######## calculator_entry ########
Fig. 1: calculator_entry, where the registers sit
(8 px per um) Other sequential cells in the stronger grey, the rest of the logic in the fainter grey.
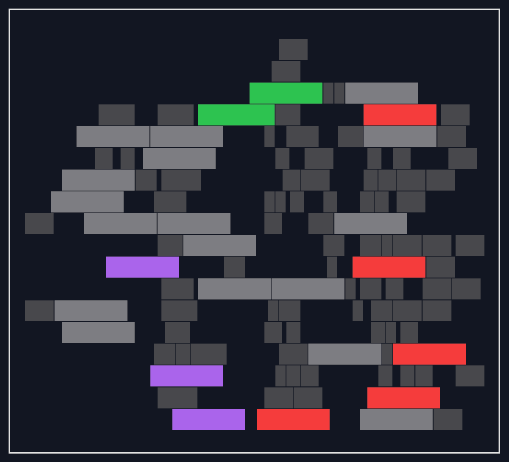

### config.mk
export PLATFORM = sky130hd
export DESIGN_NAME = calculator_entry
export DESIGN_NICKNAME = d
export VERILOG_FILES = /design/src/rtl/calculator_pkg.sv /design/src/rtl/button_debounce.sv /design/src/rtl/calculator_entry.sv
export SDC_FILE = /design/constraint.sdc
export NUM_CORES = 1
export LEC_CHECK = 0
export CORE_ASPECT_RATIO = 0.9
export CORE_MARGIN = 1.5
export CORE_UTILIZATION = 35
export CTS_CLUSTER_DIAMETER = 50
export DETAILED_ROUTE_END_ITERATION = 8
export GPL_ROUTABILITY_DRIVEN = 1
export GPL_TIMING_DRIVEN = 0
export PLACE_DENSITY = 0.69
export SETUP_SLACK_MARGIN = 0.3
export SYNTH_ARGS = -nofsm -noshare
export SYNTH_HDL_FRONTEND = slang
export SYNTH_HIERARCHICAL = 1
export SYNTH_SLANG_ARGS = --single-unit
### constraint.sdc
create_clock -name clk -period 2.4 [get_ports clk]
set_input_delay 0.48 -clock clk [delete_from_list [all_inputs] [get_ports clk]]
set_output_delay 0.48 -clock clk [all_outputs]
set_load 0.01 [all_outputs]
### src/rtl/calculator_pkg.sv
// Shared constants and state encoding for the calculator operand-entry front end.
package calculator_pkg;

  localparam int WIDTH = 5;

  typedef enum logic [1:0] {
    ENTER_IN0 = 2'b00,
    ENTER_IN1 = 2'b01,
    SHOW      = 2'b10
  } state_t;

  localparam logic OP_ADD = 1'b0;
  localparam logic OP_MUL = 1'b1;

endpackage

### src/rtl/button_debounce.sv
// Raw push-button conditioner: two-flop synchronizer, level debouncer and
// single-cycle press pulse on an accepted 0->1 transition.
module button_debounce #(
  parameter int DEBOUNCE_CYCLES = 4
) (
  input  logic clk,
  input  logic reset,
  input  logic btn_raw,
  output logic press
);

  localparam int CW = $clog2(DEBOUNCE_CYCLES + 1);
  localparam logic [CW-1:0] CNT_LAST = CW'(DEBOUNCE_CYCLES - 1);

  logic          sync_p0;
  logic          sync_p1;
  logic          level;
  logic          level_d;
  logic [CW-1:0] cnt;

  always_ff @(posedge clk or negedge reset) begin
    if (!reset) begin
      sync_p0 <= 1'b0;
      sync_p1 <= 1'b0;
      level   <= 1'b0;
      level_d <= 1'b0;
      cnt     <= '0;
    end else begin
      sync_p0 <= btn_raw;
      sync_p1 <= sync_p0;
      level_d <= level;
      // A level is accepted only after DEBOUNCE_CYCLES consecutive disagreeing samples
      if (sync_p1 == level) begin
        cnt <= '0;
      end else if (cnt == CNT_LAST) begin
        cnt   <= '0;
        level <= ~level;
      end else begin
        cnt <= cnt + 1'b1;
      end
    end
  end

  assign press = level & ~level_d;

endmodule

### src/rtl/calculator_entry.sv
// Operand-entry state machine feeding the add/multiply display stage: captures
// in0, then in1 and op, on debounced enter presses; clear returns to the start.
module calculator_entry
  import calculator_pkg::*;
#(
  parameter int DEBOUNCE_CYCLES = 4,
  parameter int WIDTH           = calculator_pkg::WIDTH
) (
  input  logic             clk,
  input  logic             reset,
  input  logic [WIDTH-1:0] sw,
  input  logic             op_sw,
  input  logic             btn_enter,
  input  logic             btn_clear,
  output logic [WIDTH-1:0] in0,
  output logic [WIDTH-1:0] in1,
  output logic             op,
  output logic [1:0]       phase,
  output logic             result_valid
);

  logic             enter_press;
  logic             clear_press;
  state_t           state;
  state_t           state_next;
  logic [WIDTH-1:0] in0_next;
  logic [WIDTH-1:0] in1_next;
  logic             op_next;

  button_debounce #(.DEBOUNCE_CYCLES(DEBOUNCE_CYCLES)) u_enter (
    .clk     (clk),
    .reset   (reset),
    .btn_raw (btn_enter),
    .press   (enter_press)
  );

  button_debounce #(.DEBOUNCE_CYCLES(DEBOUNCE_CYCLES)) u_clear (
    .clk     (clk),
    .reset   (reset),
    .btn_raw (btn_clear),
    .press   (clear_press)
  );

  always_ff @(posedge clk or negedge reset) begin
    if (!reset) begin
      state <= ENTER_IN0;
      in0   <= '0;
      in1   <= '0;
      op    <= OP_ADD;
    end else begin
      state <= state_next;
      in0   <= in0_next;
      in1   <= in1_next;
      op    <= op_next;
    end
  end

  always_comb begin
    state_next = state;
    in0_next   = in0;
    in1_next   = in1;
    op_next    = op;
    case (state)
      ENTER_IN0: begin
        if (enter_press) begin
          in0_next   = sw;
          state_next = ENTER_IN1;
        end
      end
      ENTER_IN1: begin
        if (enter_press) begin
          in1_next   = sw;
          op_next    = op_sw;
          state_next = SHOW;
        end
      end
      SHOW: begin
        // A new enter while showing a result starts the next calculation
        if (enter_press) begin
          in0_next   = sw;
          in1_next   = '0;
          op_next    = OP_ADD;
          state_next = ENTER_IN1;
        end
      end
      default: begin
        in0_next   = '0;
        in1_next   = '0;
        op_next    = OP_ADD;
        state_next = ENTER_IN0;
      end
    endcase
    // Clear overrides any simultaneous enter
    if (clear_press) begin
      in0_next   = '0;
      in1_next   = '0;
      op_next    = OP_ADD;
      state_next = ENTER_IN0;
    end
  end

  assign phase        = state;
  assign result_valid = (state == SHOW);

endmodule

######## tv_recorder ########
File: src/rtl/tv_pkg.sv
// tv_pkg: shared types and default widths for the test-vector recorder.
//   tv_state_t : recorder FSM state
//   TV_IN_W    : default DUT input bits per vector
//   TV_OUT_W   : default DUT output bits per vector
package tv_pkg;

  typedef enum logic [1:0] {
    IDLE    = 2'd0,
    CAPTURE = 2'd1,
    DUMP    = 2'd2
  } tv_state_t;

  localparam int unsigned TV_IN_W  = 7;
  localparam int unsigned TV_OUT_W = 3;

endpackage

File: src/rtl/tv_mem.sv
// tv_mem: DEPTH x VEC_W register file, synchronous write, asynchronous read, no reset.
// Ports:
//   clk     : write clock
//   i_we    : write enable
//   i_waddr : write slot
//   i_wdata : write word
//   i_raddr : read slot
//   o_rdata : read word (combinational)
module tv_mem #(
  parameter int unsigned VEC_W = 10,
  parameter int unsigned DEPTH = 16
) (
  input  logic                     clk,
  input  logic                     i_we,
  input  logic [$clog2(DEPTH)-1:0] i_waddr,
  input  logic [VEC_W-1:0]         i_wdata,
  input  logic [$clog2(DEPTH)-1:0] i_raddr,
  output logic [VEC_W-1:0]         o_rdata
);

  logic [VEC_W-1:0] r_mem [DEPTH];

  always_ff @(posedge clk) begin
    if (i_we) begin
      r_mem[i_waddr] <= i_wdata;
    end
  end

  assign o_rdata = r_mem[i_raddr];

endmodule

File: src/rtl/tv_recorder.sv
// tv_recorder: captures {cap_in, cap_out} vectors into a buffer and streams them out
// over a valid/ready read port.
// Ports:
//   clk, reset   : clock, asynchronous active-low reset
//   arm, dump    : pulses to start capture / start readout
//   cap_valid, cap_in, cap_out, cap_ready : capture handshake
//   rd_valid, rd_data, rd_ready, rd_last  : readout handshake
//   count, full, overflow                 : buffer status
module tv_recorder
  import tv_pkg::*;
#(
  parameter int unsigned IN_W  = TV_IN_W,
  parameter int unsigned OUT_W = TV_OUT_W,
  parameter int unsigned DEPTH = 16
) (
  input  logic                      clk,
  input  logic                      reset,
  input  logic                      arm,
  input  logic                      dump,
  input  logic                      cap_valid,
  input  logic [IN_W-1:0]           cap_in,
  input  logic [OUT_W-1:0]          cap_out,
  output logic                      cap_ready,
  output logic                      rd_valid,
  output logic [IN_W+OUT_W-1:0]     rd_data,
  input  logic                      rd_ready,
  output logic                      rd_last,
  output logic [$clog2(DEPTH):0]    count,
  output logic                      full,
  output logic                      overflow
);

  localparam int unsigned VEC_W = IN_W + OUT_W;
  localparam int unsigned CW    = $clog2(DEPTH) + 1;
  localparam int unsigned AW    = $clog2(DEPTH);
  localparam logic [CW-1:0] FULL_CNT = CW'(DEPTH);

  tv_state_t     r_state;
  logic [CW-1:0] r_count;
  logic [AW-1:0] r_rd_ptr;
  logic          r_overflow;

  logic             w_full;
  logic             w_last;
  logic             w_dump_go;
  logic             w_arm_go;
  logic             w_wr_en;
  logic             w_drop;
  logic [VEC_W-1:0] w_rdata;

  assign w_full = (r_count == FULL_CNT);
  assign w_last = ({1'b0, r_rd_ptr} == (r_count - CW'(1)));

  // dump beats arm whenever there is something to read; both are ignored in DUMP
  assign w_dump_go = (r_state != DUMP) && dump && (r_count != '0);
  assign w_arm_go  = (r_state != DUMP) && arm && !w_dump_go;

  // an arm restart discards any vector presented in the same cycle
  assign w_wr_en = (r_state == CAPTURE) && cap_valid && !w_full && !w_arm_go;
  assign w_drop  = (r_state == CAPTURE) && cap_valid && w_full && !w_arm_go;

  tv_mem #(
    .VEC_W (VEC_W),
    .DEPTH (DEPTH)
  ) u_mem (
    .clk     (clk),
    .i_we    (w_wr_en),
    .i_waddr (r_count[AW-1:0]),
    .i_wdata ({cap_in, cap_out}),
    .i_raddr (r_rd_ptr),
    .o_rdata (w_rdata)
  );

  always_ff @(posedge clk or negedge reset) begin
    if (!reset) begin
      r_state    <= IDLE;
      r_count    <= '0;
      r_rd_ptr   <= '0;
      r_overflow <= 1'b0;
    end else begin
      case (r_state)
        IDLE, CAPTURE: begin
          if (w_wr_en) r_count <= r_count + CW'(1);
          if (w_drop)  r_overflow <= 1'b1;
          if (w_dump_go) begin
            r_state  <= DUMP;
            r_rd_ptr <= '0;
          end else if (w_arm_go) begin
            r_state    <= CAPTURE;
            r_count    <= '0;
            r_overflow <= 1'b0;
          end
        end
        DUMP: begin
          if (rd_ready) begin
            r_rd_ptr <= r_rd_ptr + AW'(1);
            if (w_last) r_state <= IDLE;
          end
        end
        default: r_state <= IDLE;
      endcase
    end
  end

  assign cap_ready = (r_state == CAPTURE) && !w_full;
  assign rd_valid  = (r_state == DUMP);
  assign rd_data   = rd_valid ? w_rdata : '0;
  assign rd_last   = rd_valid && w_last;
  assign count     = r_count;
  assign full      = w_full;
  assign overflow  = r_overflow;

endmodule

File: config.mk
export PLATFORM = sky130hd
export DESIGN_NAME = tv_recorder
export DESIGN_NICKNAME = d
export VERILOG_FILES = /design/src/rtl/tv_pkg.sv /design/src/rtl/tv_mem.sv /design/src/rtl/tv_recorder.sv
export SDC_FILE = /design/constraint.sdc
export NUM_CORES = 1
export LEC_CHECK = 0
export CAP_MARGIN = 5
export CORE_MARGIN = 1.5
export CORE_UTILIZATION = 35
export CTS_BUF_LIST = sky130_fd_sc_hd__clkbuf_16
export CTS_CLUSTER_SIZE = 10
export DETAILED_ROUTE_END_ITERATION = 10
export PLACE_DENSITY = 0.59
export SYNTH_ARGS = -nofsm -noshare
export SYNTH_HDL_FRONTEND = slang
export SYNTH_HIERARCHICAL = 1
export SYNTH_SLANG_ARGS = --single-unit
File: constraint.sdc
create_clock -name clk -period 3.1 [get_ports clk]
set_input_delay 0.62 -clock clk [delete_from_list [all_inputs] [get_ports clk]]
set_output_delay 0.62 -clock clk [all_outputs]
set_load 0.1 [all_outputs]
######## axis_deserializer ########
<file path="config.mk">
export PLATFORM = sky130hd
export DESIGN_NAME = axis_deserializer
export DESIGN_NICKNAME = d
export VERILOG_FILES = /design/src/rtl/axis_deserializer_pkg.sv /design/src/rtl/axis_deserializer.sv
export SDC_FILE = /design/constraint.sdc
export NUM_CORES = 1
export LEC_CHECK = 0
export CAP_MARGIN = 20
export CORE_ASPECT_RATIO = 0.8
export CORE_MARGIN = 2
export CORE_UTILIZATION = 52
export CTS_CLUSTER_DIAMETER = 200
export CTS_CLUSTER_SIZE = 28
export DETAILED_ROUTE_END_ITERATION = 7
export PLACE_DENSITY = 0.88
export SLEW_MARGIN = 20
export SYNTH_ARGS = -nofsm -noshare
export SYNTH_HDL_FRONTEND = slang
export SYNTH_SLANG_ARGS = --single-unit
</file>
<file path="constraint.sdc">
create_clock -name clk -period 1.9 [get_ports clk]
set_input_delay 0.19 -clock clk [delete_from_list [all_inputs] [get_ports clk]]
set_output_delay 0.19 -clock clk [all_outputs]
set_load 0.005 [all_outputs]
</file>
<file path="src/rtl/axis_deserializer_pkg.sv">
// Shared defaults for the AXI-Stream narrow-to-wide deserializer.
package axis_deserializer_pkg;

  localparam int DEFAULT_DATA_NB    = 3;
  localparam int DEFAULT_DATA_WIDTH = 8;

endpackage

</file>
<file path="src/rtl/axis_deserializer.sv">
// Packs DATA_NB narrow AXI-Stream beats into one wide word, lane 0 first,
// closing early on up_last and holding the output word under backpressure.
module axis_deserializer
  import axis_deserializer_pkg::*;
#(
  parameter int DATA_NB    = DEFAULT_DATA_NB,
  parameter int DATA_WIDTH = DEFAULT_DATA_WIDTH
) (
  input  logic                          clk,
  input  logic                          rst,
  input  logic [DATA_WIDTH-1:0]         up_data,
  input  logic                          up_valid,
  output logic                          up_ready,
  input  logic                          up_last,
  output logic [DATA_NB*DATA_WIDTH-1:0] down_data,
  output logic [DATA_NB-1:0]            down_keep,
  output logic                          down_last,
  output logic                          down_valid,
  input  logic                          down_ready
);

  localparam int WORD_WIDTH = DATA_NB * DATA_WIDTH;

  logic [DATA_NB-1:0]    token_q, token_d;
  logic [WORD_WIDTH-1:0] lanes_q, lanes_d;
  logic [WORD_WIDTH-1:0] down_data_q, down_data_d;
  logic [DATA_NB-1:0]    down_keep_q, down_keep_d;
  logic                  down_last_q, down_last_d;
  logic                  down_valid_q, down_valid_d;

  logic [WORD_WIDTH-1:0] lanes_ins;
  logic [DATA_NB-1:0]    lane_mask;
  logic                  mask_acc;
  logic                  accept_beat;
  logic                  complete;

  // Only a completing beat can collide with a held output word.
  assign up_ready    = ~down_valid_q | down_ready | (~token_q[DATA_NB-1] & ~up_last);
  assign accept_beat = up_valid & up_ready;
  assign complete    = accept_beat & (token_q[DATA_NB-1] | up_last);

  assign down_data  = down_data_q;
  assign down_keep  = down_keep_q;
  assign down_last  = down_last_q;
  assign down_valid = down_valid_q;

  // Keep mask: every lane at or below the token position carries data.
  always_comb begin
    lane_mask = '0;
    mask_acc  = 1'b0;
    for (int i = DATA_NB - 1; i >= 0; i--) begin
      mask_acc     = mask_acc | token_q[i];
      lane_mask[i] = mask_acc;
    end
  end

  always_comb begin
    lanes_ins = lanes_q;
    for (int i = 0; i < DATA_NB; i++) begin
      if (token_q[i]) begin
        lanes_ins[i*DATA_WIDTH +: DATA_WIDTH] = up_data;
      end
    end

    token_d      = token_q;
    lanes_d      = lanes_q;
    down_data_d  = down_data_q;
    down_keep_d  = down_keep_q;
    down_last_d  = down_last_q;
    down_valid_d = down_valid_q;

    if (down_valid_q && down_ready) begin
      down_valid_d = 1'b0;
    end

    if (accept_beat) begin
      if (complete) begin
        // Lanes are cleared here so a later short packet reads zeros above its last lane.
        token_d      = '0;
        token_d[0]   = 1'b1;
        lanes_d      = '0;
        down_data_d  = lanes_ins;
        down_keep_d  = lane_mask;
        down_last_d  = up_last;
        down_valid_d = 1'b1;
      end else begin
        token_d = (token_q << 1) | (token_q >> (DATA_NB - 1));
        lanes_d = lanes_ins;
      end
    end
  end

  always_ff @(posedge clk or negedge rst) begin
    if (!rst) begin
      token_q      <= '0;
      token_q[0]   <= 1'b1;
      lanes_q      <= '0;
      down_data_q  <= '0;
      down_keep_q  <= '0;
      down_last_q  <= 1'b0;
      down_valid_q <= 1'b0;
    end else begin
      token_q      <= token_d;
      lanes_q      <= lanes_d;
      down_data_q  <= down_data_d;
      down_keep_q  <= down_keep_d;
      down_last_q  <= down_last_d;
      down_valid_q <= down_valid_d;
    end
  end

endmodule

</file>
######## plot_arbiter ########
### src/rtl/plot_arbiter_pkg.sv
// Shared state encoding, default sizing and index-width helper for the VGA plot arbiter.
`timescale 1ns/1ps
package plot_arbiter_pkg;

   typedef enum logic [1:0] {
      S_IDLE    = 2'd0,
      S_GRANT   = 2'd1,
      S_RELEASE = 2'd2
   } state_t;

   localparam int N_REQ_DEF     = 4;
   localparam int MAX_BURST_DEF = 1024;

   // Width of an index/counter over n values; never narrower than one bit.
   function automatic int idx_w(input int n);
      return (n > 1) ? $clog2(n) : 1;
   endfunction

endpackage

### src/rtl/plot_arbiter_rr_pick.sv
// Combinational round-robin finder: first asserted request after the last grant, wrapping.
`timescale 1ns/1ps
module rr_pick
   import plot_arbiter_pkg::*;
#(
   parameter  int N_REQ = N_REQ_DEF,
   localparam int LW    = idx_w(N_REQ)
) (
   input  logic [N_REQ-1:0] i_req,
   input  logic [LW-1:0]    i_last,
   output logic [LW-1:0]    o_winner,
   output logic             o_valid
);

   int unsigned w_idx;

   always_comb begin
      o_winner = '0;
      o_valid  = 1'b0;
      w_idx    = 0;
      for (int unsigned k = 1; k <= N_REQ; k++) begin
         w_idx = (32'(i_last) + k) % N_REQ;
         if (!o_valid && i_req[LW'(w_idx)]) begin
            o_valid  = 1'b1;
            o_winner = LW'(w_idx);
         end
      end
   end

endmodule

### src/rtl/plot_arbiter.sv
// Round-robin arbiter sharing one VGA plot port among N_REQ drawing requesters, with burst limit.
`timescale 1ns/1ps
module plot_arbiter
   import plot_arbiter_pkg::*;
#(
   parameter int N_REQ     = N_REQ_DEF,
   parameter int MAX_BURST = MAX_BURST_DEF
) (
   input  logic                 clk,
   input  logic                 resetn,
   input  logic [N_REQ-1:0]     req,
   input  logic [N_REQ-1:0]     plot_in,
   input  logic [10*N_REQ-1:0]  x_in,
   input  logic [10*N_REQ-1:0]  y_in,
   input  logic [3*N_REQ-1:0]   colour_in,
   output logic [N_REQ-1:0]     grant,
   output logic [9:0]           x,
   output logic [9:0]           y,
   output logic [2:0]           colour,
   output logic                 writeEn,
   output logic                 busy
);

   localparam int LW = idx_w(N_REQ);
   localparam int BW = idx_w(MAX_BURST);
   localparam logic [BW-1:0] BURST_LAST = BW'(MAX_BURST - 1);

   state_t           r_state, w_next;
   logic [LW-1:0]    r_last, w_winner;
   logic             w_valid;
   logic [BW-1:0]    r_burst;
   logic [N_REQ-1:0] r_grant, w_onehot;
   logic [9:0]       r_x, r_y, w_x_g, w_y_g;
   logic [2:0]       r_colour, w_c_g;
   logic             r_we, w_plot_g, w_req_g, w_timeout, w_exit;

   rr_pick #(.N_REQ(N_REQ)) u_rr_pick (
      .i_req    (req),
      .i_last   (r_last),
      .o_winner (w_winner),
      .o_valid  (w_valid)
   );

   // r_last doubles as the granted index for the whole burst.
   always_comb begin
      w_req_g   = req[r_last];
      w_plot_g  = plot_in[r_last];
      w_x_g     = x_in[10*int'(r_last) +: 10];
      w_y_g     = y_in[10*int'(r_last) +: 10];
      w_c_g     = colour_in[3*int'(r_last) +: 3];
      w_timeout = (r_burst == BURST_LAST);
      w_exit    = !w_req_g || w_timeout;
      w_onehot  = '0;
      for (int unsigned i = 0; i < N_REQ; i++) w_onehot[i] = (w_winner == LW'(i));
   end

   always_ff @(posedge clk) begin
      if (!resetn) r_state <= S_IDLE;
      else         r_state <= w_next;
   end

   always_comb begin
      w_next = r_state;
      case (r_state)
         S_IDLE:    if (w_valid) w_next = S_GRANT;
         S_GRANT:   if (w_exit)  w_next = S_RELEASE;
         S_RELEASE: w_next = S_IDLE;
         default:   w_next = S_IDLE;
      endcase
   end

   always_comb begin
      busy = (r_state != S_IDLE);
   end

   always_ff @(posedge clk) begin
      if (!resetn) begin
         r_grant  <= '0;
         r_we     <= 1'b0;
         r_x      <= '0;
         r_y      <= '0;
         r_colour <= '0;
         r_burst  <= '0;
         r_last   <= LW'(N_REQ - 1);
      end else begin
         case (r_state)
            S_IDLE: begin
               r_we <= 1'b0;
               if (w_valid) begin
                  r_grant <= w_onehot;
                  r_last  <= w_winner;
                  r_burst <= '0;
               end
            end
            S_GRANT: begin
               // A dropped request discards this cycle's sample; a timeout still commits it.
               if (!w_req_g) begin
                  r_grant <= '0;
                  r_we    <= 1'b0;
               end else begin
                  r_x      <= w_x_g;
                  r_y      <= w_y_g;
                  r_colour <= w_c_g;
                  r_we     <= w_plot_g;
                  if (w_timeout) r_grant <= '0;
                  else           r_burst <= r_burst + 1'b1;
               end
            end
            default: r_we <= 1'b0;
         endcase
      end
   end

   assign grant   = r_grant;
   assign x       = r_x;
   assign y       = r_y;
   assign colour  = r_colour;
   assign writeEn = r_we;

endmodule

### config.mk
export PLATFORM = sky130hd
export DESIGN_NAME = plot_arbiter
export DESIGN_NICKNAME = d
export VERILOG_FILES = /design/src/rtl/plot_arbiter_pkg.sv /design/src/rtl/plot_arbiter_rr_pick.sv /design/src/rtl/plot_arbiter.sv
export SDC_FILE = /design/constraint.sdc
export NUM_CORES = 1
export LEC_CHECK = 0
export CAP_MARGIN = 10
export CORE_MARGIN = 8
export CORE_UTILIZATION = 30
export CTS_CLUSTER_SIZE = 16
export DETAILED_ROUTE_END_ITERATION = 6
export HOLD_SLACK_MARGIN = 0.06
export MAX_ROUTING_LAYER = met4
export PLACE_DENSITY = 0.65
export SLEW_MARGIN = 10
export SYNTH_ARGS = -nofsm -noshare
export SYNTH_HDL_FRONTEND = slang
export SYNTH_SLANG_ARGS = --single-unit
### constraint.sdc
create_clock -name clk -period 3.06 [get_ports clk]
set_input_delay 0.612 -clock clk [delete_from_list [all_inputs] [get_ports clk]]
set_output_delay 0.612 -clock clk [all_outputs]
set_load 0.005 [all_outputs]
######## hsi_tx_sched ########
File: config.mk
export PLATFORM = sky130hd
export DESIGN_NAME = hsi_tx_sched
export DESIGN_NICKNAME = d
export VERILOG_FILES = /design/src/rtl/hsi_pkg.sv /design/src/rtl/crc16_ccitt_byte.sv /design/src/rtl/hsi_tx_sched.sv
export SDC_FILE = /design/constraint.sdc
export NUM_CORES = 1
export LEC_CHECK = 0
export CAP_MARGIN = 20
export CORE_MARGIN = 1.5
export CORE_UTILIZATION = 52
export DETAILED_ROUTE_END_ITERATION = 10
export GPL_ROUTABILITY_DRIVEN = 1
export GPL_TIMING_DRIVEN = 0
export PLACE_DENSITY_LB_ADDON = 0.05
export SLEW_MARGIN = 20
export SYNTH_ARGS = -nofsm -noshare
export SYNTH_HDL_FRONTEND = slang
export SYNTH_SLANG_ARGS = --single-unit
File: constraint.sdc
create_clock -name clk -period 3.9 [get_ports clk]
set_clock_uncertainty 0.05 [all_clocks]
set_input_delay 0.78 -clock clk [delete_from_list [all_inputs] [get_ports clk]]
set_output_delay 0.78 -clock clk [all_outputs]
set_load 0.02 [all_outputs]
File: src/rtl/hsi_pkg.sv
// Shared constants for the HSI transmit scheduler: source indices, FSM state codes, CRC defaults.
// Latency: n/a (constants only).
// Backpressure: n/a.
package hsi_pkg;

  // Source slots on the req/src_* vectors
  localparam int SRC_TM  = 0;
  localparam int SRC_BTC = 1;
  localparam int SRC_SR  = 2;
  localparam int SRC_CCW = 3;

  // Scheduler FSM encoding
  localparam logic [2:0] ST_IDLE   = 3'd0;
  localparam logic [2:0] ST_SEND   = 3'd1;
  localparam logic [2:0] ST_WAIT   = 3'd2;
  localparam logic [2:0] ST_CRC_HI = 3'd3;
  localparam logic [2:0] ST_CRC_LO = 3'd4;
  localparam logic [2:0] ST_END    = 3'd5;

  // CRC16-CCITT, MSB-first, no reflection, no final XOR
  localparam logic [15:0] CRC_INIT_DEF = 16'hFFFF;
  localparam logic [15:0] CRC_POLY_DEF = 16'h1021;

  // Cycles allowed for the coder to raise busy after a strobe
  localparam logic [3:0] BUSY_TO_DEF = 4'd15;

endpackage

File: src/rtl/crc16_ccitt_byte.sv
// Next-CRC for one byte, MSB-first shift/XOR over 8 bits.
// Latency: combinational.
// Backpressure: none; pure function of its inputs.
module crc16_ccitt_byte
  import hsi_pkg::*;
#(
  parameter logic [15:0] CRC_POLY = CRC_POLY_DEF
) (
  input  logic [15:0] crc,
  input  logic [7:0]  d,
  output logic [15:0] crc_nxt
);

  // Unrolled bitwise LFSR: data bit enters at the top, MSB first
  always_comb begin
    logic [15:0] c;
    c = crc;
    for (int i = 7; i >= 0; i--) begin
      if (c[15] ^ d[i]) c = {c[14:0], 1'b0} ^ CRC_POLY;
      else              c = {c[14:0], 1'b0};
    end
    crc_nxt = c;
  end

endmodule

File: src/rtl/hsi_tx_sched.sv
// Fixed-priority frame scheduler: streams the granted source's bytes plus CRC16 to the coder.
// Latency: grant 1 cycle after a masked request; tx_stb 1 cycle after SEND sees vld and !busy.
// Backpressure: holds while cd_busy is high or the source drops vld; busy-rise timeout aborts the frame.
module hsi_tx_sched
  import hsi_pkg::*;
#(
  parameter logic [15:0] CRC_INIT = CRC_INIT_DEF,
  parameter logic [15:0] CRC_POLY = CRC_POLY_DEF,
  parameter logic [3:0]  BUSY_TO  = BUSY_TO_DEF
) (
  input  logic        clk,
  input  logic        rst,
  input  logic [3:0]  req,
  input  logic [3:0]  req_en,
  input  logic        pre_tm,
  input  logic [3:0]  src_vld,
  input  logic [3:0]  src_last,
  input  logic [31:0] src_d,
  output logic [3:0]  src_ack,
  output logic [3:0]  grant,
  output logic [7:0]  tx_d,
  output logic        tx_stb,
  input  logic        cd_busy,
  output logic [3:0]  frame_end,
  output logic        err
);

  logic [2:0]  state;
  logic [2:0]  ret;
  logic [1:0]  gidx;
  logic [15:0] crc;
  logic [15:0] crc_nxt;
  logic [3:0]  cnt;
  logic [3:0]  m;
  logic [3:0]  gnt_nxt;
  logic [1:0]  idx_nxt;
  logic [7:0]  sel_byte;

  assign sel_byte = src_d[{gidx, 3'b000} +: 8];

  crc16_ccitt_byte #(.CRC_POLY(CRC_POLY)) u_crc (
    .crc     (crc),
    .d       (sel_byte),
    .crc_nxt (crc_nxt)
  );

  // Masked requests and fixed-priority pick (TM highest, CCW lowest, CCW blocked by pre_tm)
  always_comb begin
    m       = req & req_en & {~pre_tm, 3'b111};
    gnt_nxt = 4'b0000;
    idx_nxt = 2'd0;
    if (m[SRC_TM]) begin
      gnt_nxt = 4'b0001;
      idx_nxt = 2'd0;
    end else if (m[SRC_BTC]) begin
      gnt_nxt = 4'b0010;
      idx_nxt = 2'd1;
    end else if (m[SRC_SR]) begin
      gnt_nxt = 4'b0100;
      idx_nxt = 2'd2;
    end else if (m[SRC_CCW]) begin
      gnt_nxt = 4'b1000;
      idx_nxt = 2'd3;
    end
  end

  // Frame FSM; every output is a register, pulses default low each cycle
  always_ff @(posedge clk) begin
    if (rst) begin
      state     <= ST_IDLE;
      ret       <= ST_IDLE;
      gidx      <= 2'd0;
      crc       <= CRC_INIT;
      cnt       <= 4'd0;
      grant     <= 4'b0000;
      tx_d      <= 8'h00;
      tx_stb    <= 1'b0;
      src_ack   <= 4'b0000;
      frame_end <= 4'b0000;
      err       <= 1'b0;
    end else begin
      tx_stb    <= 1'b0;
      src_ack   <= 4'b0000;
      frame_end <= 4'b0000;
      err       <= 1'b0;
      case (state)
        ST_IDLE: begin
          if (|m) begin
            grant <= gnt_nxt;
            gidx  <= idx_nxt;
            crc   <= CRC_INIT;
            state <= ST_SEND;
          end
        end
        ST_SEND: begin
          if (!cd_busy && src_vld[gidx]) begin
            tx_d          <= sel_byte;
            tx_stb        <= 1'b1;
            src_ack[gidx] <= 1'b1;
            crc           <= crc_nxt;
            ret           <= src_last[gidx] ? ST_CRC_HI : ST_SEND;
            cnt           <= 4'd0;
            state         <= ST_WAIT;
          end
        end
        ST_WAIT: begin
          // The coder must acknowledge each strobe by raising busy
          if (cd_busy) begin
            state <= ret;
          end else if (cnt == BUSY_TO) begin
            err   <= 1'b1;
            grant <= 4'b0000;
            state <= ST_IDLE;
          end else begin
            cnt <= cnt + 4'd1;
          end
        end
        ST_CRC_HI: begin
          if (!cd_busy) begin
            tx_d   <= crc[15:8];
            tx_stb <= 1'b1;
            ret    <= ST_CRC_LO;
            cnt    <= 4'd0;
            state  <= ST_WAIT;
          end
        end
        ST_CRC_LO: begin
          if (!cd_busy) begin
            tx_d   <= crc[7:0];
            tx_stb <= 1'b1;
            ret    <= ST_END;
            cnt    <= 4'd0;
            state  <= ST_WAIT;
          end
        end
        ST_END: begin
          frame_end <= grant;
          grant     <= 4'b0000;
          state     <= ST_IDLE;
        end
        default: state <= ST_IDLE;
      endcase
    end
  end

endmodule
Fig. 2: calculator_entry, track usage over the die
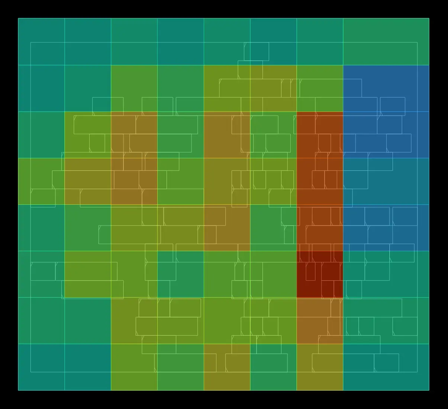
global route hottest layer: met2
met2 GRT Util: 0.210
total track usage: 0.128
wire length per cell: 12.5 um
Final Util: 0.488

## Picture notes: Fig. 1
[red] `in1` | placed flops: 5
[green] `phase` | placed flops: 2
[purple] `u_clear/cnt` | placed flops: 3
not coloured: 17

==> Slide: Implementation Results, calculator_entry <==
Flow Results at a Glance

Synth
  • Post-Syn Area: 1060 sq um
  • Ys flops: 27
  • Synth top cell by count: dfrtp_1
  • Post-synthesis cell count: 84
  • Asr flop ratio synth: 1.00
  • Post-Syn Nets: 96
  • Dominant combinational family: simple AND/OR/NAND/NOR gates
  • Post-synth top flop: dfrtp_1
  • Top area cell types: dfrtp_1 64%, a21oi_1 3.8%, nand2b_1 3.5%
  • Leading area contributor after synthesis: dfrtp_1
  • And+or+nand+nor area frac: 0.200
  • Xor/xnor share: 0.0165
  • Area leader share: 0.636

Setup path
  • Crit start category: flop
  • Crit end category: output pin
  • Slack of the worst reg-to-reg path: ~840 ps
  • Worst Setup EP: result_valid
  • CP top delay family: buffers and inverters
  • Crit Path Class: reg2out
  • CP max-delay cell: clkdlybuf4s50_1
  • Worst-path fanout max: 8
  • Crit path DAT: 1490 ps
  • Crit. path cell count: 2

Global routing
  • Met1 Use GR: 0.163
  • Global Route met3 Usage: 0.0468
  • GRT overflow: 0

Routing
  • Top sig layer: met4
  • DRC: 0
  • Met3 WL: 134 um
  • Pre-antenna DRT Iters: 3
  • Metal-1 WL: 825 um
  • Iteration-0 DRC Markers: 21

CTS
  • Hold buffers post-CTS: 0
  • Setup Buffers After CTS: 0
  • Clock H-tree levels: 1
  • Insertion Delay late pin: 320 ps
  • Clock sinks: 27
  • Longest Clk Path Bufs: 2
  • Root Driver: clkbuf_4
  • CTS tree: yes

Pwr
  • Top Consumer: sequential cells
  • Tot Pwr: 0.00155 W
  • Clk pwr: 0.000190 W
  • Sequential power: roughly 0.0007 W
  • Worst vdd ir: approximately 430 uV
  • Internal power: between 0.001 and 0.0015 W
  • Switch share: 0.339

Placement
  • IO Port Bufs: 23
  • Placed insts: 147
  • Dpl cell area: ~1300 sq um
  • Setup WS pre-CTS: 463 ps
  • RePlAce Congestion: roughly 0.71

Status
  • Status: finished, final reports clean

Die
  • Die height: approximately 55 um
  • Row count: 18
  • I/O Pins: 24
  • Core area: 2820 sq um

Final layout
  • Non-Filler Instances: 151
  • Register area: about 680 sq um
  • Comb/total area: 0.277
  • Logic Gate Count: 55
  • Most frequent cells in the layout: 26 x dfrtp_1, 23 x clkdlybuf4s50_1, 8 x a21oi_1
  • Area growth from synthesis to layout: 29.3%
  • Logic area: 380 sq um
  • Top cell category: sequential cells

STA
  • Slew HR: 0.230
  • Minimum clock period after layout: ~2000 ps
  • Setup TNS: 0 ps

Worst hold path
  • End of the worst hold path: u_enter/sync_p1
  • Worst Hold Depth: 0
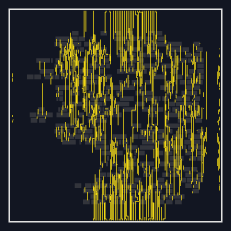
Fig. 3. The metal 2 layer (plot_arbiter).
(2 px per um)
wire length on this layer: 3,890 um
longest straight run: 46.2 um
share of all routed wire: 49%
main direction: vertical
routed via count: 2,395
met2 GRT Util: 0.249
Post-Route WL: 7.91 mm

==> Slide: Implementation Results, plot_arbiter <==
Flow Results at a Glance

Synth
  • Yosys Chip Area: about 2400 sq um
  • Top cells by count: 65 x nand2_1, 42 x dfxtp_1, 25 x a21oi_1, 25 x mux4_2, 12 x nand2b_1
  • Aoi share: 0.146
  • Xor/xnor share: 0.00365

Final layout
  • Area growth from synthesis to layout: 62.5%
  • Logic Gate Count: approximately 190
  • N_diodes: 0
  • Design Area, Final: 3900 sq um
  • Non-clock buffering overhead: 0.343
  • Non-Filler Instances: roughly 480
  • Clock buf/inv share: 0.0288

Die
  • Core area: roughly 7700 sq um
  • Die X-Extent: about 110 um
  • Tap cells: 102

Setup path
  • R2r startpoint: r_state[0]
  • Worst Setup SP: req[3]
  • Worst-path fanout max: 24
  • Worst-path cell chain: clkdlybuf4s50_1 > mux4_2 > and2_1 > nand2_1 > a21oi_1
  • Crit end category: flop
  • Crit path DAT: 2560 ps

Routing
  • Wire length per cell: about 17 um
  • ANT nets after route: 0
  • WL met2: 3.89 mm
  • Pre-antenna DRT Iters: 4

Status
  • Status: finished, final reports clean

Global routing
  • Largest net degree at the start of global routing: 31
  • Global route hottest layer: met2
  • Initial antenna violation count: 0
  • Vias in the first global route: 2,485

Pwr
  • Top Consumer: sequential cells
  • Worst vdd ir: 193 uV
  • Clk network pwr share: 0.265
  • Reg power frac: 0.370
  • Tot Pwr: 0.00170 W
  • Reported combinational group power: just over 0.0006 W

STA
  • Max Clock Skew: ~10 ps
  • Setup slack after layout: 740 ps
  • Setup TNS: 0 ps
  • Least-Margin Pin Slew: ~880 ps
  • Hold slack: 456 ps
  • Fmax: 0.431 GHz

Worst hold path
  • End of the worst hold path: x[3]

CTS
  • Root Driver: clkbuf_8
  • Clock H-tree levels: 2
  • Longest Clk Path Bufs: 2
  • TritonCTS buffer count: 5

Placement
  • Hpwl dp: 6.18 mm
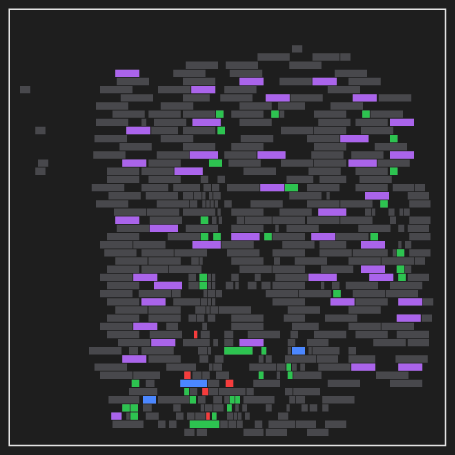
Fig. 4. Logic cells by family (tv_recorder).
(3 px per um)
[blue] adder and majority cells | cells: 3
[purple] multiplexers | cells: 41
[green] inverting AOI/OAI gates | cells: 36
[red] inverters | cells: 5 | where: bottom middle
Comb/total area: 0.220
Commonest Layout Cell: edfxtp_1
Non-Filler Instances: 703

==> Slide: Implementation Results, tv_recorder <==
Flow Results at a Glance

Setup path
  • Worst-path cell chain: buf_12 > mux4_1 > a22oi_1 > nand2_1 > and2_1 > buf_12
  • Most used cell, CP: buf_12
  • Reg2reg end: u_mem/r_mem[9][9]
  • Worst-path fanout max: 14

Pwr
  • Switching Power: 0.00217 W
  • Lkg Pwr: 2.81 nW
  • Tot Pwr: 0.00704 W
  • Switch share: 0.309

Global routing
  • GRT overflow: 0

Routing
  • Pre-antenna DRT Iters: 4

Final layout
  • Logic area: 1900 sq um
  • Final Util: 0.442

CTS
  • Longest Clk Path Bufs: 2
  • Setup Buffers After CTS: 0

Run
  • Log Warnings: 28

Worst hold path
  • Worst Hold Depth: 2

Status
  • Status: finished, final reports clean

Placement
  • Dpl cell area: 8030 sq um
  • IO Port Bufs: 35

Synth
  • Post-Syn Nets: 384
  • Seq/Total Area, Yosys: 0.725
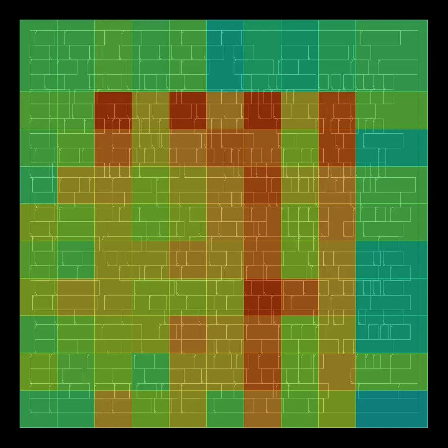
Fig. 5. Track usage over the die (hsi_tx_sched).
total track usage: 0.258
met1 Use GR: 0.362
met2 GRT Util: 0.399
Global Route met3 Usage: 0.0701

==> Slide: Implementation Results, hsi_tx_sched <==
Flow Results at a Glance

Pwr
  • Internal power: 0.00134 W
  • PwrDens: 604 nW/um^2

Final layout
  • Layout fillers: 426
  • Clock buf/inv share: 0.0228
  • Comb/total area: 0.445
  • Most frequent cells in the layout: 73 x clkdlybuf4s50_1, 50 x dfxtp_1, 21 x nand2_1

Die
  • I/O Pins: 74
  • Initial Util: 0.537

Synth
  • Post-Syn Area: between 2000 and 3000 sq um
  • And+or+nand+nor area frac: 0.196
  • Xor/xnor share: 0.0992
  • Synth top cell by count: dfxtp_1
  • Top area cell types: dfxtp_1 37%, mux4_2 5.8%, xnor2_2 4.8%
  • Yosys Chip Area: 2720 sq um

Global routing
  • Initial antenna violation count: 0
  • Global route hottest layer: met2
  • Largest net degree at the start of global routing: 14

Setup path
  • Crit end category: flop
  • CP max-delay cell: clkdlybuf4s50_1
  • Worst-path fanout max: 9
  • Reg2reg end: crc[13]
  • CP Data Required Time: 4040 ps

CTS
  • Root Driver: clkbuf_8

STA
  • Least-Margin Pin Slew: 645 ps
  • Fmax: 0.398 GHz
  • Fin crit share: 0.645

Status
  • Status: finished, final reports clean

Routing
  • Routed via count: 2,411

Worst hold path
  • Hold Path Origin: tx_d[1]
  • End of the worst hold path: tx_d[1]
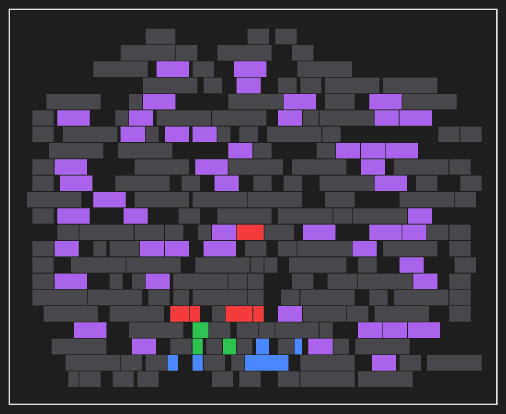
Fig. 6. Logic cells by family (axis_deserializer).
(6 px per um)
[blue] NAND gates | cells: 5 | where: bottom middle
[green] NOR gates | cells: 3
[red] inverting AOI/OAI gates | cells: 5 | where: bottom middle
[purple] multiplexers | cells: 49

==> Slide: Implementation Results, axis_deserializer <==
Flow Results at a Glance

Status
  • Status: finished, final reports clean

Pwr
  • Comb pwr share: 0.262
  • Clk network pwr share: 0.232
  • PwrDens: 947 nW/um^2
  • Worst vdd ir: 522 uV
  • Clk pwr: around 0.00068 W
  • Switching Power: around 0.0007 W
  • Tot Pwr: 0.00293 W
  • Sequential power: 0.00149 W

Final layout
  • Commonest Layout Cell: dfrtp_1
  • Most frequent cells in the layout: 55 x dfrtp_1, 41 x clkdlybuf4s50_1, 29 x mux2_2
  • Layout cells sized above 1: 0.354
  • Design Area, Final: between 3000 and 4000 sq um
  • Logic area: slightly above 1000 sq um
  • Seq cells: 56
  • N_diodes: 0
  • Top cell category: sequential cells
  • Sequential cell area share: 0.453
  • Inverters: 0
  • Non-CTS buffers: 52

Synth
  • Post-synth top flop: dfrtp_1
  • Aoi share: 0.0928
  • Post-Syn Nets: 176
  • Top cells by count: 55 x dfrtp_1, 29 x mux2_2, 20 x mux2_4, 16 x a22o_1, 8 x and2_1
  • Average size of a mapped cell: around 15 sq um
  • Synth unique cells: 26
  • Leading area contributor after synthesis: dfrtp_1
  • Seq/Total Area, Yosys: 0.568
  • Area leader share: 0.558
  • And+or+nand+nor area frac: 0.0609
  • Mux frac, synth: 0.254
  • Post-synthesis cell count: 163
  • Synth top cell by count: dfrtp_1

CTS
  • TritonCTS buffer count: 5
  • Setup Buffers After CTS: 0
  • Clock H-tree levels: 2

Routing
  • Wire length per cell: 17.5 um
  • Top sig layer: met4

Setup path
  • Crit. path cell count: 3
  • Crit Path Class: reg2out
  • Crit start category: flop
  • R2r startpoint: token_q[1]
  • Reg2reg end: lanes_q[15]
  • Worst Setup SP: token_q[2]

Die
  • Core area: 4570 sq um
  • Die X-Extent: 81.0 um
  • Tap cells: 60
  • Initial Util: 0.540
  • Die area: 5320 sq um
  • I/O Pins: 43

Global routing
  • Global Route met3 Usage: 0.0604
  • Vias in the first global route: 1,648
  • Total track usage: 0.208

STA
  • Least-Margin Pin Slew: 668 ps
  • Fin. Hold Viols: 0

Placement
  • Hpwl dp: 3.31 mm

## Gallery

Layout detail.
picture 1
Region (21, 26) to (61, 66) um. Cells in grey, sequential cells in the stronger grey; small squares are vias.
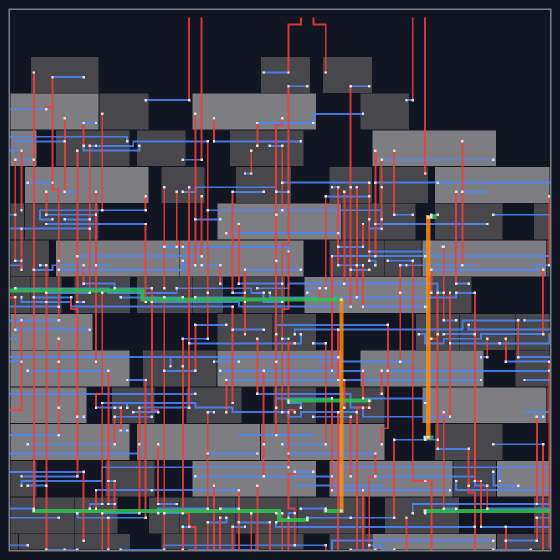
picture 2
Region (52, 81) to (92, 121) um. Cells in grey, sequential cells in the stronger grey; small squares are vias.
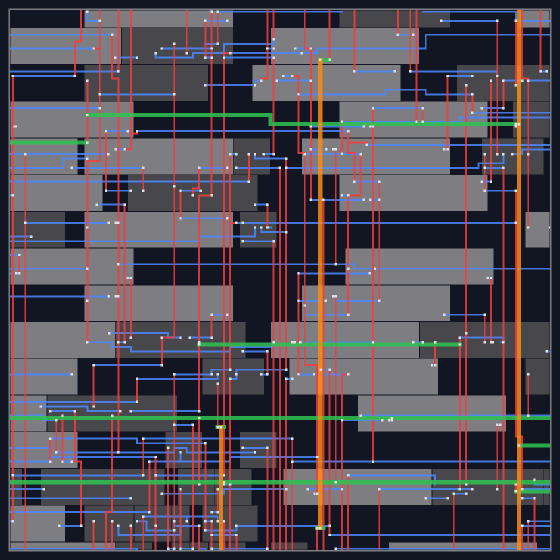
picture 3
Region (33, 54) to (73, 94) um. Cells in grey, sequential cells in the stronger grey; small squares are vias.
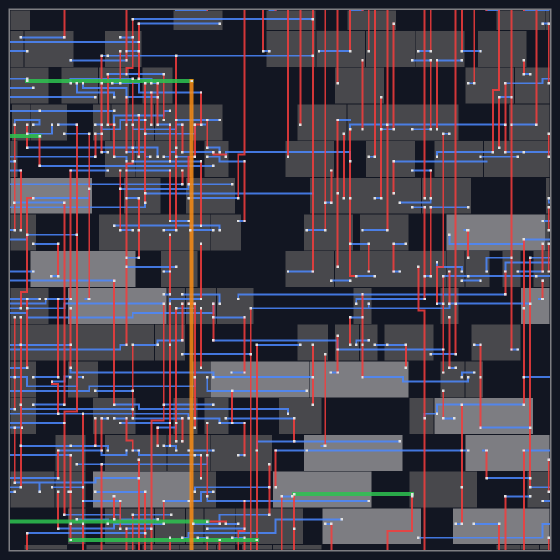
picture 4
Region (18, 33) to (58, 73) um. Cells in grey, sequential cells in the stronger grey; small squares are vias.
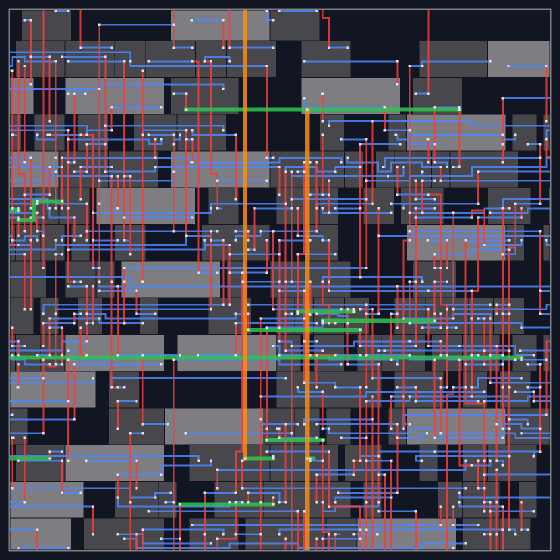
plot_arbiter: picture 3
hsi_tx_sched: picture 4
tv_recorder: picture 2
axis_deserializer: picture 1


######## seg7_reader ########
Fig. 7: seg7_reader, the metal 2 layer
(4 px per um)
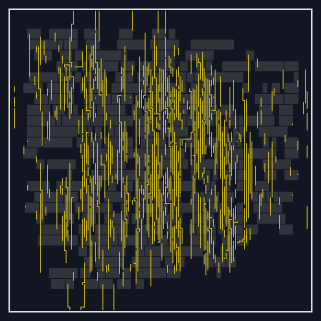

--- src/rtl/seg7_pkg.sv ---
// Shared constants for the seven-segment read-back path: segment codes, FSM states, default settle depth.
// Hex digits 8..F are only decoded when SEG7_READER_HEX_EN is defined.
package seg7_pkg;

  localparam int STABLE_CYCLES_DEF = 4;

  // Bits 6:0 = segments g..a, bit 0 = a
  localparam logic [6:0] SEG_BLANK = 7'h00;
  localparam logic [6:0] SEG_0     = 7'h3F;
  localparam logic [6:0] SEG_1     = 7'h06;
  localparam logic [6:0] SEG_2     = 7'h5B;
  localparam logic [6:0] SEG_3     = 7'h4F;
  localparam logic [6:0] SEG_4     = 7'h66;
  localparam logic [6:0] SEG_5     = 7'h6D;
  localparam logic [6:0] SEG_6     = 7'h7D;
  localparam logic [6:0] SEG_7     = 7'h07;
  localparam logic [6:0] SEG_8     = 7'h7F;
  localparam logic [6:0] SEG_9     = 7'h6F;
  localparam logic [6:0] SEG_A     = 7'h77;
  localparam logic [6:0] SEG_B     = 7'h7C;
  localparam logic [6:0] SEG_C     = 7'h39;
  localparam logic [6:0] SEG_D     = 7'h5E;
  localparam logic [6:0] SEG_E     = 7'h79;
  localparam logic [6:0] SEG_F     = 7'h71;

  typedef enum logic [1:0] {
    IDLE,
    SETTLE,
    EMIT
  } state_t;

endpackage

--- src/rtl/seg7_pattern_decode.sv ---
// Combinational segment-pattern lookup: magnitude, blank flag and illegal flag.
// SEG7_READER_HEX_EN adds the hex glyphs 8..F as legal magnitudes.
module seg7_pattern_decode
  import seg7_pkg::*;
(
  input  logic [6:0] pattern,
  output logic [3:0] mag,
  output logic       blank,
  output logic       err
);

  always_comb begin
    mag   = 4'd0;
    blank = 1'b0;
    err   = 1'b0;
    case (pattern)
      SEG_BLANK: blank = 1'b1;
      SEG_0:     mag = 4'd0;
      SEG_1:     mag = 4'd1;
      SEG_2:     mag = 4'd2;
      SEG_3:     mag = 4'd3;
      SEG_4:     mag = 4'd4;
      SEG_5:     mag = 4'd5;
      SEG_6:     mag = 4'd6;
      SEG_7:     mag = 4'd7;
`ifdef SEG7_READER_HEX_EN
      SEG_8:     mag = 4'd8;
      SEG_9:     mag = 4'd9;
      SEG_A:     mag = 4'd10;
      SEG_B:     mag = 4'd11;
      SEG_C:     mag = 4'd12;
      SEG_D:     mag = 4'd13;
      SEG_E:     mag = 4'd14;
      SEG_F:     mag = 4'd15;
`endif
      default:   err = 1'b1;
    endcase
  end

endmodule

--- src/rtl/seg7_reader.sv ---
// Debounces a read-back seven-segment bus and emits each newly settled pattern once over valid/ready.
// Define SEG7_READER_HEX_EN to accept hex digits 8..F (otherwise they count as illegal).
module seg7_reader
  import seg7_pkg::*;
#(
  parameter int STABLE_CYCLES = STABLE_CYCLES_DEF
) (
  input  logic       clk_2,
  input  logic       reset,
  input  logic [7:0] seg_in,
  output logic       out_valid,
  input  logic       out_ready,
  output logic       out_sign,
  output logic [3:0] out_mag,
  output logic [4:0] out_value,
  output logic       out_blank,
  output logic       out_err,
  output logic [7:0] err_cnt
);

  localparam logic [3:0] STABLE_N = 4'(STABLE_CYCLES);

  state_t     state;
  logic [3:0] cnt;
  logic [7:0] sample_p0;
  logic [7:0] cand_p1;
  logic [7:0] last_p1;
  logic [3:0] dec_mag;
  logic       dec_blank;
  logic       dec_err;

  function automatic logic [7:0] sat_inc(input logic [7:0] v);
    return (v == 8'hFF) ? v : v + 8'd1;
  endfunction

  function automatic logic signed [4:0] signed_value(input logic sign, input logic [3:0] mag);
    logic signed [4:0] m;
    m = signed'({1'b0, mag});
    return sign ? -m : m;
  endfunction

  seg7_pattern_decode u_decode (
    .pattern (cand_p1[6:0]),
    .mag     (dec_mag),
    .blank   (dec_blank),
    .err     (dec_err)
  );

  always_ff @(posedge clk_2) begin
    if (reset) begin
      state     <= IDLE;
      cnt       <= '0;
      sample_p0 <= '0;
      cand_p1   <= '0;
      last_p1   <= '0;
      out_valid <= 1'b0;
      out_sign  <= 1'b0;
      out_mag   <= '0;
      out_value <= '0;
      out_blank <= 1'b0;
      out_err   <= 1'b0;
      err_cnt   <= '0;
    end else begin
      // Stage p0: input sample register; the FSM below only sees sample_p0
      sample_p0 <= seg_in;
      // Stage p1: candidate settle / emit handshake
      case (state)
        IDLE: begin
          if (sample_p0 != last_p1) begin
            cand_p1 <= sample_p0;
            cnt     <= 4'd1;
            state   <= SETTLE;
          end
        end
        SETTLE: begin
          if (cnt == STABLE_N) begin
            out_valid <= 1'b1;
            out_sign  <= cand_p1[7];
            out_mag   <= dec_mag;
            out_value <= signed_value(cand_p1[7], dec_mag);
            out_blank <= dec_blank;
            out_err   <= dec_err;
            state     <= EMIT;
          end else if (sample_p0 == cand_p1) begin
            cnt <= cnt + 4'd1;
          end else if (sample_p0 == last_p1) begin
            // Bouncing back to what was already reported must not re-arm an emission
            cnt   <= '0;
            state <= IDLE;
          end else begin
            cand_p1 <= sample_p0;
            cnt     <= 4'd1;
          end
        end
        EMIT: begin
          if (out_ready) begin
            last_p1   <= cand_p1;
            out_valid <= 1'b0;
            cnt       <= '0;
            state     <= IDLE;
            if (out_err) err_cnt <= sat_inc(err_cnt);
          end
        end
        default: state <= IDLE;
      endcase
    end
  end

endmodule

--- config.mk ---
export PLATFORM = sky130hd
export DESIGN_NAME = seg7_reader
export DESIGN_NICKNAME = d
export VERILOG_FILES = /design/src/rtl/seg7_pkg.sv /design/src/rtl/seg7_pattern_decode.sv /design/src/rtl/seg7_reader.sv
export SDC_FILE = /design/constraint.sdc
export NUM_CORES = 1
export LEC_CHECK = 0
export CAP_MARGIN = 20
export CORE_MARGIN = 3
export CORE_UTILIZATION = 55
export DETAILED_ROUTE_END_ITERATION = 16
export PLACE_DENSITY = 0.86
export SLEW_MARGIN = 20
export SYNTH_ARGS = -nofsm -noshare
export SYNTH_HDL_FRONTEND = slang
export SYNTH_SLANG_ARGS = --single-unit
--- constraint.sdc ---
create_clock -name clk_2 -period 4.3 [get_ports clk_2]
set_input_delay 0.645 -clock clk_2 [delete_from_list [all_inputs] [get_ports clk_2]]
set_output_delay 0.645 -clock clk_2 [all_outputs]
set_load 0.02 [all_outputs]
######## amba_axi4_stream_mon_flat ########
**config.mk**
```make
export PLATFORM = sky130hd
export DESIGN_NAME = amba_axi4_stream_mon_flat
export DESIGN_NICKNAME = d
export VERILOG_FILES = /design/src/rtl/amba_axi4_stream_mon_pkg.sv /design/src/rtl/amba_axi4_stream_mon_if.sv /design/src/rtl/amba_axi4_stream_mon_ch.sv /design/src/rtl/amba_axi4_stream_mon.sv /design/src/flat_wrapper.sv
export SDC_FILE = /design/constraint.sdc
export NUM_CORES = 1
export LEC_CHECK = 0
export CELL_PAD_IN_SITES_DETAIL_PLACEMENT = 0
export CELL_PAD_IN_SITES_GLOBAL_PLACEMENT = 1
export CORE_MARGIN = 2
export CORE_UTILIZATION = 40
export DETAILED_ROUTE_END_ITERATION = 10
export HOLD_SLACK_MARGIN = 0.08
export PLACE_DENSITY = 0.91
export SYNTH_ARGS = -nofsm -noshare
export SYNTH_HDL_FRONTEND = slang
export SYNTH_HIERARCHICAL = 1
export SYNTH_SLANG_ARGS = --single-unit
```
**constraint.sdc**
```tcl
create_clock -name ACLK -period 3.6 [get_ports ACLK]
set_clock_uncertainty 0.1 [all_clocks]
set_input_delay 0.72 -clock ACLK [delete_from_list [all_inputs] [get_ports ACLK]]
set_output_delay 0.72 -clock ACLK [all_outputs]
set_load 0.02 [all_outputs]
```
**src/rtl/amba_axi4_stream_mon_pkg.sv**
```systemverilog
// Shared definitions for the multi-channel AXI4-Stream protocol monitor:
// error flag bit positions, channel FSM states and default parameters.
package amba_axi4_stream_mon_pkg;

  // Bit positions inside one channel's 5-bit sticky error field
  localparam int ERR_STABLE = 0;
  localparam int ERR_STALL  = 1;
  localparam int ERR_STRB   = 2;
  localparam int ERR_ROUTE  = 3;
  localparam int ERR_LEN    = 4;
  localparam int ERR_W      = 5;

  // Packet framing state of a channel
  typedef enum logic {
    MON_IDLE   = 1'b0,
    MON_ACTIVE = 1'b1
  } mon_state_e;

  // Default parameter values
  localparam int DEF_NUM_CH     = 4;
  localparam int DEF_DATA_BYTES = 4;
  localparam int DEF_ID_WIDTH   = 4;
  localparam int DEF_DEST_WIDTH = 4;
  localparam int DEF_MAXWAITS   = 16;
  localparam int DEF_MIN_PACKET = 1;
  localparam int DEF_MAX_PACKET = 256;
  localparam int DEF_CNT_WIDTH  = 16;

endpackage

```
**src/rtl/amba_axi4_stream_mon_if.sv**
```systemverilog
// Flattened multi-channel AXI4-Stream bundle. Channel c occupies slice c
// of every bus. The monitor modport observes everything and drives nothing.
interface amba_axi4_stream_mon_if #(
  parameter int NUM_CH     = 4,
  parameter int DATA_BYTES = 4,
  parameter int ID_WIDTH   = 4,
  parameter int DEST_WIDTH = 4
);

  logic [NUM_CH-1:0]              TVALID;
  logic [NUM_CH-1:0]              TREADY;
  logic [NUM_CH-1:0]              TLAST;
  logic [NUM_CH*DATA_BYTES*8-1:0] TDATA;
  logic [NUM_CH*DATA_BYTES-1:0]   TSTRB;
  logic [NUM_CH*DATA_BYTES-1:0]   TKEEP;
  logic [NUM_CH*ID_WIDTH-1:0]     TID;
  logic [NUM_CH*DEST_WIDTH-1:0]   TDEST;

  modport master (
    output TVALID, TLAST, TDATA, TSTRB, TKEEP, TID, TDEST,
    input  TREADY
  );

  modport slave (
    input  TVALID, TLAST, TDATA, TSTRB, TKEEP, TID, TDEST,
    output TREADY
  );

  modport monitor (
    input TVALID, TREADY, TLAST, TDATA, TSTRB, TKEEP, TID, TDEST
  );

endinterface

```
**src/rtl/amba_axi4_stream_mon_ch.sv**
```systemverilog
// One monitored AXI4-Stream channel: packet framing FSM, wait and beat
// counters, payload snapshot for stability checking, sticky error flags
// and a completed-packet counter.
module amba_axi4_stream_mon_ch
  import amba_axi4_stream_mon_pkg::*;
#(
  parameter int DATA_BYTES = DEF_DATA_BYTES,
  parameter int ID_WIDTH   = DEF_ID_WIDTH,
  parameter int DEST_WIDTH = DEF_DEST_WIDTH,
  parameter int MAXWAITS   = DEF_MAXWAITS,
  parameter int MIN_PACKET = DEF_MIN_PACKET,
  parameter int MAX_PACKET = DEF_MAX_PACKET,
  parameter int CNT_WIDTH  = DEF_CNT_WIDTH
) (
  input  logic                    clk,
  input  logic                    rst,
  input  logic                    tvalid,
  input  logic                    tready,
  input  logic                    tlast,
  input  logic [DATA_BYTES*8-1:0] tdata,
  input  logic [DATA_BYTES-1:0]   tstrb,
  input  logic [DATA_BYTES-1:0]   tkeep,
  input  logic [ID_WIDTH-1:0]     tid,
  input  logic [DEST_WIDTH-1:0]   tdest,
  input  logic                    err_clr,
  output logic [ERR_W-1:0]        err,
  output logic [CNT_WIDTH-1:0]    pkt_cnt
);

  localparam int PAY_W   = DATA_BYTES*8 + 2*DATA_BYTES + 1 + ID_WIDTH + DEST_WIDTH;
  // Wait counter must be able to exceed MAXWAITS+1 before saturating
  localparam int WAIT_W  = $clog2(MAXWAITS + 2) + 1;
  // Beat counter sized for whichever packet bound is larger
  localparam int LEN_REF = (MAX_PACKET > MIN_PACKET) ? MAX_PACKET : MIN_PACKET;
  localparam int LEN_W   = $clog2(LEN_REF + 1) + 1;

  localparam logic [WAIT_W-1:0] WAIT_LIM = WAIT_W'(MAXWAITS);
  localparam logic [LEN_W-1:0]  MAX_LIM  = LEN_W'(MAX_PACKET);
  localparam logic [LEN_W-1:0]  MIN_LIM  = LEN_W'(MIN_PACKET);

  function automatic logic [WAIT_W-1:0] sat_inc_wait(input logic [WAIT_W-1:0] v);
    return (&v) ? v : v + WAIT_W'(1);
  endfunction

  function automatic logic [LEN_W-1:0] sat_inc_len(input logic [LEN_W-1:0] v);
    return (&v) ? v : v + LEN_W'(1);
  endfunction

  logic              beat;
  logic              stall;
  logic [PAY_W-1:0]  pay;
  logic [LEN_W-1:0]  len_now;
  logic [ERR_W-1:0]  err_set;
  mon_state_e        state_nx;

  mon_state_e        state_p1;
  logic              armed_p1;
  logic              hold_vld_p1;
  logic [PAY_W-1:0]  pay_p1;
  logic [WAIT_W-1:0] wait_cnt_p1;
  logic [LEN_W-1:0]  len_cnt_p1;
  logic [ID_WIDTH-1:0]   id_p1;
  logic [DEST_WIDTH-1:0] dest_p1;

  assign beat    = tvalid & tready;
  assign stall   = tvalid & ~tready;
  assign pay     = {tdata, tstrb, tkeep, tlast, tid, tdest};
  // Beat count including the beat currently on the bus
  assign len_now = sat_inc_len(len_cnt_p1);

  // Framing state register
  always_ff @(posedge clk) begin
    if (rst) begin
      state_p1 <= MON_IDLE;
    end else begin
      state_p1 <= state_nx;
    end
  end

  // Next framing state and this cycle's protocol violations
  always_comb begin
    state_nx = state_p1;
    err_set  = '0;
    if (beat) begin
      if (state_p1 == MON_IDLE) begin
        if (!tlast) state_nx = MON_ACTIVE;
      end else if (tlast) begin
        state_nx = MON_IDLE;
      end
    end
    // armed_p1 is low during reset and the first cycle after it
    if (armed_p1) begin
      if (hold_vld_p1 && (!tvalid || (pay != pay_p1)))
        err_set[ERR_STABLE] = 1'b1;
      // MAXWAITS+1 consecutive waits are tolerated, the next one flags
      if ((MAXWAITS != 0) && stall && (wait_cnt_p1 > WAIT_LIM))
        err_set[ERR_STALL] = 1'b1;
      if (beat && (|(tstrb & ~tkeep)))
        err_set[ERR_STRB] = 1'b1;
      if (beat && (state_p1 == MON_ACTIVE) && ((tid != id_p1) || (tdest != dest_p1)))
        err_set[ERR_ROUTE] = 1'b1;
      if (beat && (MAX_PACKET != 0) && (len_now > MAX_LIM))
        err_set[ERR_LEN] = 1'b1;
      if (beat && tlast && (MIN_PACKET != 0) && (len_now < MIN_LIM))
        err_set[ERR_LEN] = 1'b1;
    end
  end

  // Stall tracking: payload snapshot, hold flag and consecutive-wait count
  always_ff @(posedge clk) begin
    if (rst) begin
      hold_vld_p1 <= 1'b0;
      wait_cnt_p1 <= '0;
      pay_p1      <= '0;
    end else begin
      hold_vld_p1 <= stall;
      if (stall) begin
        pay_p1      <= pay;
        wait_cnt_p1 <= sat_inc_wait(wait_cnt_p1);
      end else begin
        wait_cnt_p1 <= '0;
      end
    end
  end

  // Packet tracking: beat count, route reference, completed packets
  always_ff @(posedge clk) begin
    if (rst) begin
      len_cnt_p1 <= '0;
      id_p1      <= '0;
      dest_p1    <= '0;
      pkt_cnt    <= '0;
    end else if (beat) begin
      len_cnt_p1 <= tlast ? '0 : len_now;
      if (state_p1 == MON_IDLE) begin
        id_p1   <= tid;
        dest_p1 <= tdest;
      end
      if (tlast) pkt_cnt <= pkt_cnt + CNT_WIDTH'(1);
    end
  end

  // Sticky flags: a new violation outranks a same-cycle clear
  always_ff @(posedge clk) begin
    if (rst) begin
      armed_p1 <= 1'b0;
      err      <= '0;
    end else begin
      armed_p1 <= 1'b1;
      err      <= (err & ~{ERR_W{err_clr}}) | err_set;
    end
  end

endmodule

```
**src/rtl/amba_axi4_stream_mon.sv**
```systemverilog
// Passive multi-channel AXI4-Stream protocol monitor. One checker per
// channel; their sticky flags are concatenated and OR-reduced into a
// registered summary flag.
module amba_axi4_stream_mon
  import amba_axi4_stream_mon_pkg::*;
#(
  parameter int NUM_CH     = DEF_NUM_CH,
  parameter int DATA_BYTES = DEF_DATA_BYTES,
  parameter int ID_WIDTH   = DEF_ID_WIDTH,
  parameter int DEST_WIDTH = DEF_DEST_WIDTH,
  parameter int MAXWAITS   = DEF_MAXWAITS,
  parameter int MIN_PACKET = DEF_MIN_PACKET,
  parameter int MAX_PACKET = DEF_MAX_PACKET,
  parameter int CNT_WIDTH  = DEF_CNT_WIDTH
) (
  input  logic                        ACLK,
  input  logic                        ARESET,
  amba_axi4_stream_mon_if.monitor     axis,
  input  logic [NUM_CH-1:0]           ERR_CLR,
  output logic [NUM_CH*ERR_W-1:0]     ERR,
  output logic                        ERR_ANY,
  output logic [NUM_CH*CNT_WIDTH-1:0] PKT_CNT
);

  localparam int DW = DATA_BYTES * 8;

  for (genvar c = 0; c < NUM_CH; c++) begin : g_ch
    amba_axi4_stream_mon_ch #(
      .DATA_BYTES (DATA_BYTES),
      .ID_WIDTH   (ID_WIDTH),
      .DEST_WIDTH (DEST_WIDTH),
      .MAXWAITS   (MAXWAITS),
      .MIN_PACKET (MIN_PACKET),
      .MAX_PACKET (MAX_PACKET),
      .CNT_WIDTH  (CNT_WIDTH)
    ) u_ch (
      .clk     (ACLK),
      .rst     (ARESET),
      .tvalid  (axis.TVALID[c]),
      .tready  (axis.TREADY[c]),
      .tlast   (axis.TLAST[c]),
      .tdata   (axis.TDATA[c*DW +: DW]),
      .tstrb   (axis.TSTRB[c*DATA_BYTES +: DATA_BYTES]),
      .tkeep   (axis.TKEEP[c*DATA_BYTES +: DATA_BYTES]),
      .tid     (axis.TID[c*ID_WIDTH +: ID_WIDTH]),
      .tdest   (axis.TDEST[c*DEST_WIDTH +: DEST_WIDTH]),
      .err_clr (ERR_CLR[c]),
      .err     (ERR[c*ERR_W +: ERR_W]),
      .pkt_cnt (PKT_CNT[c*CNT_WIDTH +: CNT_WIDTH])
    );
  end

  // Summary flag, one register behind the per-channel flags
  always_ff @(posedge ACLK) begin
    if (ARESET) begin
      ERR_ANY <= 1'b0;
    end else begin
      ERR_ANY <= |ERR;
    end
  end

endmodule

```
**src/flat_wrapper.sv**
```systemverilog
// flat-port wrapper written by rule: the top's interface ports become plain ports
module amba_axi4_stream_mon_flat import amba_axi4_stream_mon_pkg::*;
#(
  parameter int NUM_CH     = DEF_NUM_CH,
  parameter int DATA_BYTES = DEF_DATA_BYTES,
  parameter int ID_WIDTH   = DEF_ID_WIDTH,
  parameter int DEST_WIDTH = DEF_DEST_WIDTH,
  parameter int MAXWAITS   = DEF_MAXWAITS,
  parameter int MIN_PACKET = DEF_MIN_PACKET,
  parameter int MAX_PACKET = DEF_MAX_PACKET,
  parameter int CNT_WIDTH  = DEF_CNT_WIDTH
)
  (ACLK, ARESET, ERR_CLR, ERR, ERR_ANY, PKT_CNT, axis_TVALID, axis_TREADY, axis_TLAST, axis_TDATA, axis_TSTRB, axis_TKEEP, axis_TID, axis_TDEST);
  amba_axi4_stream_mon_if #(.NUM_CH(NUM_CH), .DATA_BYTES(DATA_BYTES), .ID_WIDTH(ID_WIDTH), .DEST_WIDTH(DEST_WIDTH)) axis_i ();
  input  logic ACLK;
  input  logic ARESET;
  input  logic [NUM_CH-1:0] ERR_CLR;
  output logic [NUM_CH*ERR_W-1:0] ERR;
  output logic ERR_ANY;
  output logic [NUM_CH*CNT_WIDTH-1:0] PKT_CNT;
  input wire logic [$bits(axis_i.TVALID)-1:0] axis_TVALID;
  input wire logic [$bits(axis_i.TREADY)-1:0] axis_TREADY;
  input wire logic [$bits(axis_i.TLAST)-1:0] axis_TLAST;
  input wire logic [$bits(axis_i.TDATA)-1:0] axis_TDATA;
  input wire logic [$bits(axis_i.TSTRB)-1:0] axis_TSTRB;
  input wire logic [$bits(axis_i.TKEEP)-1:0] axis_TKEEP;
  input wire logic [$bits(axis_i.TID)-1:0] axis_TID;
  input wire logic [$bits(axis_i.TDEST)-1:0] axis_TDEST;
  assign axis_i.TVALID = axis_TVALID;
  assign axis_i.TREADY = axis_TREADY;
  assign axis_i.TLAST = axis_TLAST;
  assign axis_i.TDATA = axis_TDATA;
  assign axis_i.TSTRB = axis_TSTRB;
  assign axis_i.TKEEP = axis_TKEEP;
  assign axis_i.TID = axis_TID;
  assign axis_i.TDEST = axis_TDEST;
  amba_axi4_stream_mon #(.NUM_CH(NUM_CH), .DATA_BYTES(DATA_BYTES), .ID_WIDTH(ID_WIDTH), .DEST_WIDTH(DEST_WIDTH), .MAXWAITS(MAXWAITS), .MIN_PACKET(MIN_PACKET), .MAX_PACKET(MAX_PACKET), .CNT_WIDTH(CNT_WIDTH)) u_core (.ACLK(ACLK), .ARESET(ARESET), .axis(axis_i), .ERR_CLR(ERR_CLR), .ERR(ERR), .ERR_ANY(ERR_ANY), .PKT_CNT(PKT_CNT));
endmodule
```
Fig. 8: amba_axi4_stream_mon_flat, logic cells by family
(2 px per um)
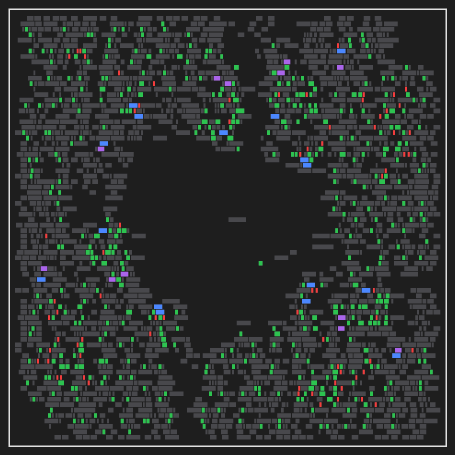
[red] inverters | cells: 73 | where: spread over the die
[purple] multiplexers | cells: 12
[blue] adder and majority cells | cells: 16
[green] inverting AOI/OAI gates | cells: 442 | where: spread over the die
Commonest Layout Cell: nand2_1
Comb/total area: 0.416
Non-Filler Instances: 3,147

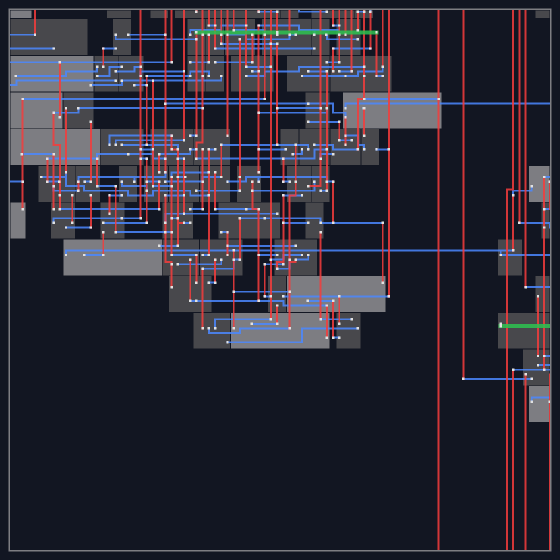
Fig. 9. Layout detail (amba_axi4_stream_mon_flat).
Region (89, 132) to (129, 172) um. Cells in grey, sequential cells in the stronger grey; small squares are vias.
[blue] met1
[red] met2
[green] met3
cells with their middle in the window: 54
netlist names of flops here include: `u_core/g_ch.u_ch/len_cnt_p1` (6), `u_core/g_ch.u_ch/pkt_cnt` (1)
most frequent: nor2_1 (8), dfxtp_1 (7), a21oi_1 (5)
sequential cells in the window: 7

==> Slide: Implementation Results, amba_axi4_stream_mon_flat <==
Flow Results at a Glance

Setup path
  • Worst-path fanout max: 3
  • Crit Path Class: reg2out
  • Worst-path cell chain: clkdlybuf4s50_1
  • Max incr delay on CP: 690 ps
  • CP top delay family: buffers and inverters
  • Slack of the worst reg-to-reg path: ~1200 ps
  • Worst Setup SP: u_core/g_ch[1].u_ch/err[0]
  • Reg2reg end: u_core/g_ch[2].u_ch/err[4]
  • Buf/Inv on CP: 1
  • Worst Setup EP: ERR[5]
  • Crit path DAT: 1730 ps

Synth
  • Post-Syn Area: approximately 18,000 sq um
  • Area leader share: 0.426
  • Mux frac, synth: 0.00678
  • Average size of a mapped cell: 8.04 sq um
  • Ys cells: around 2,300
  • Leading area contributor after synthesis: dfxtp_1
  • And+or+nand+nor area frac: 0.238
  • Post-Synth Adder-Cell Area: 0.0110
  • Post-synth top flop: dfxtp_1
  • Top cells by count: 522 x nand2_1, 389 x dfxtp_1, 299 x a21oi_1, 133 x nor2_1
  • Yosys warns: 6
  • Post-synthesis cell count: 2,273
  • Synth top cell by count: nand2_1

Global routing
  • Vias in the first global route: 15,500
  • Total track usage: 0.201
  • Largest net degree at the start of global routing: 103
  • First-pass GRT wire length: 78.3 mm
  • Initial antenna violation count: 1

Routing
  • Top sig layer: met4
  • ANT nets after route: 0
  • Iteration-0 DRC Markers: around 940

Run
  • Log Warnings: 32
  • # Max-Cap Violations: 0

Final layout
  • Logic Gate Count: approximately 1,700
  • Non-clock buffering overhead: 0.135
  • Register area: 7790 sq um
  • Layout Nets: between 2,000 and 3,000
  • Clkbuf count: 63
  • Layout fillers: 4,173
  • Sequential cell area share: 0.336
  • Largest Register: u_core/g_ch.u_ch/pay_p1
  • Area growth from synthesis to layout: 27.0%
  • Top cell category: logic gates

STA
  • Max-slew violations: 0
  • Fin. Hold Viols: 0
  • Final Setup Violations: 0
  • Unrepaired setup endpoints after global routing: false
  • Minimum clock period after layout: between 2000 and 3000 ps

Worst hold path
  • Hold WC Path Type: reg2reg
  • End of the worst hold path: u_core/g_ch[2].u_ch/pay_p1[19]
  • Hold Path Origin: u_core/g_ch[2].u_ch/pay_p1[19]

Pwr
  • Worst vdd ir: about 350 uV
  • Internal power: roughly 0.0080 W
  • Switching Power: 0.00243 W
  • Lkg Pwr: 8.40 nW

Placement
  • Setup WS pre-CTS: 584 ps
  • Placed insts: 3,068
  • Dpl cell area: 21,600 sq um
  • IO Port Bufs: 294
  • Hpwl dp: 35.2 mm

Die
  • Tap cells: 600
  • Row count: 78
  • I/O Pins: 295

CTS
  • Clock H-tree levels: 2
  • Clock sinks: around 400
  • CTS clk-pin slew, worst paths: ~60 ps
  • Post-cts resize count: 0

Status
  • Status: finished, final reports clean
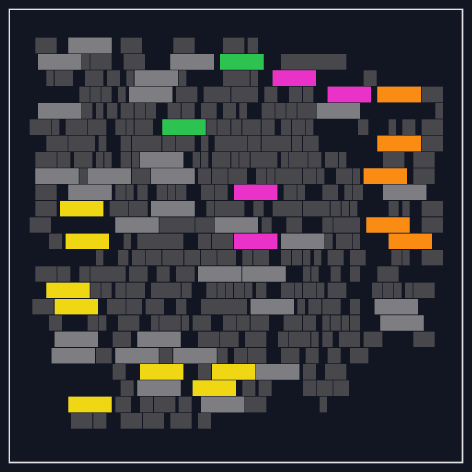
Fig. 10. Where the registers sit (seg7_reader).
(6 px per um) Other sequential cells in the stronger grey, the rest of the logic in the fainter grey.
[magenta] `cnt` | placed flops: 4
[yellow] `sample_p0` | placed flops: 8
[orange] `out_value` | placed flops: 5
[green] `state` | placed flops: 2
not coloured: 30
sequential power: 0.000520 W
Final Util: 0.665
sequential cell area share: 0.327

Notes on Fig. 7 above:
nets with wire on the layer: 283
longest straight run: 26.0 um
wire length on this layer: 2,570 um
routed via count: 2,183
met2 GRT Util: 0.342
Post-Route WL: 5.36 mm

==> Slide: Implementation Results, seg7_reader <==
Flow Results at a Glance

Worst hold path
  • Worst Hold Depth: 2
  • Hold Path Origin: out_value[4]
  • Hold WC Path Type: reg2reg
  • End of the worst hold path: out_value[4]

Setup path
  • Crit end category: flop
  • R2R depth: 7
  • Max incr delay on CP: about 830 ps
  • Crit start category: flop
  • Crit path DAT: 2710 ps
  • Worst Setup EP: cand_p1[4]
  • CP top delay family: AND-OR/OR-AND gates
  • Worst Setup SP: cnt[0]

Pwr
  • Top Consumer: sequential cells
  • Switching Power: 0.000309 W
  • Clk pwr: 0.000328 W
  • Switch share: 0.296
  • Internal power: ~0.00074 W
  • Tot Pwr: 0.00104 W
  • Worst vdd ir: about 170 uV
  • PwrDens: 348 nW/um^2

Final layout
  • Logic Gate Count: 231
  • N_diodes: 0
  • Area growth from synthesis to layout: 13.5%
  • Inverters: 8
  • Layout cells sized above 1: 0.0460
  • Logic area: around 1500 sq um
  • Most frequent cells in the layout: 49 x dfxtp_1, 30 x nand2_1, 29 x clkdlybuf4s50_1
  • Comb/total area: 0.505
  • Top cell category: logic gates
  • Non-clock buffering overhead: 0.0986

Global routing
  • Global Route met3 Usage: 0.0360
  • GRT overflow: 0
  • Global route hottest layer: met2
  • Largest net degree at the start of global routing: ~62
  • Initial antenna violation count: 0
  • Total track usage: 0.201

Routing
  • Avg Vias per Cell: roughly 5.8
  • WL met2: 2.57 mm
  • Wire length per cell: 14.2 um
  • Met3 WL: 253 um
  • Pre-antenna DRT Iters: 5

Placement
  • Dpl cell area: 2880 sq um
  • Setup WS pre-CTS: around 1800 ps
  • RePlAce Congestion: 0.958

CTS
  • Longest Clk Path Bufs: 2
  • CTS tree: yes
  • Setup Buffers After CTS: 0

Synth
  • Synth unique cells: roughly 53
  • Number of enable flip-flop cells: 0
  • Dominant combinational family: simple AND/OR/NAND/NOR gates
  • Average size of a mapped cell: around 8.5 sq um
  • Ys cells: approximately 310
  • Post-Synth Adder-Cell Area: 0.0379
  • Post-Syn Nets: ~330
  • Area leader share: 0.372

STA
  • Slew HR: 0.320
  • Hold slack: 452 ps
  • Max Clock Skew: 4.07 ps
  • Max-slew violations: 0
  • Setup TNS: 0 ps

Die
  • Die area: 5670 sq um
  • Tap cells: 52
  • Die height: 75.3 um
  • Die X-Extent: around 75 um

Status
  • Status: finished, final reports clean

Run
  • # Max-Cap Violations: 0

######## scs8hd_latch_wr_seq ########
Fig. 11: scs8hd_latch_wr_seq, logic cells by family
(8 px per um)
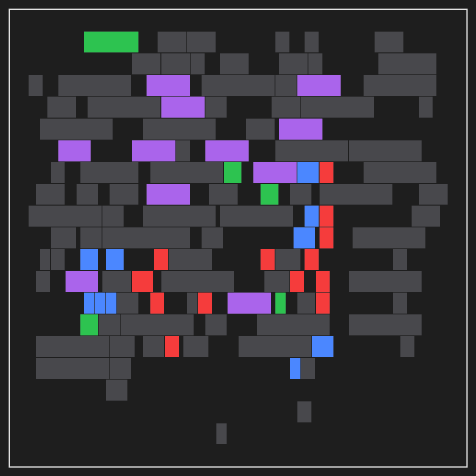
Fig. 12: scs8hd_latch_wr_seq, the metal 2 layer
(4 px per um)
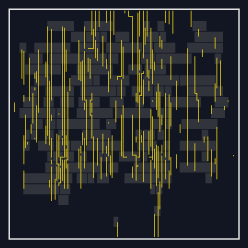
==> config.mk <==
export PLATFORM = sky130hd
export DESIGN_NAME = scs8hd_latch_wr_seq
export DESIGN_NICKNAME = d
export VERILOG_FILES = /design/src/rtl/scs8hd_latch_wr_pkg.sv /design/src/rtl/scs8hd_latch_wr_dec.sv /design/src/rtl/scs8hd_latch_wr_seq.sv
export SDC_FILE = /design/constraint.sdc
export NUM_CORES = 1
export LEC_CHECK = 0
export CORE_MARGIN = 2
export CORE_UTILIZATION = 37
export DETAILED_ROUTE_END_ITERATION = 6
export PLACE_DENSITY = 0.7
export REMOVE_ABC_BUFFERS = 1
export SLEW_MARGIN = 5
export SYNTH_ARGS = -nofsm -noshare
export SYNTH_HDL_FRONTEND = slang
export SYNTH_SLANG_ARGS = --single-unit
==> constraint.sdc <==
create_clock -name CLK -period 1.4 [get_ports CLK]
set_input_delay 0.42 -clock CLK [delete_from_list [all_inputs] [get_ports CLK]]
set_output_delay 0.42 -clock CLK [all_outputs]
set_load 0.01 [all_outputs]
==> src/rtl/scs8hd_latch_wr_pkg.sv <==
// -----------------------------------------------------------------------------
// scs8hd_latch_wr_pkg
// Shared types and sizing helpers for the latch write sequencer.
//
// Contents:
//   wr_state_e  - sequencer state encoding (IDLE, SETUP, PULSE, HOLD)
//   clog2_min1  - $clog2 clamped to a minimum of 1, so that counter and
//                 address vectors never collapse to zero width
//   max3        - largest of three integers, used to size the shared
//                 phase counter
// No ports (package).
// -----------------------------------------------------------------------------
package scs8hd_latch_wr_pkg;

  typedef enum logic [1:0] {
    ST_IDLE  = 2'd0,
    ST_SETUP = 2'd1,
    ST_PULSE = 2'd2,
    ST_HOLD  = 2'd3
  } wr_state_e;

  function automatic int clog2_min1(input int value);
    int w;
    w = $clog2(value);
    return (w < 1) ? 1 : w;
  endfunction

  function automatic int max3(input int a, input int b, input int c);
    int m;
    m = (a > b) ? a : b;
    return (m > c) ? m : c;
  endfunction

endpackage

==> src/rtl/scs8hd_latch_wr_dec.sv <==
// -----------------------------------------------------------------------------
// scs8hd_latch_wr_dec
// Registered one-hot GATE decoder with enable, broadcast and range check.
// The GATE outputs come straight from flops so the latch enables cannot
// glitch while the address or enable logic settles.
//
// Ports:
//   clk_i       in   clock, rising edge
//   rst_ni      in   asynchronous active-low reset (clears all GATE bits)
//   en_i        in   GATE pattern for the next cycle is enabled (next state
//                    is PULSE)
//   bcast_i     in   drive every GATE bit instead of a single word
//   addr_i      in   AW-bit word address, already muxed to the value that
//                    will be in effect next cycle
//   in_range_o  out  combinational: addr_i < NUM_WORDS
//   gate_o      out  NUM_WORDS registered latch enables
// -----------------------------------------------------------------------------
module scs8hd_latch_wr_dec
  import scs8hd_latch_wr_pkg::*;
#(
  parameter int NUM_WORDS = 8,
  parameter int AW        = clog2_min1(NUM_WORDS)
) (
  input  logic                 clk_i,
  input  logic                 rst_ni,
  input  logic                 en_i,
  input  logic                 bcast_i,
  input  logic [AW-1:0]        addr_i,
  output logic                 in_range_o,
  output logic [NUM_WORDS-1:0] gate_o
);

  logic [NUM_WORDS-1:0] gate_d;
  logic [NUM_WORDS-1:0] gate_q;

  assign in_range_o = (32'(addr_i) < 32'(NUM_WORDS));

  // A word only matches its own index, so an out-of-range address simply
  // matches nothing and the whole pattern stays low.
  generate
    for (genvar gi = 0; gi < NUM_WORDS; gi++) begin : g_word
      assign gate_d[gi] = en_i & (bcast_i | (32'(addr_i) == 32'(gi)));
    end
  endgenerate

  always_ff @(posedge clk_i or negedge rst_ni) begin
    if (!rst_ni) begin
      gate_q <= '0;
    end else begin
      gate_q <= gate_d;
    end
  end

  assign gate_o = gate_q;

endmodule

==> src/rtl/scs8hd_latch_wr_seq.sv <==
// -----------------------------------------------------------------------------
// scs8hd_latch_wr_seq
// Write sequencer for arrays of positive-level transparent latches. A write
// accepted over REQ_VALID/REQ_READY puts its data on D, waits SETUP_CYC
// cycles, raises exactly one GATE line for PULSE_CYC cycles, then holds D
// for HOLD_CYC cycles before returning ready.
//
// Optional feature macro: SCS8HD_LATCH_WR_BCAST_EN
//   When defined, the REQ_BCAST input exists; a broadcast write pulses all
//   GATE lines together, ignores REQ_ADDR and never raises ERR.
//
// Ports:
//   CLK        in   clock, rising edge
//   RESET_B    in   asynchronous active-low reset
//   REQ_VALID  in   write request valid
//   REQ_READY  out  sequencer idle, request will be accepted
//   REQ_ADDR   in   target word (AW bits)
//   REQ_DATA   in   write data (WIDTH bits)
//   REQ_BCAST  in   broadcast write (only with SCS8HD_LATCH_WR_BCAST_EN)
//   D          out  registered latch data bus
//   GATE       out  one-hot latch enables, flop-driven
//   BUSY       out  write sequence in progress
//   ERR        out  one-cycle pulse after accepting an out-of-range address
// -----------------------------------------------------------------------------
module scs8hd_latch_wr_seq
  import scs8hd_latch_wr_pkg::*;
#(
  parameter  int NUM_WORDS = 8,
  parameter  int WIDTH     = 8,
  parameter  int SETUP_CYC = 1,
  parameter  int PULSE_CYC = 2,
  parameter  int HOLD_CYC  = 1,
  localparam int AW        = clog2_min1(NUM_WORDS)
) (
  input  logic                 CLK,
  input  logic                 RESET_B,
  input  logic                 REQ_VALID,
  output logic                 REQ_READY,
  input  logic [AW-1:0]        REQ_ADDR,
  input  logic [WIDTH-1:0]     REQ_DATA,
`ifdef SCS8HD_LATCH_WR_BCAST_EN
  input  logic                 REQ_BCAST,
`endif
  output logic [WIDTH-1:0]     D,
  output logic [NUM_WORDS-1:0] GATE,
  output logic                 BUSY,
  output logic                 ERR
);

  // One down-counter is shared by every phase, so it is sized for the
  // longest of them.
  localparam int CW = clog2_min1(max3(SETUP_CYC, PULSE_CYC, HOLD_CYC) + 1);

  localparam logic [CW-1:0] CNT_ONE  = CW'(1);
  localparam logic [CW-1:0] SETUP_LD = CW'(SETUP_CYC);
  localparam logic [CW-1:0] PULSE_LD = CW'(PULSE_CYC);
  localparam logic [CW-1:0] HOLD_LD  = CW'(HOLD_CYC);

  // Zero-length SETUP/HOLD phases are skipped entirely.
  localparam wr_state_e FIRST_ST   = (SETUP_CYC > 0) ? ST_SETUP : ST_PULSE;
  localparam wr_state_e PULSE_EXIT = (HOLD_CYC > 0)  ? ST_HOLD  : ST_IDLE;

  wr_state_e        state_q;
  wr_state_e        state_d;
  logic [CW-1:0]    cnt_q;
  logic [CW-1:0]    cnt_d;
  logic [WIDTH-1:0] data_q;
  logic [WIDTH-1:0] data_d;
  logic [AW-1:0]    addr_q;
  logic [AW-1:0]    addr_d;
  logic             bcast_q;
  logic             bcast_d;
  logic             err_q;
  logic             err_d;

  logic             ready;
  logic             accept;
  logic             bcast_in;
  logic             addr_in_range;
  logic             gate_en;

`ifdef SCS8HD_LATCH_WR_BCAST_EN
  assign bcast_in = REQ_BCAST;
`else
  assign bcast_in = 1'b0;
`endif

  assign accept = REQ_VALID & ready;

  // ---------------------------------------------------------------------------
  // FSM: state register
  // ---------------------------------------------------------------------------
  always_ff @(posedge CLK or negedge RESET_B) begin
    if (!RESET_B) begin
      state_q <= ST_IDLE;
      cnt_q   <= '0;
    end else begin
      state_q <= state_d;
      cnt_q   <= cnt_d;
    end
  end

  // ---------------------------------------------------------------------------
  // FSM: next-state logic
  // ---------------------------------------------------------------------------
  always_comb begin
    state_d = state_q;
    case (state_q)
      ST_IDLE:  if (accept)            state_d = FIRST_ST;
      ST_SETUP: if (cnt_q == CNT_ONE)  state_d = ST_PULSE;
      ST_PULSE: if (cnt_q == CNT_ONE)  state_d = PULSE_EXIT;
      ST_HOLD:  if (cnt_q == CNT_ONE)  state_d = ST_IDLE;
      default:                         state_d = ST_IDLE;
    endcase
  end

  // Counter is reloaded on every state change and otherwise counts down,
  // stopping at 1 (the exit condition) so it can never wrap.
  always_comb begin
    cnt_d = cnt_q;
    if (state_d != state_q) begin
      case (state_d)
        ST_SETUP: cnt_d = SETUP_LD;
        ST_PULSE: cnt_d = PULSE_LD;
        ST_HOLD:  cnt_d = HOLD_LD;
        default:  cnt_d = '0;
      endcase
    end else if (cnt_q > CNT_ONE) begin
      cnt_d = cnt_q - CNT_ONE;
    end
  end

  // ---------------------------------------------------------------------------
  // FSM: outputs
  // ---------------------------------------------------------------------------
  always_comb begin
    ready = (state_q == ST_IDLE);
    BUSY  = (state_q != ST_IDLE);
  end

  assign REQ_READY = ready;

  // ---------------------------------------------------------------------------
  // Request capture: data, address and broadcast flag change only on accept,
  // which keeps D stable through SETUP, PULSE and HOLD.
  // ---------------------------------------------------------------------------
  always_comb begin
    data_d  = data_q;
    addr_d  = addr_q;
    bcast_d = bcast_q;
    if (accept) begin
      data_d  = REQ_DATA;
      addr_d  = REQ_ADDR;
      bcast_d = bcast_in;
    end
  end

  // addr_in_range is evaluated on addr_d, which equals REQ_ADDR during accept.
  assign err_d = accept & ~bcast_in & ~addr_in_range;

  always_ff @(posedge CLK or negedge RESET_B) begin
    if (!RESET_B) begin
      data_q  <= '0;
      addr_q  <= '0;
      bcast_q <= 1'b0;
      err_q   <= 1'b0;
    end else begin
      data_q  <= data_d;
      addr_q  <= addr_d;
      bcast_q <= bcast_d;
      err_q   <= err_d;
    end
  end

  assign D   = data_q;
  assign ERR = err_q;

  // ---------------------------------------------------------------------------
  // GATE generation. The decoder registers its output, so it is fed with the
  // next-cycle view (state_d, addr_d, bcast_d); GATE is then high exactly in
  // the cycles where state_q is PULSE.
  // ---------------------------------------------------------------------------
  assign gate_en = (state_d == ST_PULSE);

  scs8hd_latch_wr_dec #(
    .NUM_WORDS (NUM_WORDS),
    .AW        (AW)
  ) u_dec (
    .clk_i      (CLK),
    .rst_ni     (RESET_B),
    .en_i       (gate_en),
    .bcast_i    (bcast_d),
    .addr_i     (addr_d),
    .in_range_o (addr_in_range),
    .gate_o     (GATE)
  );

endmodule

==> Slide: Implementation Results <==
Flow Results at a Glance

Synth
  • Top cells by count: 24 x dfrtp_1, 10 x a21oi_1, 9 x mux2_4, 4 x nand2_1
  • Post-Syn Area: between 1000 and 1500 sq um
  • Yosys warns: 0
  • Yosys Chip Area: about 1000 sq um
  • Area leader share: 0.577
  • Dominant combinational family: multiplexers

CTS
  • Root Driver: clkbuf_4
  • CTS clk-pin slew, worst paths: around 140 ps
  • CTS tree: yes
  • TritonCTS buffer count: 3
  • Insertion Delay late pin: 320 ps
  • Setup Buffers After CTS: 3

STA
  • Unrepaired setup endpoints after global routing: true
  • Setup slack after layout: -29.4 ps
  • Final Setup Violations: 12

Die
  • Die height: approximately 57 um
  • Initial Util: 0.384
  • Row count: 19

Final layout
  • Logic area: 407 sq um
  • Layout cells sized above 1: 0.392
  • Final Util: 0.531
  • Area growth from synthesis to layout: 38.3%
  • Commonest Layout Cell: dfrtp_1
  • Design Area, Final: 1440 sq um

Setup path
  • Max incr delay on CP: 410 ps
  • R2r startpoint: state_q[0]
  • Worst Setup SP: state_q[0]
  • Slack of the worst reg-to-reg path: -30 ps

Routing
  • Top sig layer: met4
  • Metal-1 WL: ~820 um
  • DRC: 0
  • Wire length per cell: 13.5 um
  • Post-Route WL: 2.04 mm

Placement
  • Dpl cell area: around 1400 sq um

Status
  • Status: finished, violations left
  • Failing checks: setup timing

Worst hold path
  • Hold WC Path Type: in2async

Global routing
  • GRT overflow: 0

Pwr
  • Reg power frac: 0.381
Notes on Fig. 11 above:
[green] NOR gates | cells: 5
[blue] NAND gates | cells: 10
[purple] multiplexers | cells: 11
[red] inverting AOI/OAI gates | cells: 13

Notes on Fig. 12 above:
nets with wire on the layer: 117
longest straight run: 32.3 um
share of all routed wire: 54%
wire length on this layer: 1,100 um



==> screenshots <==
Track usage over the die.
panel A
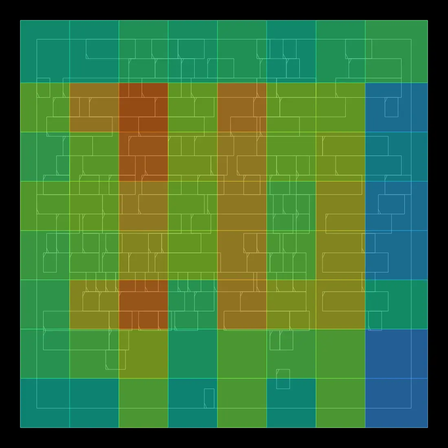
panel B
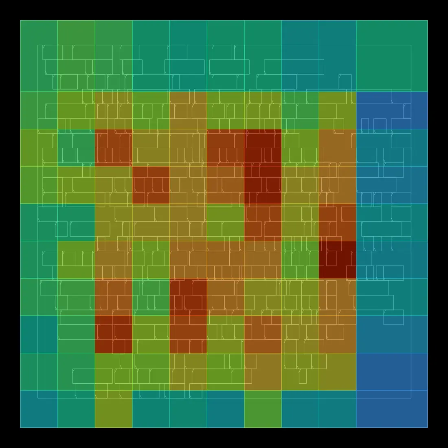
panel C
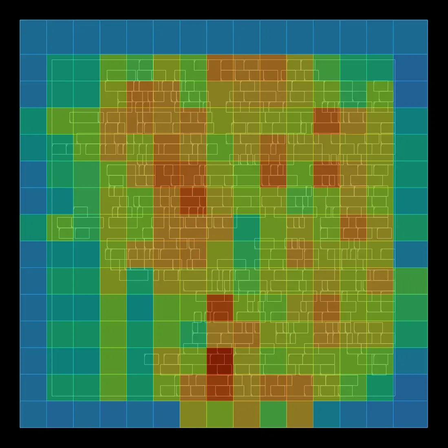
panel D
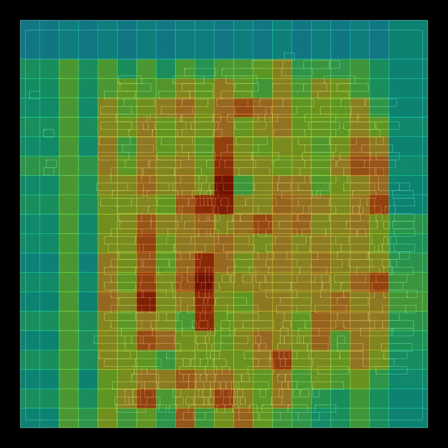
panel E
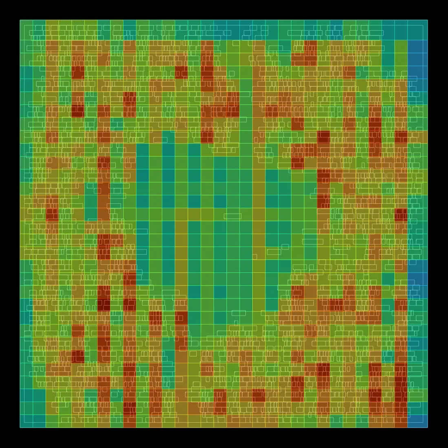
panel F
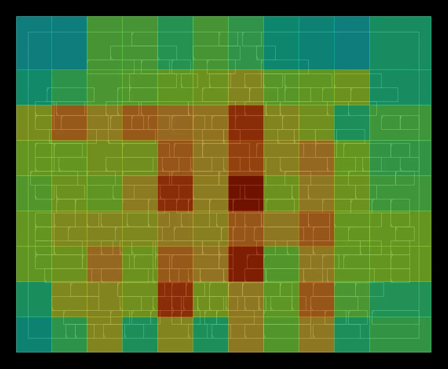
| picture | from |
|---|---|
| panel E | amba_axi4_stream_mon_flat |
| panel B | seg7_reader |
| panel A | scs8hd_latch_wr_seq |
| panel F | axis_deserializer |
| panel C | plot_arbiter |
| panel D | tv_recorder |


==> gallery <==
Where the registers sit.
image #1
(6 px per um) Other sequential cells in the stronger grey, the rest of the logic in the fainter grey.
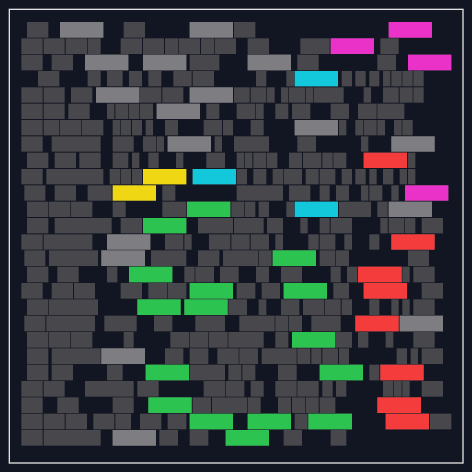
image #2
(2 px per um) Other sequential cells in the stronger grey, the rest of the logic in the fainter grey.
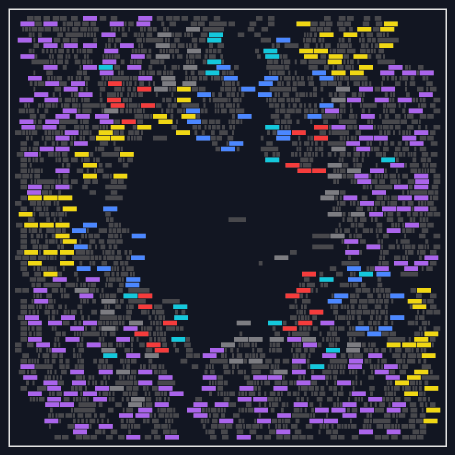
image #3
(8 px per um) Other sequential cells in the stronger grey, the rest of the logic in the fainter grey.
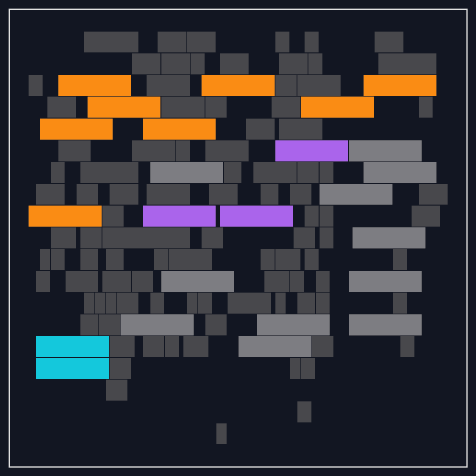
image #4
(3 px per um) Other sequential cells in the stronger grey, the rest of the logic in the fainter grey.
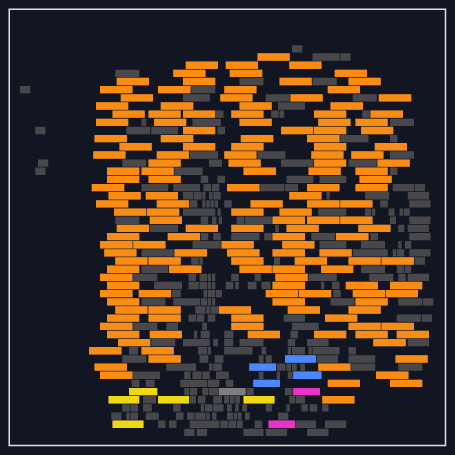
image #5
(6 px per um) Other sequential cells in the stronger grey, the rest of the logic in the fainter grey.
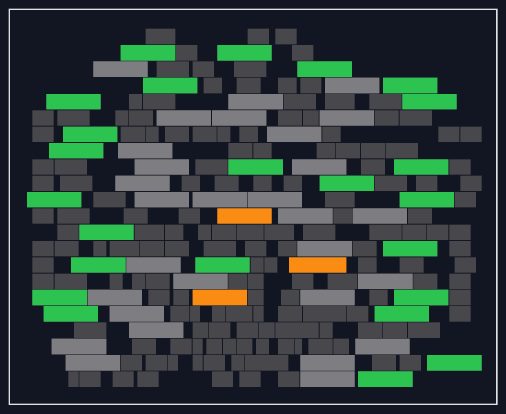
image #6
(4 px per um) Other sequential cells in the stronger grey, the rest of the logic in the fainter grey.
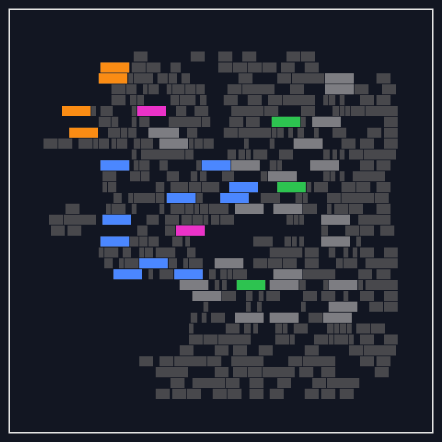
- image #3 = scs8hd_latch_wr_seq
- image #6 = plot_arbiter
- image #1 = hsi_tx_sched
- image #4 = tv_recorder
- image #2 = amba_axi4_stream_mon_flat
- image #5 = axis_deserializer
- most cells: image #2

Key to image #6:
[blue] `r_burst` | placed flops: 10
[orange] `grant` | placed flops: 4 | where: top left
[green] `colour` | placed flops: 3
[magenta] `r_state` | placed flops: 2
not coloured: 23

Power figures rest on the tool's default switching activity, not on a simulated workload.
